# alt_compr_ctrl

Figure 1. Met2 routing (alt_compr_ctrl).
(6 px per um)
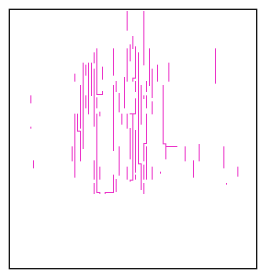

**src/rtl/alt_compr_ctrl.sv**
```systemverilog
// alt_compr_ctrl: Moore controller for three compressors (C1..C3).
// Pressure inputs select stop / two-compressor / three-compressor operation.
// Two-compressor demands rotate through pairs C1C2 -> C1C3 -> C2C3 so that
// wear is spread evenly. Each idle state records which pair runs next.
module alt_compr_ctrl (
    input  logic Clk,
    input  logic Reset,
    input  logic PA,
    input  logic PB,
    input  logic PMB,
    output logic C1,
    output logic C2,
    output logic C3
);

    // A/D/F are idle states that remember the next pair. B runs all three.
    // C/E/G run pairs C1C2/C1C3/C2C3. Encoding 3'b111 is unused.
    typedef enum logic [2:0] {
        ST_A = 3'd0,
        ST_B = 3'd1,
        ST_C = 3'd2,
        ST_D = 3'd3,
        ST_E = 3'd4,
        ST_F = 3'd5,
        ST_G = 3'd6
    } state_t;

    state_t state;
    state_t next_state;

    // State register with synchronous reset to idle state A.
    always_ff @(posedge Clk) begin
        // NOTE: sequential state uses non-blocking assignments so every flop samples pre-edge values.
        if (Reset) begin
            state <= ST_A;
        end else begin
            state <= next_state;
        end
    end

    // Next-state selection (PA > PMB > PB, otherwise hold) and output decode from state.
    always_comb begin
        // NOTE: defaults first so every path assigns every signal and no latch is inferred.
        next_state   = ST_A;
        {C1, C2, C3} = 3'b000;

        case (state)
            ST_A: begin
                {C1, C2, C3} = 3'b000;
                if (PA)       next_state = ST_A;
                else if (PMB) next_state = ST_B;
                else if (PB)  next_state = ST_C;
                else          next_state = ST_A;
            end
            ST_B: begin
                {C1, C2, C3} = 3'b111;
                // Leaving full demand always restarts the rotation at C1C2.
                if (PA) next_state = ST_A;
                else    next_state = ST_B;
            end
            ST_C: begin
                {C1, C2, C3} = 3'b110;
                if (PA)       next_state = ST_D;
                else if (PMB) next_state = ST_B;
                else          next_state = ST_C;
            end
            ST_D: begin
                {C1, C2, C3} = 3'b000;
                if (PA)       next_state = ST_D;
                else if (PMB) next_state = ST_B;
                else if (PB)  next_state = ST_E;
                else          next_state = ST_D;
            end
            ST_E: begin
                {C1, C2, C3} = 3'b101;
                if (PA)       next_state = ST_F;
                else if (PMB) next_state = ST_B;
                else          next_state = ST_E;
            end
            ST_F: begin
                {C1, C2, C3} = 3'b000;
                if (PA)       next_state = ST_F;
                else if (PMB) next_state = ST_B;
                else if (PB)  next_state = ST_G;
                else          next_state = ST_F;
            end
            ST_G: begin
                {C1, C2, C3} = 3'b011;
                if (PA)       next_state = ST_A;
                else if (PMB) next_state = ST_B;
                else          next_state = ST_G;
            end
            default: begin
                // Unused encoding: outputs off, recover to A.
                {C1, C2, C3} = 3'b000;
                next_state   = ST_A;
            end
        endcase
    end

endmodule

```
**config.mk**
```make
export PLATFORM = sky130hd
export DESIGN_NAME = alt_compr_ctrl
export DESIGN_NICKNAME = d
export VERILOG_FILES = /design/src/rtl/alt_compr_ctrl.sv
export SDC_FILE = /design/constraint.sdc
export NUM_CORES = 1
export LEC_CHECK = 0
export ABC_AREA = 1
export CAP_MARGIN = 15
export CELL_PAD_IN_SITES_DETAIL_PLACEMENT = 0
export CELL_PAD_IN_SITES_GLOBAL_PLACEMENT = 2
export CORE_AREA = 2 2 39 41
export DETAILED_ROUTE_END_ITERATION = 8
export DIE_AREA = 0 0 41 43
export PLACE_DENSITY = 0.7
export SYNTH_ARGS = -nofsm -noshare
export SYNTH_HDL_FRONTEND = slang
export SYNTH_SLANG_ARGS = --single-unit
```
**constraint.sdc**
```tcl
create_clock -name Clk -period 2.2 [get_ports Clk]
set_input_delay 0.44 -clock Clk [delete_from_list [all_inputs] [get_ports Clk]]
set_output_delay 0.44 -clock Clk [all_outputs]
set_load 0.02 [all_outputs]
```
# ahbmtx_lite_1xn

$ cat config.mk
export PLATFORM = sky130hd
export DESIGN_NAME = ahbmtx_lite_1xn
export DESIGN_NICKNAME = d
export VERILOG_FILES = /design/src/rtl/ahbmtx_lite_1xn.sv
export SDC_FILE = /design/constraint.sdc
export NUM_CORES = 1
export LEC_CHECK = 0
export ABC_AREA = 1
export CAP_MARGIN = 0
export CORE_AREA = 5 5 127 129
export CTS_CLUSTER_SIZE = 12
export DETAILED_ROUTE_END_ITERATION = 7
export DIE_AREA = 0 0 132 134
export PLACE_DENSITY = 0.71
export SYNTH_ARGS = -nofsm -noshare
export SYNTH_HDL_FRONTEND = slang
export SYNTH_SLANG_ARGS = --single-unit
export TNS_END_PERCENT = 10
$ cat constraint.sdc
create_clock -name HCLK -period 4.2 [get_ports HCLK]
set_input_delay 1.26 -clock HCLK [delete_from_list [all_inputs] [get_ports HCLK]]
set_output_delay 1.26 -clock HCLK [all_outputs]
set_load 0.01 [all_outputs]
$ cat src/rtl/ahbmtx_lite_1xn.sv
// rtl/ahbmtx_lite_1xn.sv - single-master AHB-Lite decoder/mux with default error slave and error capture
module ahbmtx_lite_1xn #(
    parameter int                    NUM_SLV  = 3,
    parameter logic [NUM_SLV*32-1:0] SLV_BASE = {32'h4000_0000, 32'h2000_0000, 32'h0000_0000},
    parameter logic [NUM_SLV*32-1:0] SLV_MASK = {3{32'hF000_0000}},
    parameter int                    ERRCNT_W = 8
) (
    input  logic                    HCLK,
    input  logic                    HRESETn,
    input  logic [31:0]             HADDRS,
    input  logic [1:0]              HTRANSS,
    input  logic                    HWRITES,
    input  logic [2:0]              HSIZES,
    input  logic [2:0]              HBURSTS,
    input  logic [3:0]              HPROTS,
    input  logic [31:0]             HWDATAS,
    input  logic                    HMASTLOCKS,
    output logic [31:0]             HRDATAS,
    output logic                    HREADYS,
    output logic                    HRESPS,
    output logic [NUM_SLV-1:0]      HSELM,
    output logic [31:0]             HADDRM,
    output logic [1:0]              HTRANSM,
    output logic                    HWRITEM,
    output logic [2:0]              HSIZEM,
    output logic [2:0]              HBURSTM,
    output logic [3:0]              HPROTM,
    output logic [31:0]             HWDATAM,
    output logic                    HMASTLOCKM,
    output logic                    HREADYMUXM,
    input  logic [NUM_SLV*32-1:0]   HRDATAM,
    input  logic [NUM_SLV-1:0]      HREADYOUTM,
    input  logic [NUM_SLV-1:0]      HRESPM,
    input  logic                    ERRCLR,
    output logic [ERRCNT_W-1:0]     ERRCNT,
    output logic [31:0]             ERRADDR
);

    typedef enum logic [1:0] {DS_IDLE, DS_ERR1, DS_ERR2} ds_state_e;

    ds_state_e              ds_q;
    logic [NUM_SLV-1:0]     hit_sel;
    logic                   hit_any;
    logic [NUM_SLV:0]       dsel_q, dsel_d;
    logic [31:0]            daddr_q, daddr_d;
    logic [ERRCNT_W-1:0]    errcnt_q, errcnt_d;
    logic [31:0]            erraddr_q, erraddr_d;
    logic                   ds_ready, ds_resp, ds_start;
    logic [31:0]            hrdata;
    logic                   hready, hresp;

    // Lowest-index match wins when decode windows overlap.
    always_comb begin
        hit_sel = '0;
        hit_any = 1'b0;
        for (int i = 0; i < NUM_SLV; i++) begin
            if (!hit_any && ((HADDRS & SLV_MASK[i*32 +: 32]) == SLV_BASE[i*32 +: 32])) begin
                hit_sel[i] = 1'b1;
                hit_any    = 1'b1;
            end
        end
    end

    assign HSELM      = hit_sel;
    assign HADDRM     = HADDRS;
    assign HTRANSM    = HTRANSS;
    assign HWRITEM    = HWRITES;
    assign HSIZEM     = HSIZES;
    assign HBURSTM    = HBURSTS;
    assign HPROTM     = HPROTS;
    assign HWDATAM    = HWDATAS;
    assign HMASTLOCKM = HMASTLOCKS;
    assign HREADYMUXM = HREADYS;

    assign ds_ready = (ds_q != DS_ERR1);
    assign ds_resp  = (ds_q != DS_IDLE);

    always_comb begin
        hrdata = '0;
        hready = 1'b1;
        hresp  = 1'b0;
        if (dsel_q[NUM_SLV]) begin
            hready = ds_ready;
            hresp  = ds_resp;
        end
        for (int i = 0; i < NUM_SLV; i++) begin
            if (dsel_q[i]) begin
                hrdata = HRDATAM[i*32 +: 32];
                hready = HREADYOUTM[i];
                hresp  = HRESPM[i];
            end
        end
    end

    assign HRDATAS = hrdata;
    assign HREADYS = hready;
    assign HRESPS  = hresp;
    assign ERRCNT  = errcnt_q;
    assign ERRADDR = erraddr_q;

    assign ds_start = HREADYS & HTRANSS[1] & ~hit_any;

    always_comb begin
        dsel_d    = HREADYS ? {~hit_any, hit_sel} : dsel_q;
        daddr_d   = HREADYS ? HADDRS : daddr_q;
        errcnt_d  = errcnt_q;
        erraddr_d = erraddr_q;
        if (HREADYS && HRESPS) begin
            erraddr_d = daddr_q;
            if (errcnt_q != '1) begin
                errcnt_d = errcnt_q + ERRCNT_W'(1);
            end
        end
        if (ERRCLR) begin
            errcnt_d = '0;
        end
    end

    always_ff @(posedge HCLK) begin
        if (!HRESETn) begin
            dsel_q    <= {1'b1, {NUM_SLV{1'b0}}};
            daddr_q   <= '0;
            errcnt_q  <= '0;
            erraddr_q <= '0;
        end else begin
            dsel_q    <= dsel_d;
            daddr_q   <= daddr_d;
            errcnt_q  <= errcnt_d;
            erraddr_q <= erraddr_d;
        end
    end

    // ERR2 already has HREADYS high, so it accepts the next address like IDLE does.
    always_ff @(posedge HCLK) begin
        if (!HRESETn) begin
            ds_q <= DS_IDLE;
        end else begin
            case (ds_q)
                DS_IDLE: ds_q <= ds_start ? DS_ERR1 : DS_IDLE;
                DS_ERR1: ds_q <= DS_ERR2;
                DS_ERR2: ds_q <= ds_start ? DS_ERR1 : DS_IDLE;
                default: ds_q <= DS_IDLE;
            endcase
        end
    end

endmodule
Figure 2. Met2 routing (ahbmtx_lite_1xn).
(2 px per um)
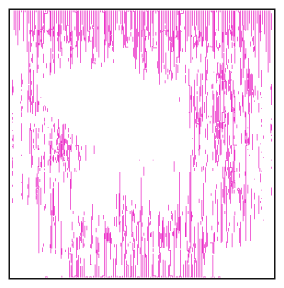
main direction: vertical
nets with wire on the layer: 713

==> flow_metrics.tcl, ahbmtx_lite_1xn <==
# collected from the flow reports
set metrics [dict create \
    synth_warnings 0 \
    status "finished, final reports clean" \
    area_growth_pct 58.0 \
    place_hpwl_mm 10.9 \
    root_buffer "clkbuf_16" \
    io_buffers 248 \
    die_y_um 134 \
    crit_start "HADDRS[31]" \
    power-top-group "combinational cells" \
    critPathBufInv 2 \
    use_met2_pct 25.1 \
    grt_max_degree 69 \
    power_density_nw_per_um2 416 \
    top_cell_area_share_pct 37.5 \
    hold_viol 0 \
    synthXorXnorAreaFrac_pct 0.421 \
    sh_seq_area_pct 23.8 \
]
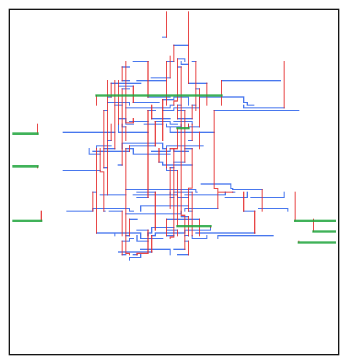
Figure 3: alt_compr_ctrl, metal layers overlaid.
(8 px per um)
legend:
  M2:
    color: red
    wire_length: 316 um
  M1:
    color: blue
    wire_length: 331 um
  M3:
    color: green
    wire_length: 42.7 um
total track usage: 9.92%
DRT Wirelength: 689 um
DR vias: 342
DR WL/cell: 9.19 um

About Figure 1:
longest straight run: 18.5 um
wire length on this layer: 316 um

==> flow_metrics.tcl, alt_compr_ctrl <==
# collected from the flow reports
set metrics [dict create \
    p_seq_uw 63.2 \
    cap_violations 0 \
    worstHoldPathCells 2 \
    cp-endpoint "C2" \
    numCtsBuffers 3 \
    postRouteAntennaNets 0 \
    grt_max_degree 9 \
    min_to "state[2]$_SDFF_PP0_" \
    synth_warnings 0 \
    grt_pass1_wl_mm 1.19 \
    met3_length_um 42 \
    power_density_nw_per_um2 569 \
    status "finished, final reports clean" \
    regMostFlops "state" \
    comb_share_pct 47.0 \
    reg_top3 "state x3" \
    top_cells_by_count "nand2_1, nand3_1, nor2_1, inv_2" \
    ys_cells 49 \
    setup_viol 0 \
    critPathSlowestCell "clkdlybuf4s50_1" \
]

# board_uart_loader

Figure 4. Supply network (board_uart_loader).
Pins as bars on the die edge. Tap cells in gray.
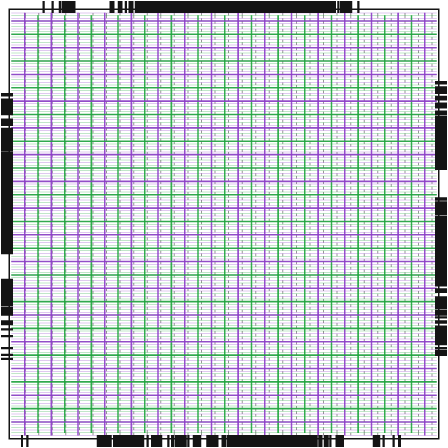

### config.mk
export PLATFORM = sky130hd
export DESIGN_NAME = board_uart_loader
export DESIGN_NICKNAME = d
export VERILOG_FILES = /design/src/rtl/board_uart_loader_pkg.sv /design/src/rtl/board_uart_loader_uart_rx_byte.sv /design/src/rtl/board_uart_loader.sv
export SDC_FILE = /design/constraint.sdc
export NUM_CORES = 2
export LEC_CHECK = 0
export ABC_AREA = 1
export CAP_MARGIN = 0
export CORE_UTILIZATION = 35
export CTS_CLUSTER_DIAMETER = 30
export DETAILED_ROUTE_END_ITERATION = 7
export GPL_TIMING_DRIVEN = 0
export PLACE_DENSITY = 0.52
export SKIP_CTS_REPAIR_TIMING = 1
export SYNTH_ARGS = -nofsm -noshare
export SYNTH_HDL_FRONTEND = slang
export SYNTH_SLANG_ARGS = --single-unit
### constraint.sdc
create_clock -name clk -period 3.2 [get_ports clk]
set_clock_uncertainty 0.2 [all_clocks]
set_input_delay 0.64 -clock clk [delete_from_list [all_inputs] [get_ports clk]]
set_output_delay 0.64 -clock clk [all_outputs]
set_load 0.005 [all_outputs]
### src/rtl/board_uart_loader_pkg.sv
// ============================================================================
// Module : board_uart_loader_pkg
// Brief  : Shared constants for the serial Game of Life board loader.
// Rev    : 1.0  initial release
// ============================================================================
`default_nettype none

package board_uart_loader_pkg;

    localparam int          MAX_X_DEF        = 32;
    localparam int          MAX_Y_DEF        = 24;
    localparam int          CLKS_PER_BIT_DEF = 434;
    localparam int          TIMEOUT_CLKS_DEF = 50000;
    localparam logic [7:0]  SYNC_BYTE        = 8'hA5;

    // One payload byte carries eight consecutive cells, LSB = lowest index.
    function automatic int nbytes(input int mx, input int my);
        return (mx * my) / 8;
    endfunction

endpackage

`default_nettype wire

### src/rtl/board_uart_loader_uart_rx_byte.sv
// ============================================================================
// Module : uart_rx_byte
// Brief  : 2-FF synchronizer plus 8N1 byte receiver with stop-bit check.
// Rev    : 1.0  initial release
// ============================================================================
`default_nettype none

module uart_rx_byte
    import board_uart_loader_pkg::*;
#(
    parameter int CLKS_PER_BIT = CLKS_PER_BIT_DEF
) (
    input  logic       clk,
    input  logic       rst,
    input  logic       rx_i,
    output logic       byte_done_o,
    output logic [7:0] data_o,
    output logic       stop_err_o
);

    localparam int CW = $clog2(CLKS_PER_BIT);
    localparam logic [CW-1:0] HALF_CNT = CW'(CLKS_PER_BIT / 2 - 1);
    localparam logic [CW-1:0] FULL_CNT = CW'(CLKS_PER_BIT - 1);

    localparam logic [1:0] R_IDLE  = 2'd0;
    localparam logic [1:0] R_START = 2'd1;
    localparam logic [1:0] R_DATA  = 2'd2;
    localparam logic [1:0] R_STOP  = 2'd3;

    logic          sync1_q, sync2_q, prev_q;
    logic [1:0]    state_q, state_d;
    logic [CW-1:0] cnt_q, cnt_d;
    logic [2:0]    idx_q, idx_d;
    logic [7:0]    shift_q, shift_d;

    // Synchronizer and edge history idle high so a low line after reset is no edge.
    always_ff @(posedge clk or negedge rst) begin
        if (!rst) begin
            sync1_q <= 1'b1;
            sync2_q <= 1'b1;
            prev_q  <= 1'b1;
            state_q <= R_IDLE;
            cnt_q   <= '0;
            idx_q   <= '0;
            shift_q <= '0;
        end else begin
            sync1_q <= rx_i;
            sync2_q <= sync1_q;
            prev_q  <= sync2_q;
            state_q <= state_d;
            cnt_q   <= cnt_d;
            idx_q   <= idx_d;
            shift_q <= shift_d;
        end
    end

    always_comb begin
        state_d     = state_q;
        cnt_d       = cnt_q;
        idx_d       = idx_q;
        shift_d     = shift_q;
        byte_done_o = 1'b0;
        stop_err_o  = 1'b0;
        case (state_q)
            R_IDLE: begin
                cnt_d = '0;
                idx_d = '0;
                if (prev_q && !sync2_q) state_d = R_START;
            end
            R_START: begin
                if (cnt_q == HALF_CNT) begin
                    cnt_d   = '0;
                    state_d = sync2_q ? R_IDLE : R_DATA;
                end else begin
                    cnt_d = cnt_q + 1'b1;
                end
            end
            R_DATA: begin
                if (cnt_q == FULL_CNT) begin
                    cnt_d   = '0;
                    shift_d = {sync2_q, shift_q[7:1]};
                    idx_d   = idx_q + 1'b1;
                    if (idx_q == 3'd7) state_d = R_STOP;
                end else begin
                    cnt_d = cnt_q + 1'b1;
                end
            end
            R_STOP: begin
                if (cnt_q == FULL_CNT) begin
                    byte_done_o = sync2_q;
                    stop_err_o  = !sync2_q;
                    state_d     = R_IDLE;
                end else begin
                    cnt_d = cnt_q + 1'b1;
                end
            end
            default: state_d = R_IDLE;
        endcase
    end

    assign data_o = shift_q;

endmodule

`default_nettype wire

### src/rtl/board_uart_loader.sv
// ============================================================================
// Module : board_uart_loader
// Brief  : Receives a sync-framed, XOR-checked board image over UART and
//          commits it to board_out only when the checksum matches.
// Rev    : 1.0  initial release
// ============================================================================
`default_nettype none

module board_uart_loader
    import board_uart_loader_pkg::*;
#(
    parameter int CLKS_PER_BIT = CLKS_PER_BIT_DEF,
    parameter int MAX_X        = MAX_X_DEF,
    parameter int MAX_Y        = MAX_Y_DEF,
    parameter int TIMEOUT_CLKS = TIMEOUT_CLKS_DEF
) (
    input  logic                   clk,
    input  logic                   rst,
    input  logic                   rx_in,
    output logic [MAX_X*MAX_Y-1:0] board_out,
    output logic                   board_valid,
    output logic                   frame_err,
    output logic                   busy
);

    localparam int NBITS  = MAX_X * MAX_Y;
    localparam int NBYTES = nbytes(MAX_X, MAX_Y);
    localparam int BCW    = $clog2(NBYTES);
    localparam int TOW    = $clog2(TIMEOUT_CLKS + 1);

    localparam logic [BCW-1:0] LAST_BYTE = BCW'(NBYTES - 1);
    localparam logic [TOW-1:0] TO_LAST   = TOW'(TIMEOUT_CLKS - 1);

    localparam logic [1:0] F_SYNC    = 2'd0;
    localparam logic [1:0] F_PAYLOAD = 2'd1;
    localparam logic [1:0] F_CHECK   = 2'd2;

    logic             rx_done;
    logic             rx_stop_err;
    logic [7:0]       rx_data;

    logic [1:0]       state_q, state_d;
    logic [BCW-1:0]   bcnt_q, bcnt_d;
    logic [7:0]       xsum_q, xsum_d;
    logic [TOW-1:0]   to_q, to_d;
    logic [NBITS-1:0] stage_q, stage_d;
    logic [NBITS-1:0] board_q, board_d;
    logic             valid_q, valid_d;
    logic             err_q, err_d;

    uart_rx_byte #(
        .CLKS_PER_BIT (CLKS_PER_BIT)
    ) u_rx (
        .clk         (clk),
        .rst         (rst),
        .rx_i        (rx_in),
        .byte_done_o (rx_done),
        .data_o      (rx_data),
        .stop_err_o  (rx_stop_err)
    );

    always_ff @(posedge clk or negedge rst) begin
        if (!rst) begin
            state_q <= F_SYNC;
            bcnt_q  <= '0;
            xsum_q  <= '0;
            to_q    <= '0;
            stage_q <= '0;
            board_q <= '0;
            valid_q <= 1'b0;
            err_q   <= 1'b0;
        end else begin
            state_q <= state_d;
            bcnt_q  <= bcnt_d;
            xsum_q  <= xsum_d;
            to_q    <= to_d;
            stage_q <= stage_d;
            board_q <= board_d;
            valid_q <= valid_d;
            err_q   <= err_d;
        end
    end

    always_comb begin
        state_d = state_q;
        bcnt_d  = bcnt_q;
        xsum_d  = xsum_q;
        to_d    = '0;
        stage_d = stage_q;
        board_d = board_q;
        valid_d = 1'b0;
        err_d   = 1'b0;
        case (state_q)
            F_SYNC: begin
                if (rx_done && rx_data == SYNC_BYTE) begin
                    state_d = F_PAYLOAD;
                    bcnt_d  = '0;
                    xsum_d  = '0;
                end
            end
            F_PAYLOAD, F_CHECK: begin
                // A received byte restarts the idle timer; the stop error and
                // the timeout both abandon the frame with a single error pulse.
                if (rx_done) begin
                    if (state_q == F_PAYLOAD) begin
                        stage_d[{bcnt_q, 3'b000} +: 8] = rx_data;
                        xsum_d = xsum_q ^ rx_data;
                        bcnt_d = bcnt_q + 1'b1;
                        if (bcnt_q == LAST_BYTE) state_d = F_CHECK;
                    end else begin
                        if (rx_data == xsum_q) begin
                            board_d = stage_q;
                            valid_d = 1'b1;
                        end else begin
                            err_d = 1'b1;
                        end
                        state_d = F_SYNC;
                    end
                end else if (rx_stop_err || to_q == TO_LAST) begin
                    err_d   = 1'b1;
                    state_d = F_SYNC;
                end else begin
                    to_d = to_q + 1'b1;
                end
            end
            default: state_d = F_SYNC;
        endcase
    end

    assign board_out   = board_q;
    assign board_valid = valid_q;
    assign frame_err   = err_q;
    assign busy        = (state_q != F_SYNC);

endmodule

`default_nettype wire

# mac8_feeder_flat

[src/rtl/mac8_pkg.sv]
// Shared constants and FSM state type for the MAC8 feeder block.
// Latency: n/a (types and constants only).
// Backpressure: n/a.
package mac8_pkg;
    localparam int LANES      = 8;
    localparam int LOAD_WORDS = 72;   // 8 B words followed by 64 A words
    localparam int RUN_CYCLES = 18;   // phase counter p runs 0..17

    typedef enum logic [1:0] {
        LOAD,
        READY,
        RUN
    } state_t;
endpackage

[src/rtl/mac8_feeder_if.sv]
// Load stream, run control and array-side outputs of the MAC8 feeder.
// Latency: n/a (signal bundle only).
// Backpressure: in_valid/in_ready on the load stream; array side has none.
// master: load/control source (drives in_valid, in_data, start)
// slave : mac8_feeder (drives in_ready, busy, done, b_out, en_out, clr_out, a_out)
interface mac8_feeder_if #(
    parameter int DATA_WIDTH = 8
);
    import mac8_pkg::*;

    logic                  in_valid;
    logic                  in_ready;
    logic [DATA_WIDTH-1:0] in_data;
    logic                  start;
    logic                  busy;
    logic                  done;
    logic [DATA_WIDTH-1:0] b_out;
    logic                  en_out;
    logic                  clr_out;
    logic [DATA_WIDTH-1:0] a_out [LANES];

    modport master (
        output in_valid, in_data, start,
        input  in_ready, busy, done, b_out, en_out, clr_out, a_out
    );

    modport slave (
        input  in_valid, in_data, start,
        output in_ready, busy, done, b_out, en_out, clr_out, a_out
    );
endinterface

[src/rtl/mac8_lane_buf.sv]
// Per-lane 8-entry operand buffer with a skewed, registered read port.
// Latency: read data is registered; it reflects the phase presented on p_nxt.
// Backpressure: none; writes land whenever we is high.
// Ports: clk, rst_n; write port (we, wslot, wdata); run_nxt/p_nxt give the
// phase the next cycle will be in; rd_dat = buf[p - LANE - 2] inside the window.
// MAC8_FEEDER_ZERO_GATE_EN: when defined, rd_dat is forced to 0 outside the
// window; otherwise it holds its last driven value.
module mac8_lane_buf
    import mac8_pkg::*;
#(
    parameter int DATA_WIDTH = 8,
    parameter int LANE       = 0    // -1 turns this into the B stream buffer (window p=1..8)
) (
    input  logic                  clk,
    input  logic                  rst_n,
    input  logic                  we,
    input  logic [2:0]            wslot,
    input  logic [DATA_WIDTH-1:0] wdata,
    input  logic                  run_nxt,
    input  logic [4:0]            p_nxt,
    output logic [DATA_WIDTH-1:0] rd_dat
);
    logic [DATA_WIDTH-1:0] mem [LANES];
    int                    idx;
    logic                  in_win;
    logic [2:0]            rslot;

    always_comb begin
        idx    = int'(p_nxt) - LANE - 2;
        in_win = run_nxt && (idx >= 0) && (idx < LANES);
        rslot  = idx[2:0];
    end

    always_ff @(posedge clk or negedge rst_n) begin
        if (!rst_n) begin
            for (int j = 0; j < LANES; j++) mem[j] <= '0;
            rd_dat <= '0;
        end else begin
            if (we) mem[wslot] <= wdata;
            if (in_win) rd_dat <= mem[rslot];
`ifdef MAC8_FEEDER_ZERO_GATE_EN
            else        rd_dat <= '0;
`endif
        end
    end
endmodule

[src/rtl/mac8_feeder.sv]
// Buffers an 8x8 A matrix and 8-element B vector, then sequences them into the systolic MAC array.
// Latency: start->done 18 cycles, start->next in_ready 19 cycles; every output is a register.
// Backpressure: in_ready is high only in LOAD; start is ignored outside READY.
// Ports: clk, rst_n (async, active-low); bus (mac8_feeder_if.slave) carrying
// the load stream, start/busy/done and the array-side b_out/en_out/clr_out/a_out.
// MAC8_FEEDER_ZERO_GATE_EN: zero b_out/a_out outside their valid windows.
module mac8_feeder
    import mac8_pkg::*;
#(
    parameter int DATA_WIDTH = 8
) (
    input  logic          clk,
    input  logic          rst_n,
    mac8_feeder_if.slave  bus
);
    state_t           state, state_nxt;
    logic [6:0]       w, w_nxt;
    logic [4:0]       p, p_nxt;
    logic             accept;
    logic             run_nxt;
    logic             b_sel;
    logic [2:0]       row;
    logic [LANES-1:0] a_we;

    always_ff @(posedge clk or negedge rst_n) begin
        if (!rst_n) begin
            state <= LOAD;
            w     <= '0;
            p     <= '0;
        end else begin
            state <= state_nxt;
            w     <= w_nxt;
            p     <= p_nxt;
        end
    end

    always_comb begin
        state_nxt = state;
        w_nxt     = w;
        p_nxt     = p;
        accept    = 1'b0;
        case (state)
            LOAD: begin
                accept = bus.in_valid && bus.in_ready;
                if (accept) begin
                    if (w == 7'(LOAD_WORDS - 1)) begin
                        state_nxt = READY;
                        w_nxt     = '0;
                    end else begin
                        w_nxt = w + 7'd1;
                    end
                end
            end
            READY: begin
                if (bus.start) begin
                    state_nxt = RUN;
                    p_nxt     = '0;
                end
            end
            RUN: begin
                if (p == 5'(RUN_CYCLES - 1)) begin
                    state_nxt = LOAD;
                    w_nxt     = '0;
                    p_nxt     = '0;
                end else begin
                    p_nxt = p + 5'd1;
                end
            end
            default: state_nxt = LOAD;
        endcase
    end

    // Word w>=8 is A[(w-8)/8][w%8]; (w-8)/8 mod 8 equals w[5:3]-1 for 8..71.
    assign b_sel   = (w < 7'd8);
    assign row     = w[5:3] - 3'd1;
    assign run_nxt = (state_nxt == RUN);

    // Control outputs are registered from next-state so they line up with p.
    always_ff @(posedge clk or negedge rst_n) begin
        if (!rst_n) begin
            bus.in_ready <= 1'b1;
            bus.busy     <= 1'b0;
            bus.done     <= 1'b0;
            bus.en_out   <= 1'b0;
            bus.clr_out  <= 1'b0;
        end else begin
            bus.in_ready <= (state_nxt == LOAD);
            bus.busy     <= run_nxt;
            bus.done     <= run_nxt && (p_nxt == 5'(RUN_CYCLES - 1));
            bus.en_out   <= run_nxt && (p_nxt >= 5'd1) && (p_nxt <= 5'd8);
            bus.clr_out  <= run_nxt && (p_nxt == 5'd0);
        end
    end

    mac8_lane_buf #(
        .DATA_WIDTH (DATA_WIDTH),
        .LANE       (-1)
    ) u_b_buf (
        .clk     (clk),
        .rst_n   (rst_n),
        .we      (accept && b_sel),
        .wslot   (w[2:0]),
        .wdata   (bus.in_data),
        .run_nxt (run_nxt),
        .p_nxt   (p_nxt),
        .rd_dat  (bus.b_out)
    );

    for (genvar i = 0; i < LANES; i++) begin : g_lane
        assign a_we[i] = accept && !b_sel && (row == 3'(i));

        mac8_lane_buf #(
            .DATA_WIDTH (DATA_WIDTH),
            .LANE       (i)
        ) u_a_buf (
            .clk     (clk),
            .rst_n   (rst_n),
            .we      (a_we[i]),
            .wslot   (w[2:0]),
            .wdata   (bus.in_data),
            .run_nxt (run_nxt),
            .p_nxt   (p_nxt),
            .rd_dat  (bus.a_out[i])
        );
    end
endmodule

[src/flat_wrapper.sv]
// flat-port wrapper written by rule: the top's interface ports become plain ports
module mac8_feeder_flat import mac8_pkg::*;
#(
    parameter int DATA_WIDTH = 8
)
  (clk, rst_n, bus_in_valid, bus_in_data, bus_start, bus_in_ready, bus_busy, bus_done, bus_b_out, bus_en_out, bus_clr_out, bus_a_out);
  mac8_feeder_if #(.DATA_WIDTH(DATA_WIDTH)) bus_i ();
  input  logic clk;
  input  logic rst_n;
  input wire logic [$bits(bus_i.in_valid)-1:0] bus_in_valid;
  input wire logic [$bits(bus_i.in_data)-1:0] bus_in_data;
  input wire logic [$bits(bus_i.start)-1:0] bus_start;
  output wire logic [$bits(bus_i.in_ready)-1:0] bus_in_ready;
  output wire logic [$bits(bus_i.busy)-1:0] bus_busy;
  output wire logic [$bits(bus_i.done)-1:0] bus_done;
  output wire logic [$bits(bus_i.b_out)-1:0] bus_b_out;
  output wire logic [$bits(bus_i.en_out)-1:0] bus_en_out;
  output wire logic [$bits(bus_i.clr_out)-1:0] bus_clr_out;
  output wire logic [$bits(bus_i.a_out)-1:0] bus_a_out;
  assign bus_i.in_valid = bus_in_valid;
  assign bus_i.in_data = bus_in_data;
  assign bus_i.start = bus_start;
  assign bus_in_ready = bus_i.in_ready;
  assign bus_busy = bus_i.busy;
  assign bus_done = bus_i.done;
  assign bus_b_out = bus_i.b_out;
  assign bus_en_out = bus_i.en_out;
  assign bus_clr_out = bus_i.clr_out;
  assign bus_a_out = {>>{bus_i.a_out}};
  mac8_feeder #(.DATA_WIDTH(DATA_WIDTH)) u_core (.clk(clk), .rst_n(rst_n), .bus(bus_i));
endmodule
[config.mk]
export PLATFORM = sky130hd
export DESIGN_NAME = mac8_feeder_flat
export DESIGN_NICKNAME = d
export VERILOG_FILES = /design/src/rtl/mac8_pkg.sv /design/src/rtl/mac8_feeder_if.sv /design/src/rtl/mac8_lane_buf.sv /design/src/rtl/mac8_feeder.sv /design/src/flat_wrapper.sv
export SDC_FILE = /design/constraint.sdc
export NUM_CORES = 1
export LEC_CHECK = 0
export ABC_AREA = 1
export CAP_MARGIN = 20
export CORE_AREA = 10 10 368 192
export DETAILED_ROUTE_END_ITERATION = 8
export DIE_AREA = 0 0 378 202
export PLACE_DENSITY = 0.7
export SYNTH_ARGS = -nofsm -noshare
export SYNTH_HDL_FRONTEND = slang
export SYNTH_SLANG_ARGS = --single-unit
[constraint.sdc]
create_clock -name clk -period 10.4 [get_ports clk]
set_input_delay 1.04 -clock clk [delete_from_list [all_inputs] [get_ports clk]]
set_output_delay 1.04 -clock clk [all_outputs]
set_load 0.03 [all_outputs]
Figure 5. Metal layers overlaid (mac8_feeder_flat).
(1 px per um)
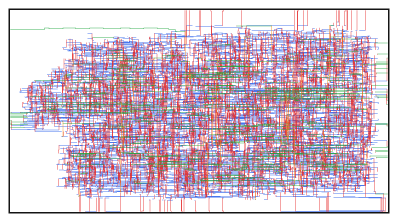
legend:
  M1:
    color: blue
    wire_length: 45.2 mm
  M4:
    color: orange
    wire_length: 1,420 um
  M3:
    color: green
    wire_length: 8,920 um
  M2:
    color: red
    wire_length: 35.2 mm

==> flow_metrics.tcl, mac8_feeder_flat <==
# collected from the flow reports
set metrics [dict create \
    critPathSlowestCell "inv_4" \
    critPathMaxFanout 122 \
    crit_type "in2reg" \
    max-vdd-ir-drop_mv 0.116 \
    via_per_inst 5.67 \
    largest_cell_class "registers" \
    crit_chain "clkdlybuf4s50_1, inv_1, nand2_1, nand2_1, nand2_1, nand2_8, inv_4, ha_1, inv_1, a21oi_1, xor2_2, nand4_1, ha_1, inv_1, nand3_1, nor3b_1, nand2_1, nor2_1, nand4_4, nand2_1, nand2_1" \
    p_seq_uw 3200 \
    swShare_pct 28.3 \
    p_switching_uw 1820 \
    reg2reg_depth 20 \
    warnings 62 \
    ys_sh_adder_pct 2.75 \
    routed.top_layer "met4" \
    period_needed_ns 5.61 \
    nets 3873 \
    root_buffer "clkbuf_16" \
    cts_sinks 667 \
    fin_hold_ws_ns 0.479 \
    relSlewSlack_pct 25.8 \
    sh_seq_area_pct 47.7 \
    setup_slack_ns 4.79 \
    fp_nets 3926 \
    status "finished, final reports clean" \
    top_logic_kind "simple AND/OR/NAND/NOR gates" \
    logic_area_um2 13400 \
    min_to "u_core.g_lane[7].u_a_buf.rd_dat[2]$_DFFE_PN0P_" \
    post_cts_buffers 0 \
]
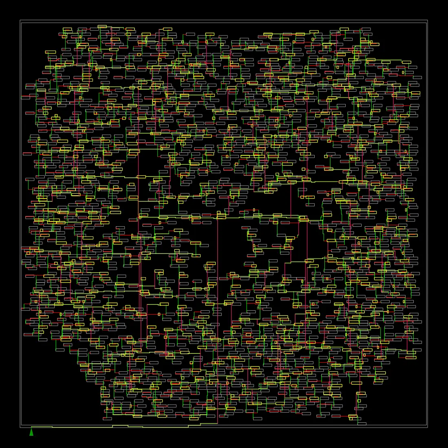
Figure 6: board_uart_loader, the clock network.
clock sink count: 1,596
Flops: 1,596
clk_buf instances: 554
CTS Buf Count: 416
Power Clock: 42,900 uW

## Picture notes: Figure 4
legend:
  VDD:
    color: green
  VSS:
    color: purple
met4 straps: 31
signal pins: 774
rows: 158
met5 straps: 31
tap cells: 2,480

==> flow_metrics.tcl, board_uart_loader <==
# collected from the flow reports
set metrics [dict create \
    status "finished with violations" \
    violations "hold timing, setup timing" \
    p_switching_uw 13400 \
    flop_cell "dfrtp_1" \
    rsz0062_at_grt "yes" \
    pwr-share-comb_pct 1.0 \
    swShare_pct 21.0 \
    synth_cells 7955 \
    fin_hold_ws_ns -0.450 \
    warnings 88 \
    fin_area_um2 94300 \
    diodes 12 \
    period_needed_ns 3.22 \
    setup_viol 2 \
    initial_core_util_pct 35.4 \
    place_hpwl_mm 215 \
    via_per_inst 4.92 \
    simple_gate_share_pct 33.2 \
    setup_slack_ns -0.0191 \
    hold_viol 126 \
    required_ns 3.83 \
    drt-pass1-iter-count 7 \
]

# ahb_bus_arbiter_flat

Figure 7. Met2 routing (ahb_bus_arbiter_flat).
(6 px per um)
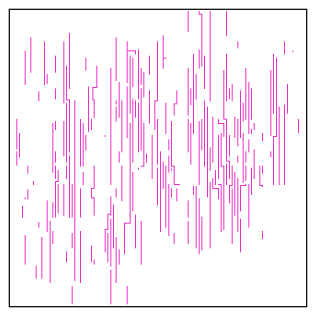

==> src/rtl/ahb_bus_arbiter_if.sv <==
// Bus-side signal bundle between the AHB fabric and its arbiter.
// "master" is the requesting/bus side; "slave" is the arbiter side that returns grant and ownership.
interface ahb_bus_arbiter_if #(
   parameter int NUM_MASTERS = 4
);
   logic [NUM_MASTERS-1:0] hbusreq;
   logic [NUM_MASTERS-1:0] hlock;
   logic [1:0]             htrans;
   logic [2:0]             hburst;
   logic                   hready;
   logic [1:0]             hresp;
   logic [NUM_MASTERS-1:0] hgrant;
   logic [3:0]             hmaster;
   logic                   hmastlock;

   modport master (
      output hbusreq, hlock, htrans, hburst, hready, hresp,
      input  hgrant, hmaster, hmastlock
   );

   modport slave (
      input  hbusreq, hlock, htrans, hburst, hready, hresp,
      output hgrant, hmaster, hmastlock
   );
endinterface

==> src/rtl/ahb_bus_arbiter.sv <==
// AHB arbiter: registered one-hot hgrant, hmaster, hmastlock; a decision lands one hclk after an hready=1 edge, everything holds while hready=0.
// Define ARB_ROUND_ROBIN_EN for round-robin search after the last winner; otherwise fixed priority, lowest index first.
module ahb_bus_arbiter #(
   parameter int NUM_MASTERS    = 4,
   parameter int DEFAULT_MASTER = 0
) (
   input logic              hclk,
   input logic              hreset,
   ahb_bus_arbiter_if.slave bus
);
   localparam int IW = (NUM_MASTERS > 1) ? $clog2(NUM_MASTERS) : 1;
   localparam logic [IW-1:0]          DEF_IDX   = IW'(DEFAULT_MASTER);
   localparam logic [NUM_MASTERS-1:0] GRANT_RST = NUM_MASTERS'(1) << DEFAULT_MASTER;

   typedef enum logic [1:0] {ARB, BURST, LOCK, LOCK_LAST} state_t;

   state_t                 state, state_next;
   logic [4:0]             cnt, cnt_next, burst_len;
   logic [IW-1:0]          grant_idx, win_idx;
   logic [NUM_MASTERS-1:0] grant_q, grant_next;
   logic [3:0]             master_q;
   logic                   lock_q, mastlock_next;
   logic                   acc, err, decide, lock_win;

   assign acc = bus.hready & bus.htrans[1];
   // Only the first, wait-stated cycle of a two-cycle non-OKAY response aborts.
   assign err = (bus.hresp != 2'd0) & ~bus.hready;

   always_comb begin
      case (bus.hburst)
         3'd2, 3'd3: burst_len = 5'd3;
         3'd4, 3'd5: burst_len = 5'd7;
         3'd6, 3'd7: burst_len = 5'd15;
         default:    burst_len = 5'd0;
      endcase
   end

   always_comb begin
      cnt_next = cnt;
      if (err)
         cnt_next = 5'd0;
      else if (acc && !bus.htrans[0])
         cnt_next = burst_len;
      else if (acc && bus.htrans[0] && cnt != 5'd0)
         cnt_next = cnt - 5'd1;
   end

`ifdef ARB_ROUND_ROBIN_EN
   logic [IW-1:0] rr_ptr;
   logic [4:0]    cand;

   // Walk from the farthest candidate inwards so the nearest requester after rr_ptr wins.
   always_comb begin
      win_idx = DEF_IDX;
      cand    = 5'd0;
      for (int k = NUM_MASTERS; k >= 1; k--) begin
         cand = 5'(rr_ptr) + 5'(k);
         if (cand >= 5'(NUM_MASTERS))
            cand = cand - 5'(NUM_MASTERS);
         if (bus.hbusreq[IW'(cand)])
            win_idx = IW'(cand);
      end
   end

   always_ff @(posedge hclk or negedge hreset) begin
      if (!hreset)
         rr_ptr <= DEF_IDX;
      else if (decide && win_idx != grant_idx)
         rr_ptr <= win_idx;
   end
`else
   always_comb begin
      win_idx = DEF_IDX;
      for (int i = NUM_MASTERS - 1; i >= 0; i--)
         if (bus.hbusreq[i])
            win_idx = IW'(i);
   end
`endif

   assign lock_win   = bus.hlock[win_idx] & bus.hbusreq[win_idx];
   assign grant_next = NUM_MASTERS'(1) << win_idx;

   always_comb begin
      state_next = state;
      decide     = 1'b0;
      if (err) begin
         state_next = (state == LOCK || state == LOCK_LAST) ? LOCK_LAST : ARB;
      end else if (bus.hready) begin
         case (state)
            ARB, BURST: begin
               if (cnt_next > 5'd1) begin
                  state_next = BURST;
               end else begin
                  decide     = 1'b1;
                  state_next = lock_win ? LOCK : ARB;
               end
            end
            LOCK: begin
               if (!bus.hlock[grant_idx])
                  state_next = LOCK_LAST;
            end
            LOCK_LAST: begin
               if (acc) begin
                  if (cnt_next > 5'd1) begin
                     state_next = BURST;
                  end else begin
                     decide     = 1'b1;
                     state_next = lock_win ? LOCK : ARB;
                  end
               end
            end
            default: state_next = ARB;
         endcase
      end
   end

   assign mastlock_next = bus.hlock[grant_idx] & ((state == LOCK) | (state_next == LOCK));

   always_ff @(posedge hclk or negedge hreset) begin
      if (!hreset) begin
         state     <= ARB;
         cnt       <= 5'd0;
         grant_idx <= DEF_IDX;
         grant_q   <= GRANT_RST;
         master_q  <= 4'(DEFAULT_MASTER);
         lock_q    <= 1'b0;
      end else begin
         state <= state_next;
         cnt   <= cnt_next;
         if (decide) begin
            grant_idx <= win_idx;
            grant_q   <= grant_next;
         end
         // Address-phase ownership follows the grant that was visible before this edge.
         if (bus.hready) begin
            master_q <= 4'(grant_idx);
            lock_q   <= mastlock_next;
         end
      end
   end

   assign bus.hgrant    = grant_q;
   assign bus.hmaster   = master_q;
   assign bus.hmastlock = lock_q;
endmodule
==> src/flat_wrapper.sv <==
// flat-port wrapper written by rule: the top's interface ports become plain ports
module ahb_bus_arbiter_flat 
#(
   parameter int NUM_MASTERS    = 4,
   parameter int DEFAULT_MASTER = 0
)
  (hclk, hreset, bus_hbusreq, bus_hlock, bus_htrans, bus_hburst, bus_hready, bus_hresp, bus_hgrant, bus_hmaster, bus_hmastlock);
  ahb_bus_arbiter_if #(.NUM_MASTERS(NUM_MASTERS)) bus_i ();
  input logic hclk;
  input logic hreset;
  input wire logic [$bits(bus_i.hbusreq)-1:0] bus_hbusreq;
  input wire logic [$bits(bus_i.hlock)-1:0] bus_hlock;
  input wire logic [$bits(bus_i.htrans)-1:0] bus_htrans;
  input wire logic [$bits(bus_i.hburst)-1:0] bus_hburst;
  input wire logic [$bits(bus_i.hready)-1:0] bus_hready;
  input wire logic [$bits(bus_i.hresp)-1:0] bus_hresp;
  output wire logic [$bits(bus_i.hgrant)-1:0] bus_hgrant;
  output wire logic [$bits(bus_i.hmaster)-1:0] bus_hmaster;
  output wire logic [$bits(bus_i.hmastlock)-1:0] bus_hmastlock;
  assign bus_i.hbusreq = bus_hbusreq;
  assign bus_i.hlock = bus_hlock;
  assign bus_i.htrans = bus_htrans;
  assign bus_i.hburst = bus_hburst;
  assign bus_i.hready = bus_hready;
  assign bus_i.hresp = bus_hresp;
  assign bus_hgrant = bus_i.hgrant;
  assign bus_hmaster = bus_i.hmaster;
  assign bus_hmastlock = bus_i.hmastlock;
  ahb_bus_arbiter #(.NUM_MASTERS(NUM_MASTERS), .DEFAULT_MASTER(DEFAULT_MASTER)) u_core (.hclk(hclk), .hreset(hreset), .bus(bus_i));
endmodule
==> config.mk <==
export PLATFORM = sky130hd
export DESIGN_NAME = ahb_bus_arbiter_flat
export DESIGN_NICKNAME = d
export VERILOG_FILES = /design/src/rtl/ahb_bus_arbiter_if.sv /design/src/rtl/ahb_bus_arbiter.sv /design/src/flat_wrapper.sv
export SDC_FILE = /design/constraint.sdc
export NUM_CORES = 1
export LEC_CHECK = 0
export CORE_UTILIZATION = 48
export CTS_CLUSTER_SIZE = 12
export DETAILED_ROUTE_END_ITERATION = 16
export GPL_TIMING_DRIVEN = 0
export PLACE_DENSITY = 0.81
export SLEW_MARGIN = 10
export SYNTH_ARGS = -nofsm -noshare
export SYNTH_HDL_FRONTEND = slang
export SYNTH_SLANG_ARGS = --single-unit
export TNS_END_PERCENT = 1
==> constraint.sdc <==
create_clock -name hclk -period 2.57 [get_ports hclk]
set_input_delay 0.3855 -clock hclk [delete_from_list [all_inputs] [get_ports hclk]]
set_output_delay 0.3855 -clock hclk [all_outputs]
set_load 0.01 [all_outputs]
# register_file_param

**src/rtl/register_file_param.sv**
```systemverilog
// Parameterised multi-port register file: two combinational read ports, one write port, and a sequential clear engine.
// Define RF_BYPASS_EN to make reads write-first; leave it undefined for read-first. Writes are dropped while busy is high.
module register_file_param #(
  parameter int DATA_W   = 32,
  parameter int ADDR_W   = 5,
  parameter int ZERO_REG = 1
) (
  input  logic              clk,
  input  logic              rst,
  input  logic [ADDR_W-1:0] readAddr1,
  input  logic [ADDR_W-1:0] readAddr2,
  input  logic [ADDR_W-1:0] writeAddr,
  input  logic [DATA_W-1:0] writeData,
  input  logic              writeEn,
  input  logic              clearReq,
  output logic [DATA_W-1:0] readData1,
  output logic [DATA_W-1:0] readData2,
  output logic              busy
);

  localparam int DEPTH = 1 << ADDR_W;

  typedef enum logic {IDLE, CLEAR} state_t;

  state_t            state_q, state_d;
  logic [ADDR_W-1:0] cnt_q, cnt_d;
  logic [DATA_W-1:0] regs_q [DEPTH];
  logic [DATA_W-1:0] regs_d [DEPTH];
  logic              wr_en;

  assign busy  = (state_q == CLEAR);
  assign wr_en = writeEn && !busy && !((ZERO_REG != 0) && (writeAddr == '0));

  always_ff @(posedge clk or posedge rst) begin
    if (rst) begin
      state_q <= IDLE;
      cnt_q   <= '0;
    end else begin
      state_q <= state_d;
      cnt_q   <= cnt_d;
    end
  end

  always_comb begin
    state_d = state_q;
    cnt_d   = cnt_q;
    unique case (state_q)
      IDLE: begin
        if (clearReq) begin
          state_d = CLEAR;
          cnt_d   = '0;
        end
      end
      CLEAR: begin
        // cnt wraps to 0 naturally on the final clear edge
        cnt_d = cnt_q + 1'b1;
        if (cnt_q == {ADDR_W{1'b1}}) state_d = IDLE;
      end
      default: state_d = IDLE;
    endcase
  end

  always_comb begin
    regs_d = regs_q;
    if (wr_en) regs_d[writeAddr] = writeData;
    if (busy)  regs_d[cnt_q]     = '0;
  end

  always_ff @(posedge clk or posedge rst) begin
    if (rst) begin
      for (int i = 0; i < DEPTH; i++) regs_q[i] <= '0;
    end else begin
      regs_q <= regs_d;
    end
  end

  function automatic logic [DATA_W-1:0] rd_port(input logic [ADDR_W-1:0] a);
    logic [DATA_W-1:0] v;
    v = regs_q[a];
`ifdef RF_BYPASS_EN
    // Write-first forwarding; gated by reset so reset always reads zero
    if (writeEn && !busy && !rst && (a == writeAddr)) v = writeData;
`endif
    if ((ZERO_REG != 0) && (a == '0)) v = '0;
    return v;
  endfunction

  assign readData1 = rd_port(readAddr1);
  assign readData2 = rd_port(readAddr2);

endmodule

```
**config.mk**
```make
export PLATFORM = sky130hd
export DESIGN_NAME = register_file_param
export DESIGN_NICKNAME = d
export VERILOG_FILES = /design/src/rtl/register_file_param.sv
export SDC_FILE = /design/constraint.sdc
export NUM_CORES = 2
export LEC_CHECK = 0
export ABC_AREA = 0
export CORE_MARGIN = 3
export CORE_UTILIZATION = 63
export DETAILED_ROUTE_END_ITERATION = 6
export GPL_ROUTABILITY_DRIVEN = 0
export PLACE_DENSITY_LB_ADDON = 0.12
export SLEW_MARGIN = 0
export SYNTH_ARGS = -nofsm -noshare
export SYNTH_HDL_FRONTEND = slang
export SYNTH_SLANG_ARGS = --single-unit
```
**constraint.sdc**
```tcl
create_clock -name clk -period 37 [get_ports clk]
set_clock_uncertainty 0.2 [all_clocks]
set_input_delay 3.7 -clock clk [delete_from_list [all_inputs] [get_ports clk]]
set_output_delay 3.7 -clock clk [all_outputs]
set_load 0.01 [all_outputs]
```
# me_search_controller_flat

--- src/rtl/me_search_controller_if.sv ---
// Handshake and result bus between me_search_controller and its neighbours.
// Latency: none, wires only. Backpressure: none, the core paces the controller via completed.
// Carries frame_start/frame_done/busy (scheduler side), start/completed/BestDist/motionX/motionY
// (ME core side) and the per-block result record plus frame totals. master = controller,
// slave = the scheduler/core/consumer side.
interface me_search_controller_if #(
    parameter int IDX_W = 4
);
    logic             frame_start;
    logic             start;
    logic             completed;
    logic [7:0]       BestDist;
    logic [3:0]       motionX;
    logic [3:0]       motionY;
    logic [IDX_W-1:0] block_idx;
    logic             busy;
    logic             result_valid;
    logic [IDX_W-1:0] result_idx;
    logic [7:0]       result_dist;
    logic [3:0]       result_mvx;
    logic [3:0]       result_mvy;
    logic [15:0]      sad_total;
    logic [IDX_W:0]   zero_mv_cnt;
    logic             frame_done;
    logic             timeout_err;

    modport master (
        input  frame_start, completed, BestDist, motionX, motionY,
        output start, block_idx, busy, result_valid, result_idx, result_dist,
               result_mvx, result_mvy, sad_total, zero_mv_cnt, frame_done, timeout_err
    );

    modport slave (
        output frame_start, completed, BestDist, motionX, motionY,
        input  start, block_idx, busy, result_valid, result_idx, result_dist,
               result_mvx, result_mvy, sad_total, zero_mv_cnt, frame_done, timeout_err
    );
endinterface

--- src/rtl/me_search_controller.sv ---
// Initiator for the ME core: launches one search per macroblock, captures results, keeps frame totals.
// Latency: start pulse to result_valid = 1 + ack wait + search + 2 cycles; frame_done 1 cycle after last result.
// Backpressure: waits on the core's completed level; frame_start is ignored unless idle.
// Ports: clock, reset (async, active-high), bus (me_search_controller_if.master).
// Optional: define ME_TIMEOUT_EN to add a per-phase watchdog of TIMEOUT_CYCLES that substitutes
// dist=8'hFF, mv=(0,0) for a hung search and sets the sticky timeout_err flag.
module me_search_controller #(
    parameter int NUM_BLOCKS     = 16,
    parameter int IDX_W          = 4,
    parameter int TIMEOUT_CYCLES = 1024
) (
    input  logic                   clock,
    input  logic                   reset,
    me_search_controller_if.master bus
);
    if (NUM_BLOCKS < 1 || NUM_BLOCKS > (2 ** IDX_W) || TIMEOUT_CYCLES < 1) begin : g_bad_params
        $error("me_search_controller: illegal parameter combination");
    end

    localparam logic [2:0] IDLE      = 3'd0;
    localparam logic [2:0] LAUNCH    = 3'd1;
    localparam logic [2:0] WAIT_ACK  = 3'd2;
    localparam logic [2:0] WAIT_DONE = 3'd3;
    localparam logic [2:0] CAPTURE   = 3'd4;
    localparam logic [2:0] NEXT      = 3'd5;
    localparam logic [2:0] FIN       = 3'd6;

    localparam logic [IDX_W-1:0] LAST_IDX = IDX_W'(NUM_BLOCKS - 1);

    logic [2:0]       state, state_nxt;
    logic             start_q, busy_q, result_valid_q, frame_done_q;
    logic [IDX_W-1:0] block_idx_q, result_idx_q;
    logic [7:0]       result_dist_q;
    logic [3:0]       result_mvx_q, result_mvy_q;
    logic [15:0]      sad_total_q;
    logic [IDX_W:0]   zero_mv_cnt_q;

    logic             wd_hit;     // watchdog expired in the current wait phase
    logic             timed_out;  // current block is being captured because of the watchdog
    logic [7:0]       cap_dist;
    logic [3:0]       cap_mvx, cap_mvy;
    logic             cap_zero;
    logic [16:0]      sad_sum;

`ifdef ME_TIMEOUT_EN
    localparam int TW = $clog2(TIMEOUT_CYCLES + 1);
    logic [TW-1:0] wd_cnt;
    logic          wd_fire;
    logic          timeout_err_q;

    assign wd_hit  = (wd_cnt == TW'(TIMEOUT_CYCLES - 1));
    // Fires only when the awaited edge of completed has not arrived, so a real response wins a tie.
    assign wd_fire = wd_hit && (((state == WAIT_ACK) && bus.completed) ||
                                ((state == WAIT_DONE) && !bus.completed));

    always_ff @(posedge clock or posedge reset) begin
        if (reset) begin
            wd_cnt        <= '0;
            timed_out     <= 1'b0;
            timeout_err_q <= 1'b0;
        end else begin
            // Restart the count on every state change, so each wait phase gets a full budget.
            if (state != state_nxt)
                wd_cnt <= '0;
            else if (state == WAIT_ACK || state == WAIT_DONE)
                wd_cnt <= wd_cnt + TW'(1);

            if (state == LAUNCH)
                timed_out <= 1'b0;
            else if (wd_fire)
                timed_out <= 1'b1;

            if (state == CAPTURE && timed_out)
                timeout_err_q <= 1'b1;
        end
    end

    assign bus.timeout_err = timeout_err_q;
`else
    assign wd_hit          = 1'b0;
    assign timed_out       = 1'b0;
    assign bus.timeout_err = 1'b0;
`endif

    // A watchdog capture ignores whatever the core is presenting.
    assign cap_dist = timed_out ? 8'hFF : bus.BestDist;
    assign cap_mvx  = timed_out ? 4'h0  : bus.motionX;
    assign cap_mvy  = timed_out ? 4'h0  : bus.motionY;
    assign cap_zero = !timed_out && (bus.motionX == 4'h0) && (bus.motionY == 4'h0);
    assign sad_sum  = {1'b0, sad_total_q} + {9'd0, cap_dist};

    always_comb begin
        state_nxt = state;
        case (state)
            IDLE:      if (bus.frame_start) state_nxt = LAUNCH;
            LAUNCH:    state_nxt = WAIT_ACK;
            WAIT_ACK:  if (!bus.completed) state_nxt = WAIT_DONE;
                       else if (wd_hit)   state_nxt = CAPTURE;
            WAIT_DONE: if (bus.completed || wd_hit) state_nxt = CAPTURE;
            CAPTURE:   state_nxt = NEXT;
            NEXT:      state_nxt = (block_idx_q == LAST_IDX) ? FIN : LAUNCH;
            FIN:       state_nxt = IDLE;
            default:   state_nxt = IDLE;
        endcase
    end

    always_ff @(posedge clock or posedge reset) begin
        if (reset) begin
            state          <= IDLE;
            start_q        <= 1'b0;
            busy_q         <= 1'b0;
            result_valid_q <= 1'b0;
            frame_done_q   <= 1'b0;
            block_idx_q    <= '0;
            result_idx_q   <= '0;
            result_dist_q  <= '0;
            result_mvx_q   <= '0;
            result_mvy_q   <= '0;
            sad_total_q    <= '0;
            zero_mv_cnt_q  <= '0;
        end else begin
            state          <= state_nxt;
            // Pulses are registered from the next state so they line up with LAUNCH/FIN exactly.
            start_q        <= (state_nxt == LAUNCH);
            frame_done_q   <= (state_nxt == FIN);
            result_valid_q <= (state == CAPTURE);

            case (state)
                IDLE: begin
                    if (bus.frame_start) begin
                        block_idx_q   <= '0;
                        sad_total_q   <= '0;
                        zero_mv_cnt_q <= '0;
                        busy_q        <= 1'b1;
                    end
                end
                CAPTURE: begin
                    result_idx_q  <= block_idx_q;
                    result_dist_q <= cap_dist;
                    result_mvx_q  <= cap_mvx;
                    result_mvy_q  <= cap_mvy;
                    sad_total_q   <= sad_sum[16] ? 16'hFFFF : sad_sum[15:0];
                    if (cap_zero)
                        zero_mv_cnt_q <= zero_mv_cnt_q + (IDX_W + 1)'(1);
                end
                NEXT: begin
                    // block_idx keeps the last index after the frame ends.
                    if (block_idx_q != LAST_IDX)
                        block_idx_q <= block_idx_q + IDX_W'(1);
                    else
                        busy_q <= 1'b0;
                end
                default: ;
            endcase
        end
    end

    assign bus.start        = start_q;
    assign bus.busy         = busy_q;
    assign bus.block_idx    = block_idx_q;
    assign bus.result_valid = result_valid_q;
    assign bus.result_idx   = result_idx_q;
    assign bus.result_dist  = result_dist_q;
    assign bus.result_mvx   = result_mvx_q;
    assign bus.result_mvy   = result_mvy_q;
    assign bus.sad_total    = sad_total_q;
    assign bus.zero_mv_cnt  = zero_mv_cnt_q;
    assign bus.frame_done   = frame_done_q;
endmodule
--- src/flat_wrapper.sv ---
// flat-port wrapper written by rule: the top's interface ports become plain ports
module me_search_controller_flat 
#(
    parameter int NUM_BLOCKS     = 16,
    parameter int IDX_W          = 4,
    parameter int TIMEOUT_CYCLES = 1024
)
  (clock, reset, bus_frame_start, bus_completed, bus_BestDist, bus_motionX, bus_motionY, bus_start, bus_block_idx, bus_busy, bus_result_valid, bus_result_idx, bus_result_dist, bus_result_mvx, bus_result_mvy, bus_sad_total, bus_zero_mv_cnt, bus_frame_done, bus_timeout_err);
  me_search_controller_if #(.IDX_W(IDX_W)) bus_i ();
  input  logic clock;
  input  logic reset;
  input wire logic [$bits(bus_i.frame_start)-1:0] bus_frame_start;
  input wire logic [$bits(bus_i.completed)-1:0] bus_completed;
  input wire logic [$bits(bus_i.BestDist)-1:0] bus_BestDist;
  input wire logic [$bits(bus_i.motionX)-1:0] bus_motionX;
  input wire logic [$bits(bus_i.motionY)-1:0] bus_motionY;
  output wire logic [$bits(bus_i.start)-1:0] bus_start;
  output wire logic [$bits(bus_i.block_idx)-1:0] bus_block_idx;
  output wire logic [$bits(bus_i.busy)-1:0] bus_busy;
  output wire logic [$bits(bus_i.result_valid)-1:0] bus_result_valid;
  output wire logic [$bits(bus_i.result_idx)-1:0] bus_result_idx;
  output wire logic [$bits(bus_i.result_dist)-1:0] bus_result_dist;
  output wire logic [$bits(bus_i.result_mvx)-1:0] bus_result_mvx;
  output wire logic [$bits(bus_i.result_mvy)-1:0] bus_result_mvy;
  output wire logic [$bits(bus_i.sad_total)-1:0] bus_sad_total;
  output wire logic [$bits(bus_i.zero_mv_cnt)-1:0] bus_zero_mv_cnt;
  output wire logic [$bits(bus_i.frame_done)-1:0] bus_frame_done;
  output wire logic [$bits(bus_i.timeout_err)-1:0] bus_timeout_err;
  assign bus_i.frame_start = bus_frame_start;
  assign bus_i.completed = bus_completed;
  assign bus_i.BestDist = bus_BestDist;
  assign bus_i.motionX = bus_motionX;
  assign bus_i.motionY = bus_motionY;
  assign bus_start = bus_i.start;
  assign bus_block_idx = bus_i.block_idx;
  assign bus_busy = bus_i.busy;
  assign bus_result_valid = bus_i.result_valid;
  assign bus_result_idx = bus_i.result_idx;
  assign bus_result_dist = bus_i.result_dist;
  assign bus_result_mvx = bus_i.result_mvx;
  assign bus_result_mvy = bus_i.result_mvy;
  assign bus_sad_total = bus_i.sad_total;
  assign bus_zero_mv_cnt = bus_i.zero_mv_cnt;
  assign bus_frame_done = bus_i.frame_done;
  assign bus_timeout_err = bus_i.timeout_err;
  me_search_controller #(.NUM_BLOCKS(NUM_BLOCKS), .IDX_W(IDX_W), .TIMEOUT_CYCLES(TIMEOUT_CYCLES)) u_core (.clock(clock), .reset(reset), .bus(bus_i));
endmodule
--- config.mk ---
export PLATFORM = sky130hd
export DESIGN_NAME = me_search_controller_flat
export DESIGN_NICKNAME = d
export VERILOG_FILES = /design/src/rtl/me_search_controller_if.sv /design/src/rtl/me_search_controller.sv /design/src/flat_wrapper.sv
export SDC_FILE = /design/constraint.sdc
export NUM_CORES = 1
export LEC_CHECK = 0
export CAP_MARGIN = 20
export CORE_ASPECT_RATIO = 1.75
export CORE_MARGIN = 2
export CORE_UTILIZATION = 53
export DETAILED_ROUTE_END_ITERATION = 10
export GPL_TIMING_DRIVEN = 1
export HOLD_SLACK_MARGIN = 0.1
export PLACE_DENSITY = 0.85
export SYNTH_ARGS = -nofsm -noshare
export SYNTH_HDL_FRONTEND = slang
export SYNTH_SLANG_ARGS = --single-unit
--- constraint.sdc ---
create_clock -name clock -period 3.36 [get_ports clock]
set_input_delay 0.672 -clock clock [delete_from_list [all_inputs] [get_ports clock]]
set_output_delay 0.672 -clock clock [all_outputs]
set_load 0.03 [all_outputs]
# fetch_queue

**src/rtl/fetch_queue.sv**
```systemverilog
// Instruction fetch stage: decoupled imem request/response, credit-limited
// prefetch queue toward decode. Optional FETCH_BYPASS_EN: empty-queue bypass.
module fetch_queue #(
  parameter int unsigned     XLEN     = 32,
  parameter int unsigned     DEPTH    = 4,
  parameter logic [XLEN-1:0] RESET_PC = '0
) (
  input  logic            clk,
  input  logic            rst,
  output logic            imem_req_valid,
  input  logic            imem_req_ready,
  output logic [XLEN-1:0] imem_req_addr,
  input  logic            imem_rsp_valid,
  input  logic [XLEN-1:0] imem_rsp_data,
  input  logic            redirect_valid,
  input  logic [XLEN-1:0] redirect_pc,
  output logic            dec_valid,
  input  logic            dec_ready,
  output logic [XLEN-1:0] dec_pc,
  output logic [XLEN-1:0] dec_instr
);

  localparam int unsigned CW = $clog2(DEPTH + 1);
  localparam int unsigned PW = $clog2(DEPTH);
  localparam logic [XLEN-1:0] STEP = XLEN'(4);

  logic [XLEN-1:0] fetch_pc_q, fetch_pc_d;
  logic [XLEN-1:0] rsp_pc_q, rsp_pc_d;
  logic [XLEN-1:0] pc_mem_q [DEPTH];
  logic [XLEN-1:0] pc_mem_d [DEPTH];
  logic [XLEN-1:0] ins_mem_q [DEPTH];
  logic [XLEN-1:0] ins_mem_d [DEPTH];
  logic [PW-1:0]   rd_ptr_q, rd_ptr_d;
  logic [PW-1:0]   wr_ptr_q, wr_ptr_d;
  logic [CW-1:0]   count_q, count_d;
  logic [CW-1:0]   out_q, out_d;
  logic [CW-1:0]   drop_q, drop_d;

  logic [CW:0]     inflight;
  logic [XLEN-1:0] tgt_pc;
  logic req_fire, rsp_keep, head_valid;
  logic byp, byp_take, push, pop;

  assign inflight = {1'b0, count_q} + {1'b0, out_q};
  assign tgt_pc   = redirect_pc & ~XLEN'(3);

  assign imem_req_valid = !rst && !redirect_valid &&
                          (inflight < (CW+1)'(DEPTH));
  assign imem_req_addr  = fetch_pc_q;
  assign req_fire       = imem_req_valid && imem_req_ready;

  assign rsp_keep   = imem_rsp_valid && (drop_q == '0) &&
                      !redirect_valid;
  assign head_valid = (count_q != '0) && !redirect_valid;

`ifdef FETCH_BYPASS_EN
  assign byp = rsp_keep && (count_q == '0) && !rst;
`else
  assign byp = 1'b0;
`endif

  assign dec_valid = head_valid || byp;
  assign pop       = head_valid && dec_ready;
  assign byp_take  = byp && dec_ready;
  assign push      = rsp_keep && !byp_take;

  always_comb begin
    dec_pc    = '0;
    dec_instr = '0;
    if (head_valid) begin
      dec_pc    = pc_mem_q[rd_ptr_q];
      dec_instr = ins_mem_q[rd_ptr_q];
    end else if (byp) begin
      dec_pc    = rsp_pc_q;
      dec_instr = imem_rsp_data;
    end
  end

  always_comb begin
    fetch_pc_d = fetch_pc_q;
    rsp_pc_d   = rsp_pc_q;
    pc_mem_d   = pc_mem_q;
    ins_mem_d  = ins_mem_q;
    rd_ptr_d   = rd_ptr_q;
    wr_ptr_d   = wr_ptr_q;
    count_d    = count_q;
    drop_d     = drop_q;
    out_d      = out_q + CW'(req_fire) - CW'(imem_rsp_valid);
    if (redirect_valid) begin
      // responses already requested become stale; the one
      // landing this cycle is dropped here, not counted
      fetch_pc_d = tgt_pc;
      rsp_pc_d   = tgt_pc;
      rd_ptr_d   = '0;
      wr_ptr_d   = '0;
      count_d    = '0;
      drop_d     = out_q - CW'(imem_rsp_valid);
    end else begin
      if (req_fire) fetch_pc_d = fetch_pc_q + STEP;
      if (rsp_keep) rsp_pc_d = rsp_pc_q + STEP;
      if (push) begin
        pc_mem_d[wr_ptr_q]  = rsp_pc_q;
        ins_mem_d[wr_ptr_q] = imem_rsp_data;
        wr_ptr_d = wr_ptr_q + PW'(1);
      end
      if (pop) rd_ptr_d = rd_ptr_q + PW'(1);
      count_d = count_q + CW'(push) - CW'(pop);
      if (imem_rsp_valid && (drop_q != '0))
        drop_d = drop_q - CW'(1);
    end
  end

  always_ff @(posedge clk or posedge rst) begin
    if (rst) begin
      fetch_pc_q <= RESET_PC;
      rsp_pc_q   <= RESET_PC;
      pc_mem_q   <= '{default: '0};
      ins_mem_q  <= '{default: '0};
      rd_ptr_q   <= '0;
      wr_ptr_q   <= '0;
      count_q    <= '0;
      out_q      <= '0;
      drop_q     <= '0;
    end else begin
      fetch_pc_q <= fetch_pc_d;
      rsp_pc_q   <= rsp_pc_d;
      pc_mem_q   <= pc_mem_d;
      ins_mem_q  <= ins_mem_d;
      rd_ptr_q   <= rd_ptr_d;
      wr_ptr_q   <= wr_ptr_d;
      count_q    <= count_d;
      out_q      <= out_d;
      drop_q     <= drop_d;
    end
  end

endmodule

```
**config.mk**
```make
export PLATFORM = sky130hd
export DESIGN_NAME = fetch_queue
export DESIGN_NICKNAME = d
export VERILOG_FILES = /design/src/rtl/fetch_queue.sv
export SDC_FILE = /design/constraint.sdc
export NUM_CORES = 1
export LEC_CHECK = 0
export CORE_MARGIN = 5
export CORE_UTILIZATION = 40
export DETAILED_ROUTE_END_ITERATION = 12
export MAX_ROUTING_LAYER = met4
export PLACE_DENSITY = 0.6
export SETUP_SLACK_MARGIN = 0.5
export SYNTH_ARGS = -nofsm -noshare
export SYNTH_HDL_FRONTEND = slang
export SYNTH_SLANG_ARGS = --single-unit
export TNS_END_PERCENT = 100
```
**constraint.sdc**
```tcl
create_clock -name clk -period 14.3 [get_ports clk]
set_clock_uncertainty 0.05 [all_clocks]
set_input_delay 3.575 -clock clk [delete_from_list [all_inputs] [get_ports clk]]
set_output_delay 3.575 -clock clk [all_outputs]
set_load 0.01 [all_outputs]
```
Figure 8. M3 wires (ahb_bus_arbiter_flat).
(6 px per um) Cells faint in the background.
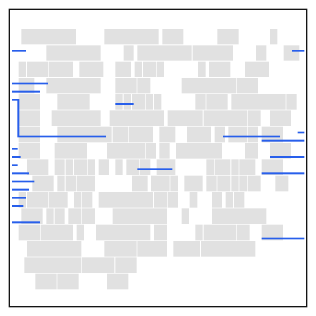
nets with wire on the layer: 22
longest straight run: 14.5 um
share of all routed wire: 4.6%
wire length on this layer: 98.8 um
DRT Wirelength: 2.16 mm
grt met3 use: 2.80%
DR vias: 881

Notes on Figure 7 above:
nets with wire on the layer: 136
wire length on this layer: 1,090 um
share of all routed wire: 50%

==> flow_metrics.tcl, ahb_bus_arbiter_flat <==
# collected from the flow reports
set metrics [dict create \
    fin_crit_sh_pct 86.7 \
    ys_sh_adder_pct 1.16 \
    worstHoldPathCells 3 \
    placedCellCount 156 \
    numCtsBuffers 3 \
    postCtsHoldBufs 0 \
    fin_total_pwr_uw 979 \
    top_logic_kind "simple AND/OR/NAND/NOR gates" \
    clk_share_pct 2.65 \
    comb_share_pct 45.2 \
    aoi_share_pct 19.6 \
    max-vdd-ir-drop_mv 0.512 \
    synth_cells 106 \
    largest_reg_flops 5 \
    crit_start "bus_htrans[1]" \
    crit_family "buffers and inverters" \
    powerComb_uw 418 \
    post_drt_wl_per_cell_um 13.5 \
    fin_area_um2 1370 \
    period_needed_ns 2.23 \
    yosys.stat.seqShare_pct 37.4 \
    layout-drive-gt1-share_pct 21.1 \
    status "finished, final reports clean" \
    internal_power_uw 669 \
]
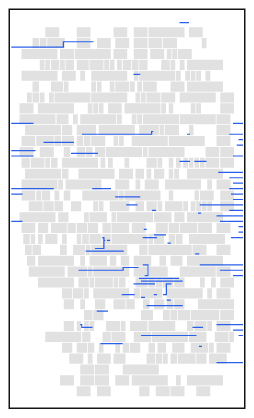
Figure 9: me_search_controller_flat, M3 wires.
(4 px per um) Cells faint in the background.
wire length on this layer: 313 um
nets with wire on the layer: 58
longest straight run: 17.2 um
main direction: horizontal
share of all routed wire: 4.6%
DR vias: 2,455
DRT Wirelength: 6.76 mm
grt met3 use: 3.90%

==> flow_metrics.tcl, me_search_controller_flat <==
# collected from the flow reports
set metrics [dict create \
    aoi_share_pct 16.4 \
    postRouteAntennaNets 0 \
    clkPwrFrac_pct 15.9 \
    swShare_pct 42.7 \
    flop_cell "dfrtp_1" \
    wl_met1_mm 2.53 \
    ys_cells 295 \
    die_w_um 58.5 \
    yosysUniqueCellTypes 56 \
    comb_share_pct 38.5 \
    use_met2_pct 44.2 \
    initial_core_util_pct 55.4 \
    met1_usage_pct 30.2 \
    status "finished, final reports clean" \
    post_drt_wl_per_cell_um 16.1 \
]
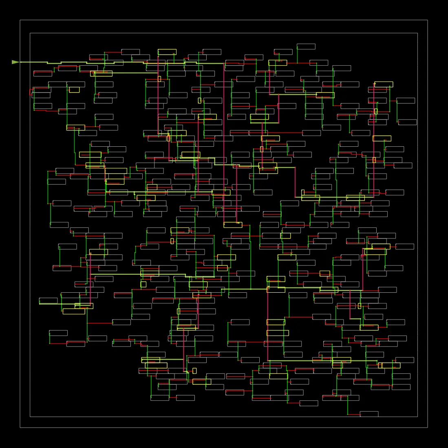
Figure 10: fetch_queue, the clock network.
clk_buf instances: 57
CTS Buf Count: 38
clock sink count: 321
clk ins delay skew pair: 0.51 ns

==> flow_metrics.tcl, fetch_queue <==
# collected from the flow reports
set metrics [dict create \
    status "finished, final reports clean" \
    top_cell_area_share_pct 52.7 \
    dieArea_um2 42100 \
    die_w_um 205 \
    die_y_um 205 \
    vias 9576 \
    crit_type "in2out" \
    grt_util_all_layers_pct 17.5 \
    place_hpwl_mm 21.8 \
    internal_power_uw 2270 \
    tns_ns 0 \
    largest_cell_class "registers" \
    pin_count 168 \
    required_ns 10.68 \
    yosys-stat-area_um2 15200 \
    sh_seq_area_pct 43.2 \
    place_area_um2 17300 \
]
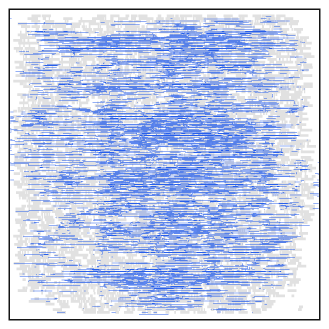
Figure 11: register_file_param, M3 wires.
(1 px per um) Cells faint in the background.
nets with wire on the layer: 894
share of all routed wire: 18%
wire length on this layer: 42.2 mm

==> flow_metrics.tcl, register_file_param <==
# collected from the flow reports
set metrics [dict create \
    status "finished with violations" \
    violations "DRC" \
    swShare_pct 30.8 \
    pin_count 116 \
    seq_cell_count 1030 \
    coreArea_um2 90600 \
    wl_met2_mm 96.6 \
    drc 18 \
    met3_length_mm 42.2 \
    routed.top_layer "met5" \
    simple_gate_share_pct 15.9 \
    fin_total_pwr_uw 3000 \
    use_met2_pct 67.1 \
    layout.cells.most_common "nand2_1" \
    preCtsSetupSlack_ns 24.31 \
    comb_share_pct 46.8 \
    ctsResizeCount 0 \
    dieArea_um2 95500 \
    pwr-share-comb_pct 18.0 \
    area_leaders "dfrtp_1, mux4_2, nand2_1" \
    cts_max_path_buffers 3 \
    max_stage_delay_ns 0.91 \
    inverters 6 \
    cts_tree "yes" \
    relSlewSlack_pct 9.13 \
    top_cells_by_count "nand2_1, dfrtp_1, a21oi_1, mux4_2, clkbuf_1" \
]


==> screenshots <==
The clock network.
(a)
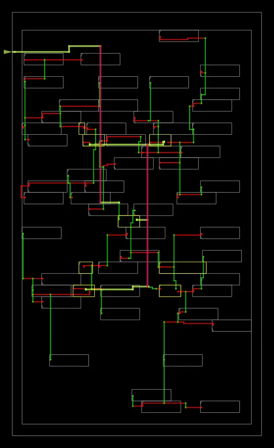
(b)
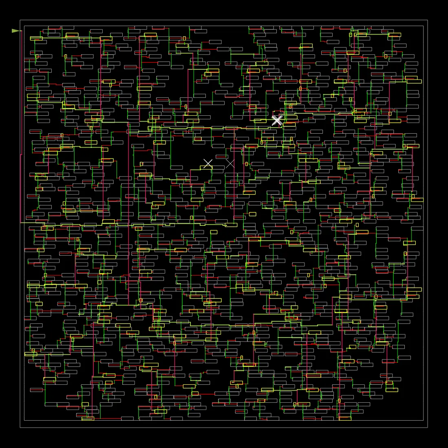
(c)
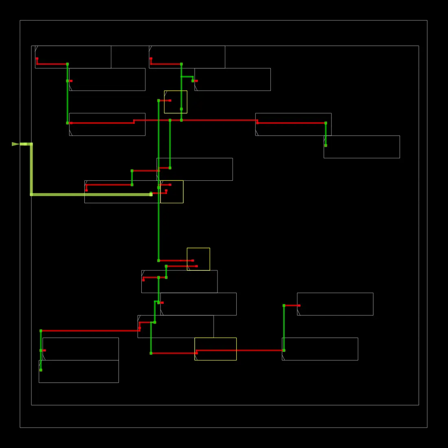
(d)
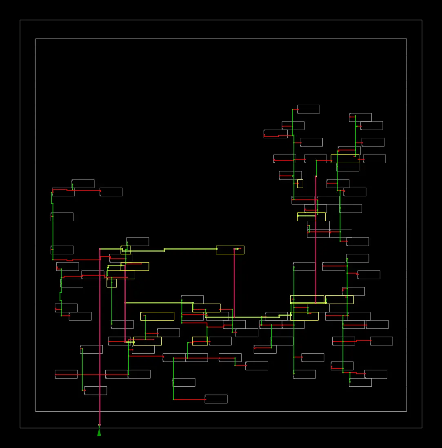
(e)
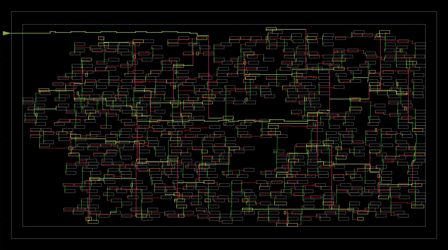
(e) -> mac8_feeder_flat
(c) -> ahb_bus_arbiter_flat
(a) -> me_search_controller_flat
(b) -> register_file_param
(d) -> ahbmtx_lite_1xn
- most clock buffers: (b)


==> gallery <==
Supply network.
panel A
(2 px per um) Pins as bars on the die edge. Tap cells in gray.
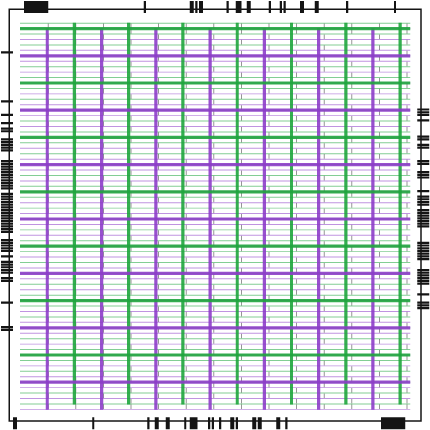
panel B
(4 px per um) Pins as bars on the die edge. Tap cells in gray.
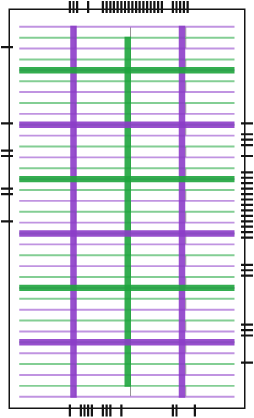
panel C
(8 px per um) Pins as bars on the die edge. Tap cells in gray.
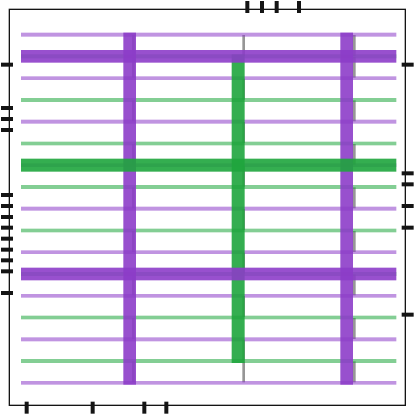
panel D
(8 px per um) Pins as bars on the die edge. Tap cells in gray.
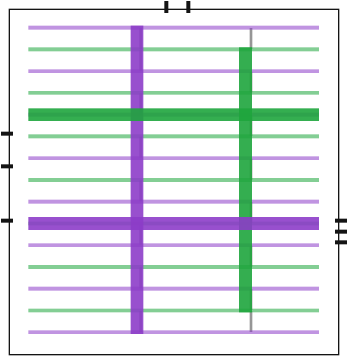
panel E
(1 px per um) Pins as bars on the die edge. Tap cells in gray.
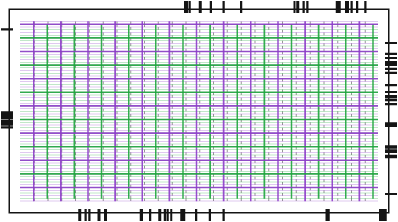
panel F
(1 px per um) Pins as bars on the die edge. Tap cells in gray.
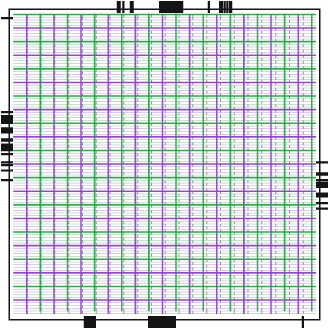
| from | picture |
|---|---|
| me_search_controller_flat | panel B |
| fetch_queue | panel A |
| ahb_bus_arbiter_flat | panel C |
| mac8_feeder_flat | panel E |
| register_file_param | panel F |
| alt_compr_ctrl | panel D |
- largest die: panel F
- fewest pins: panel D

Power and IR drop assume default switching activity.
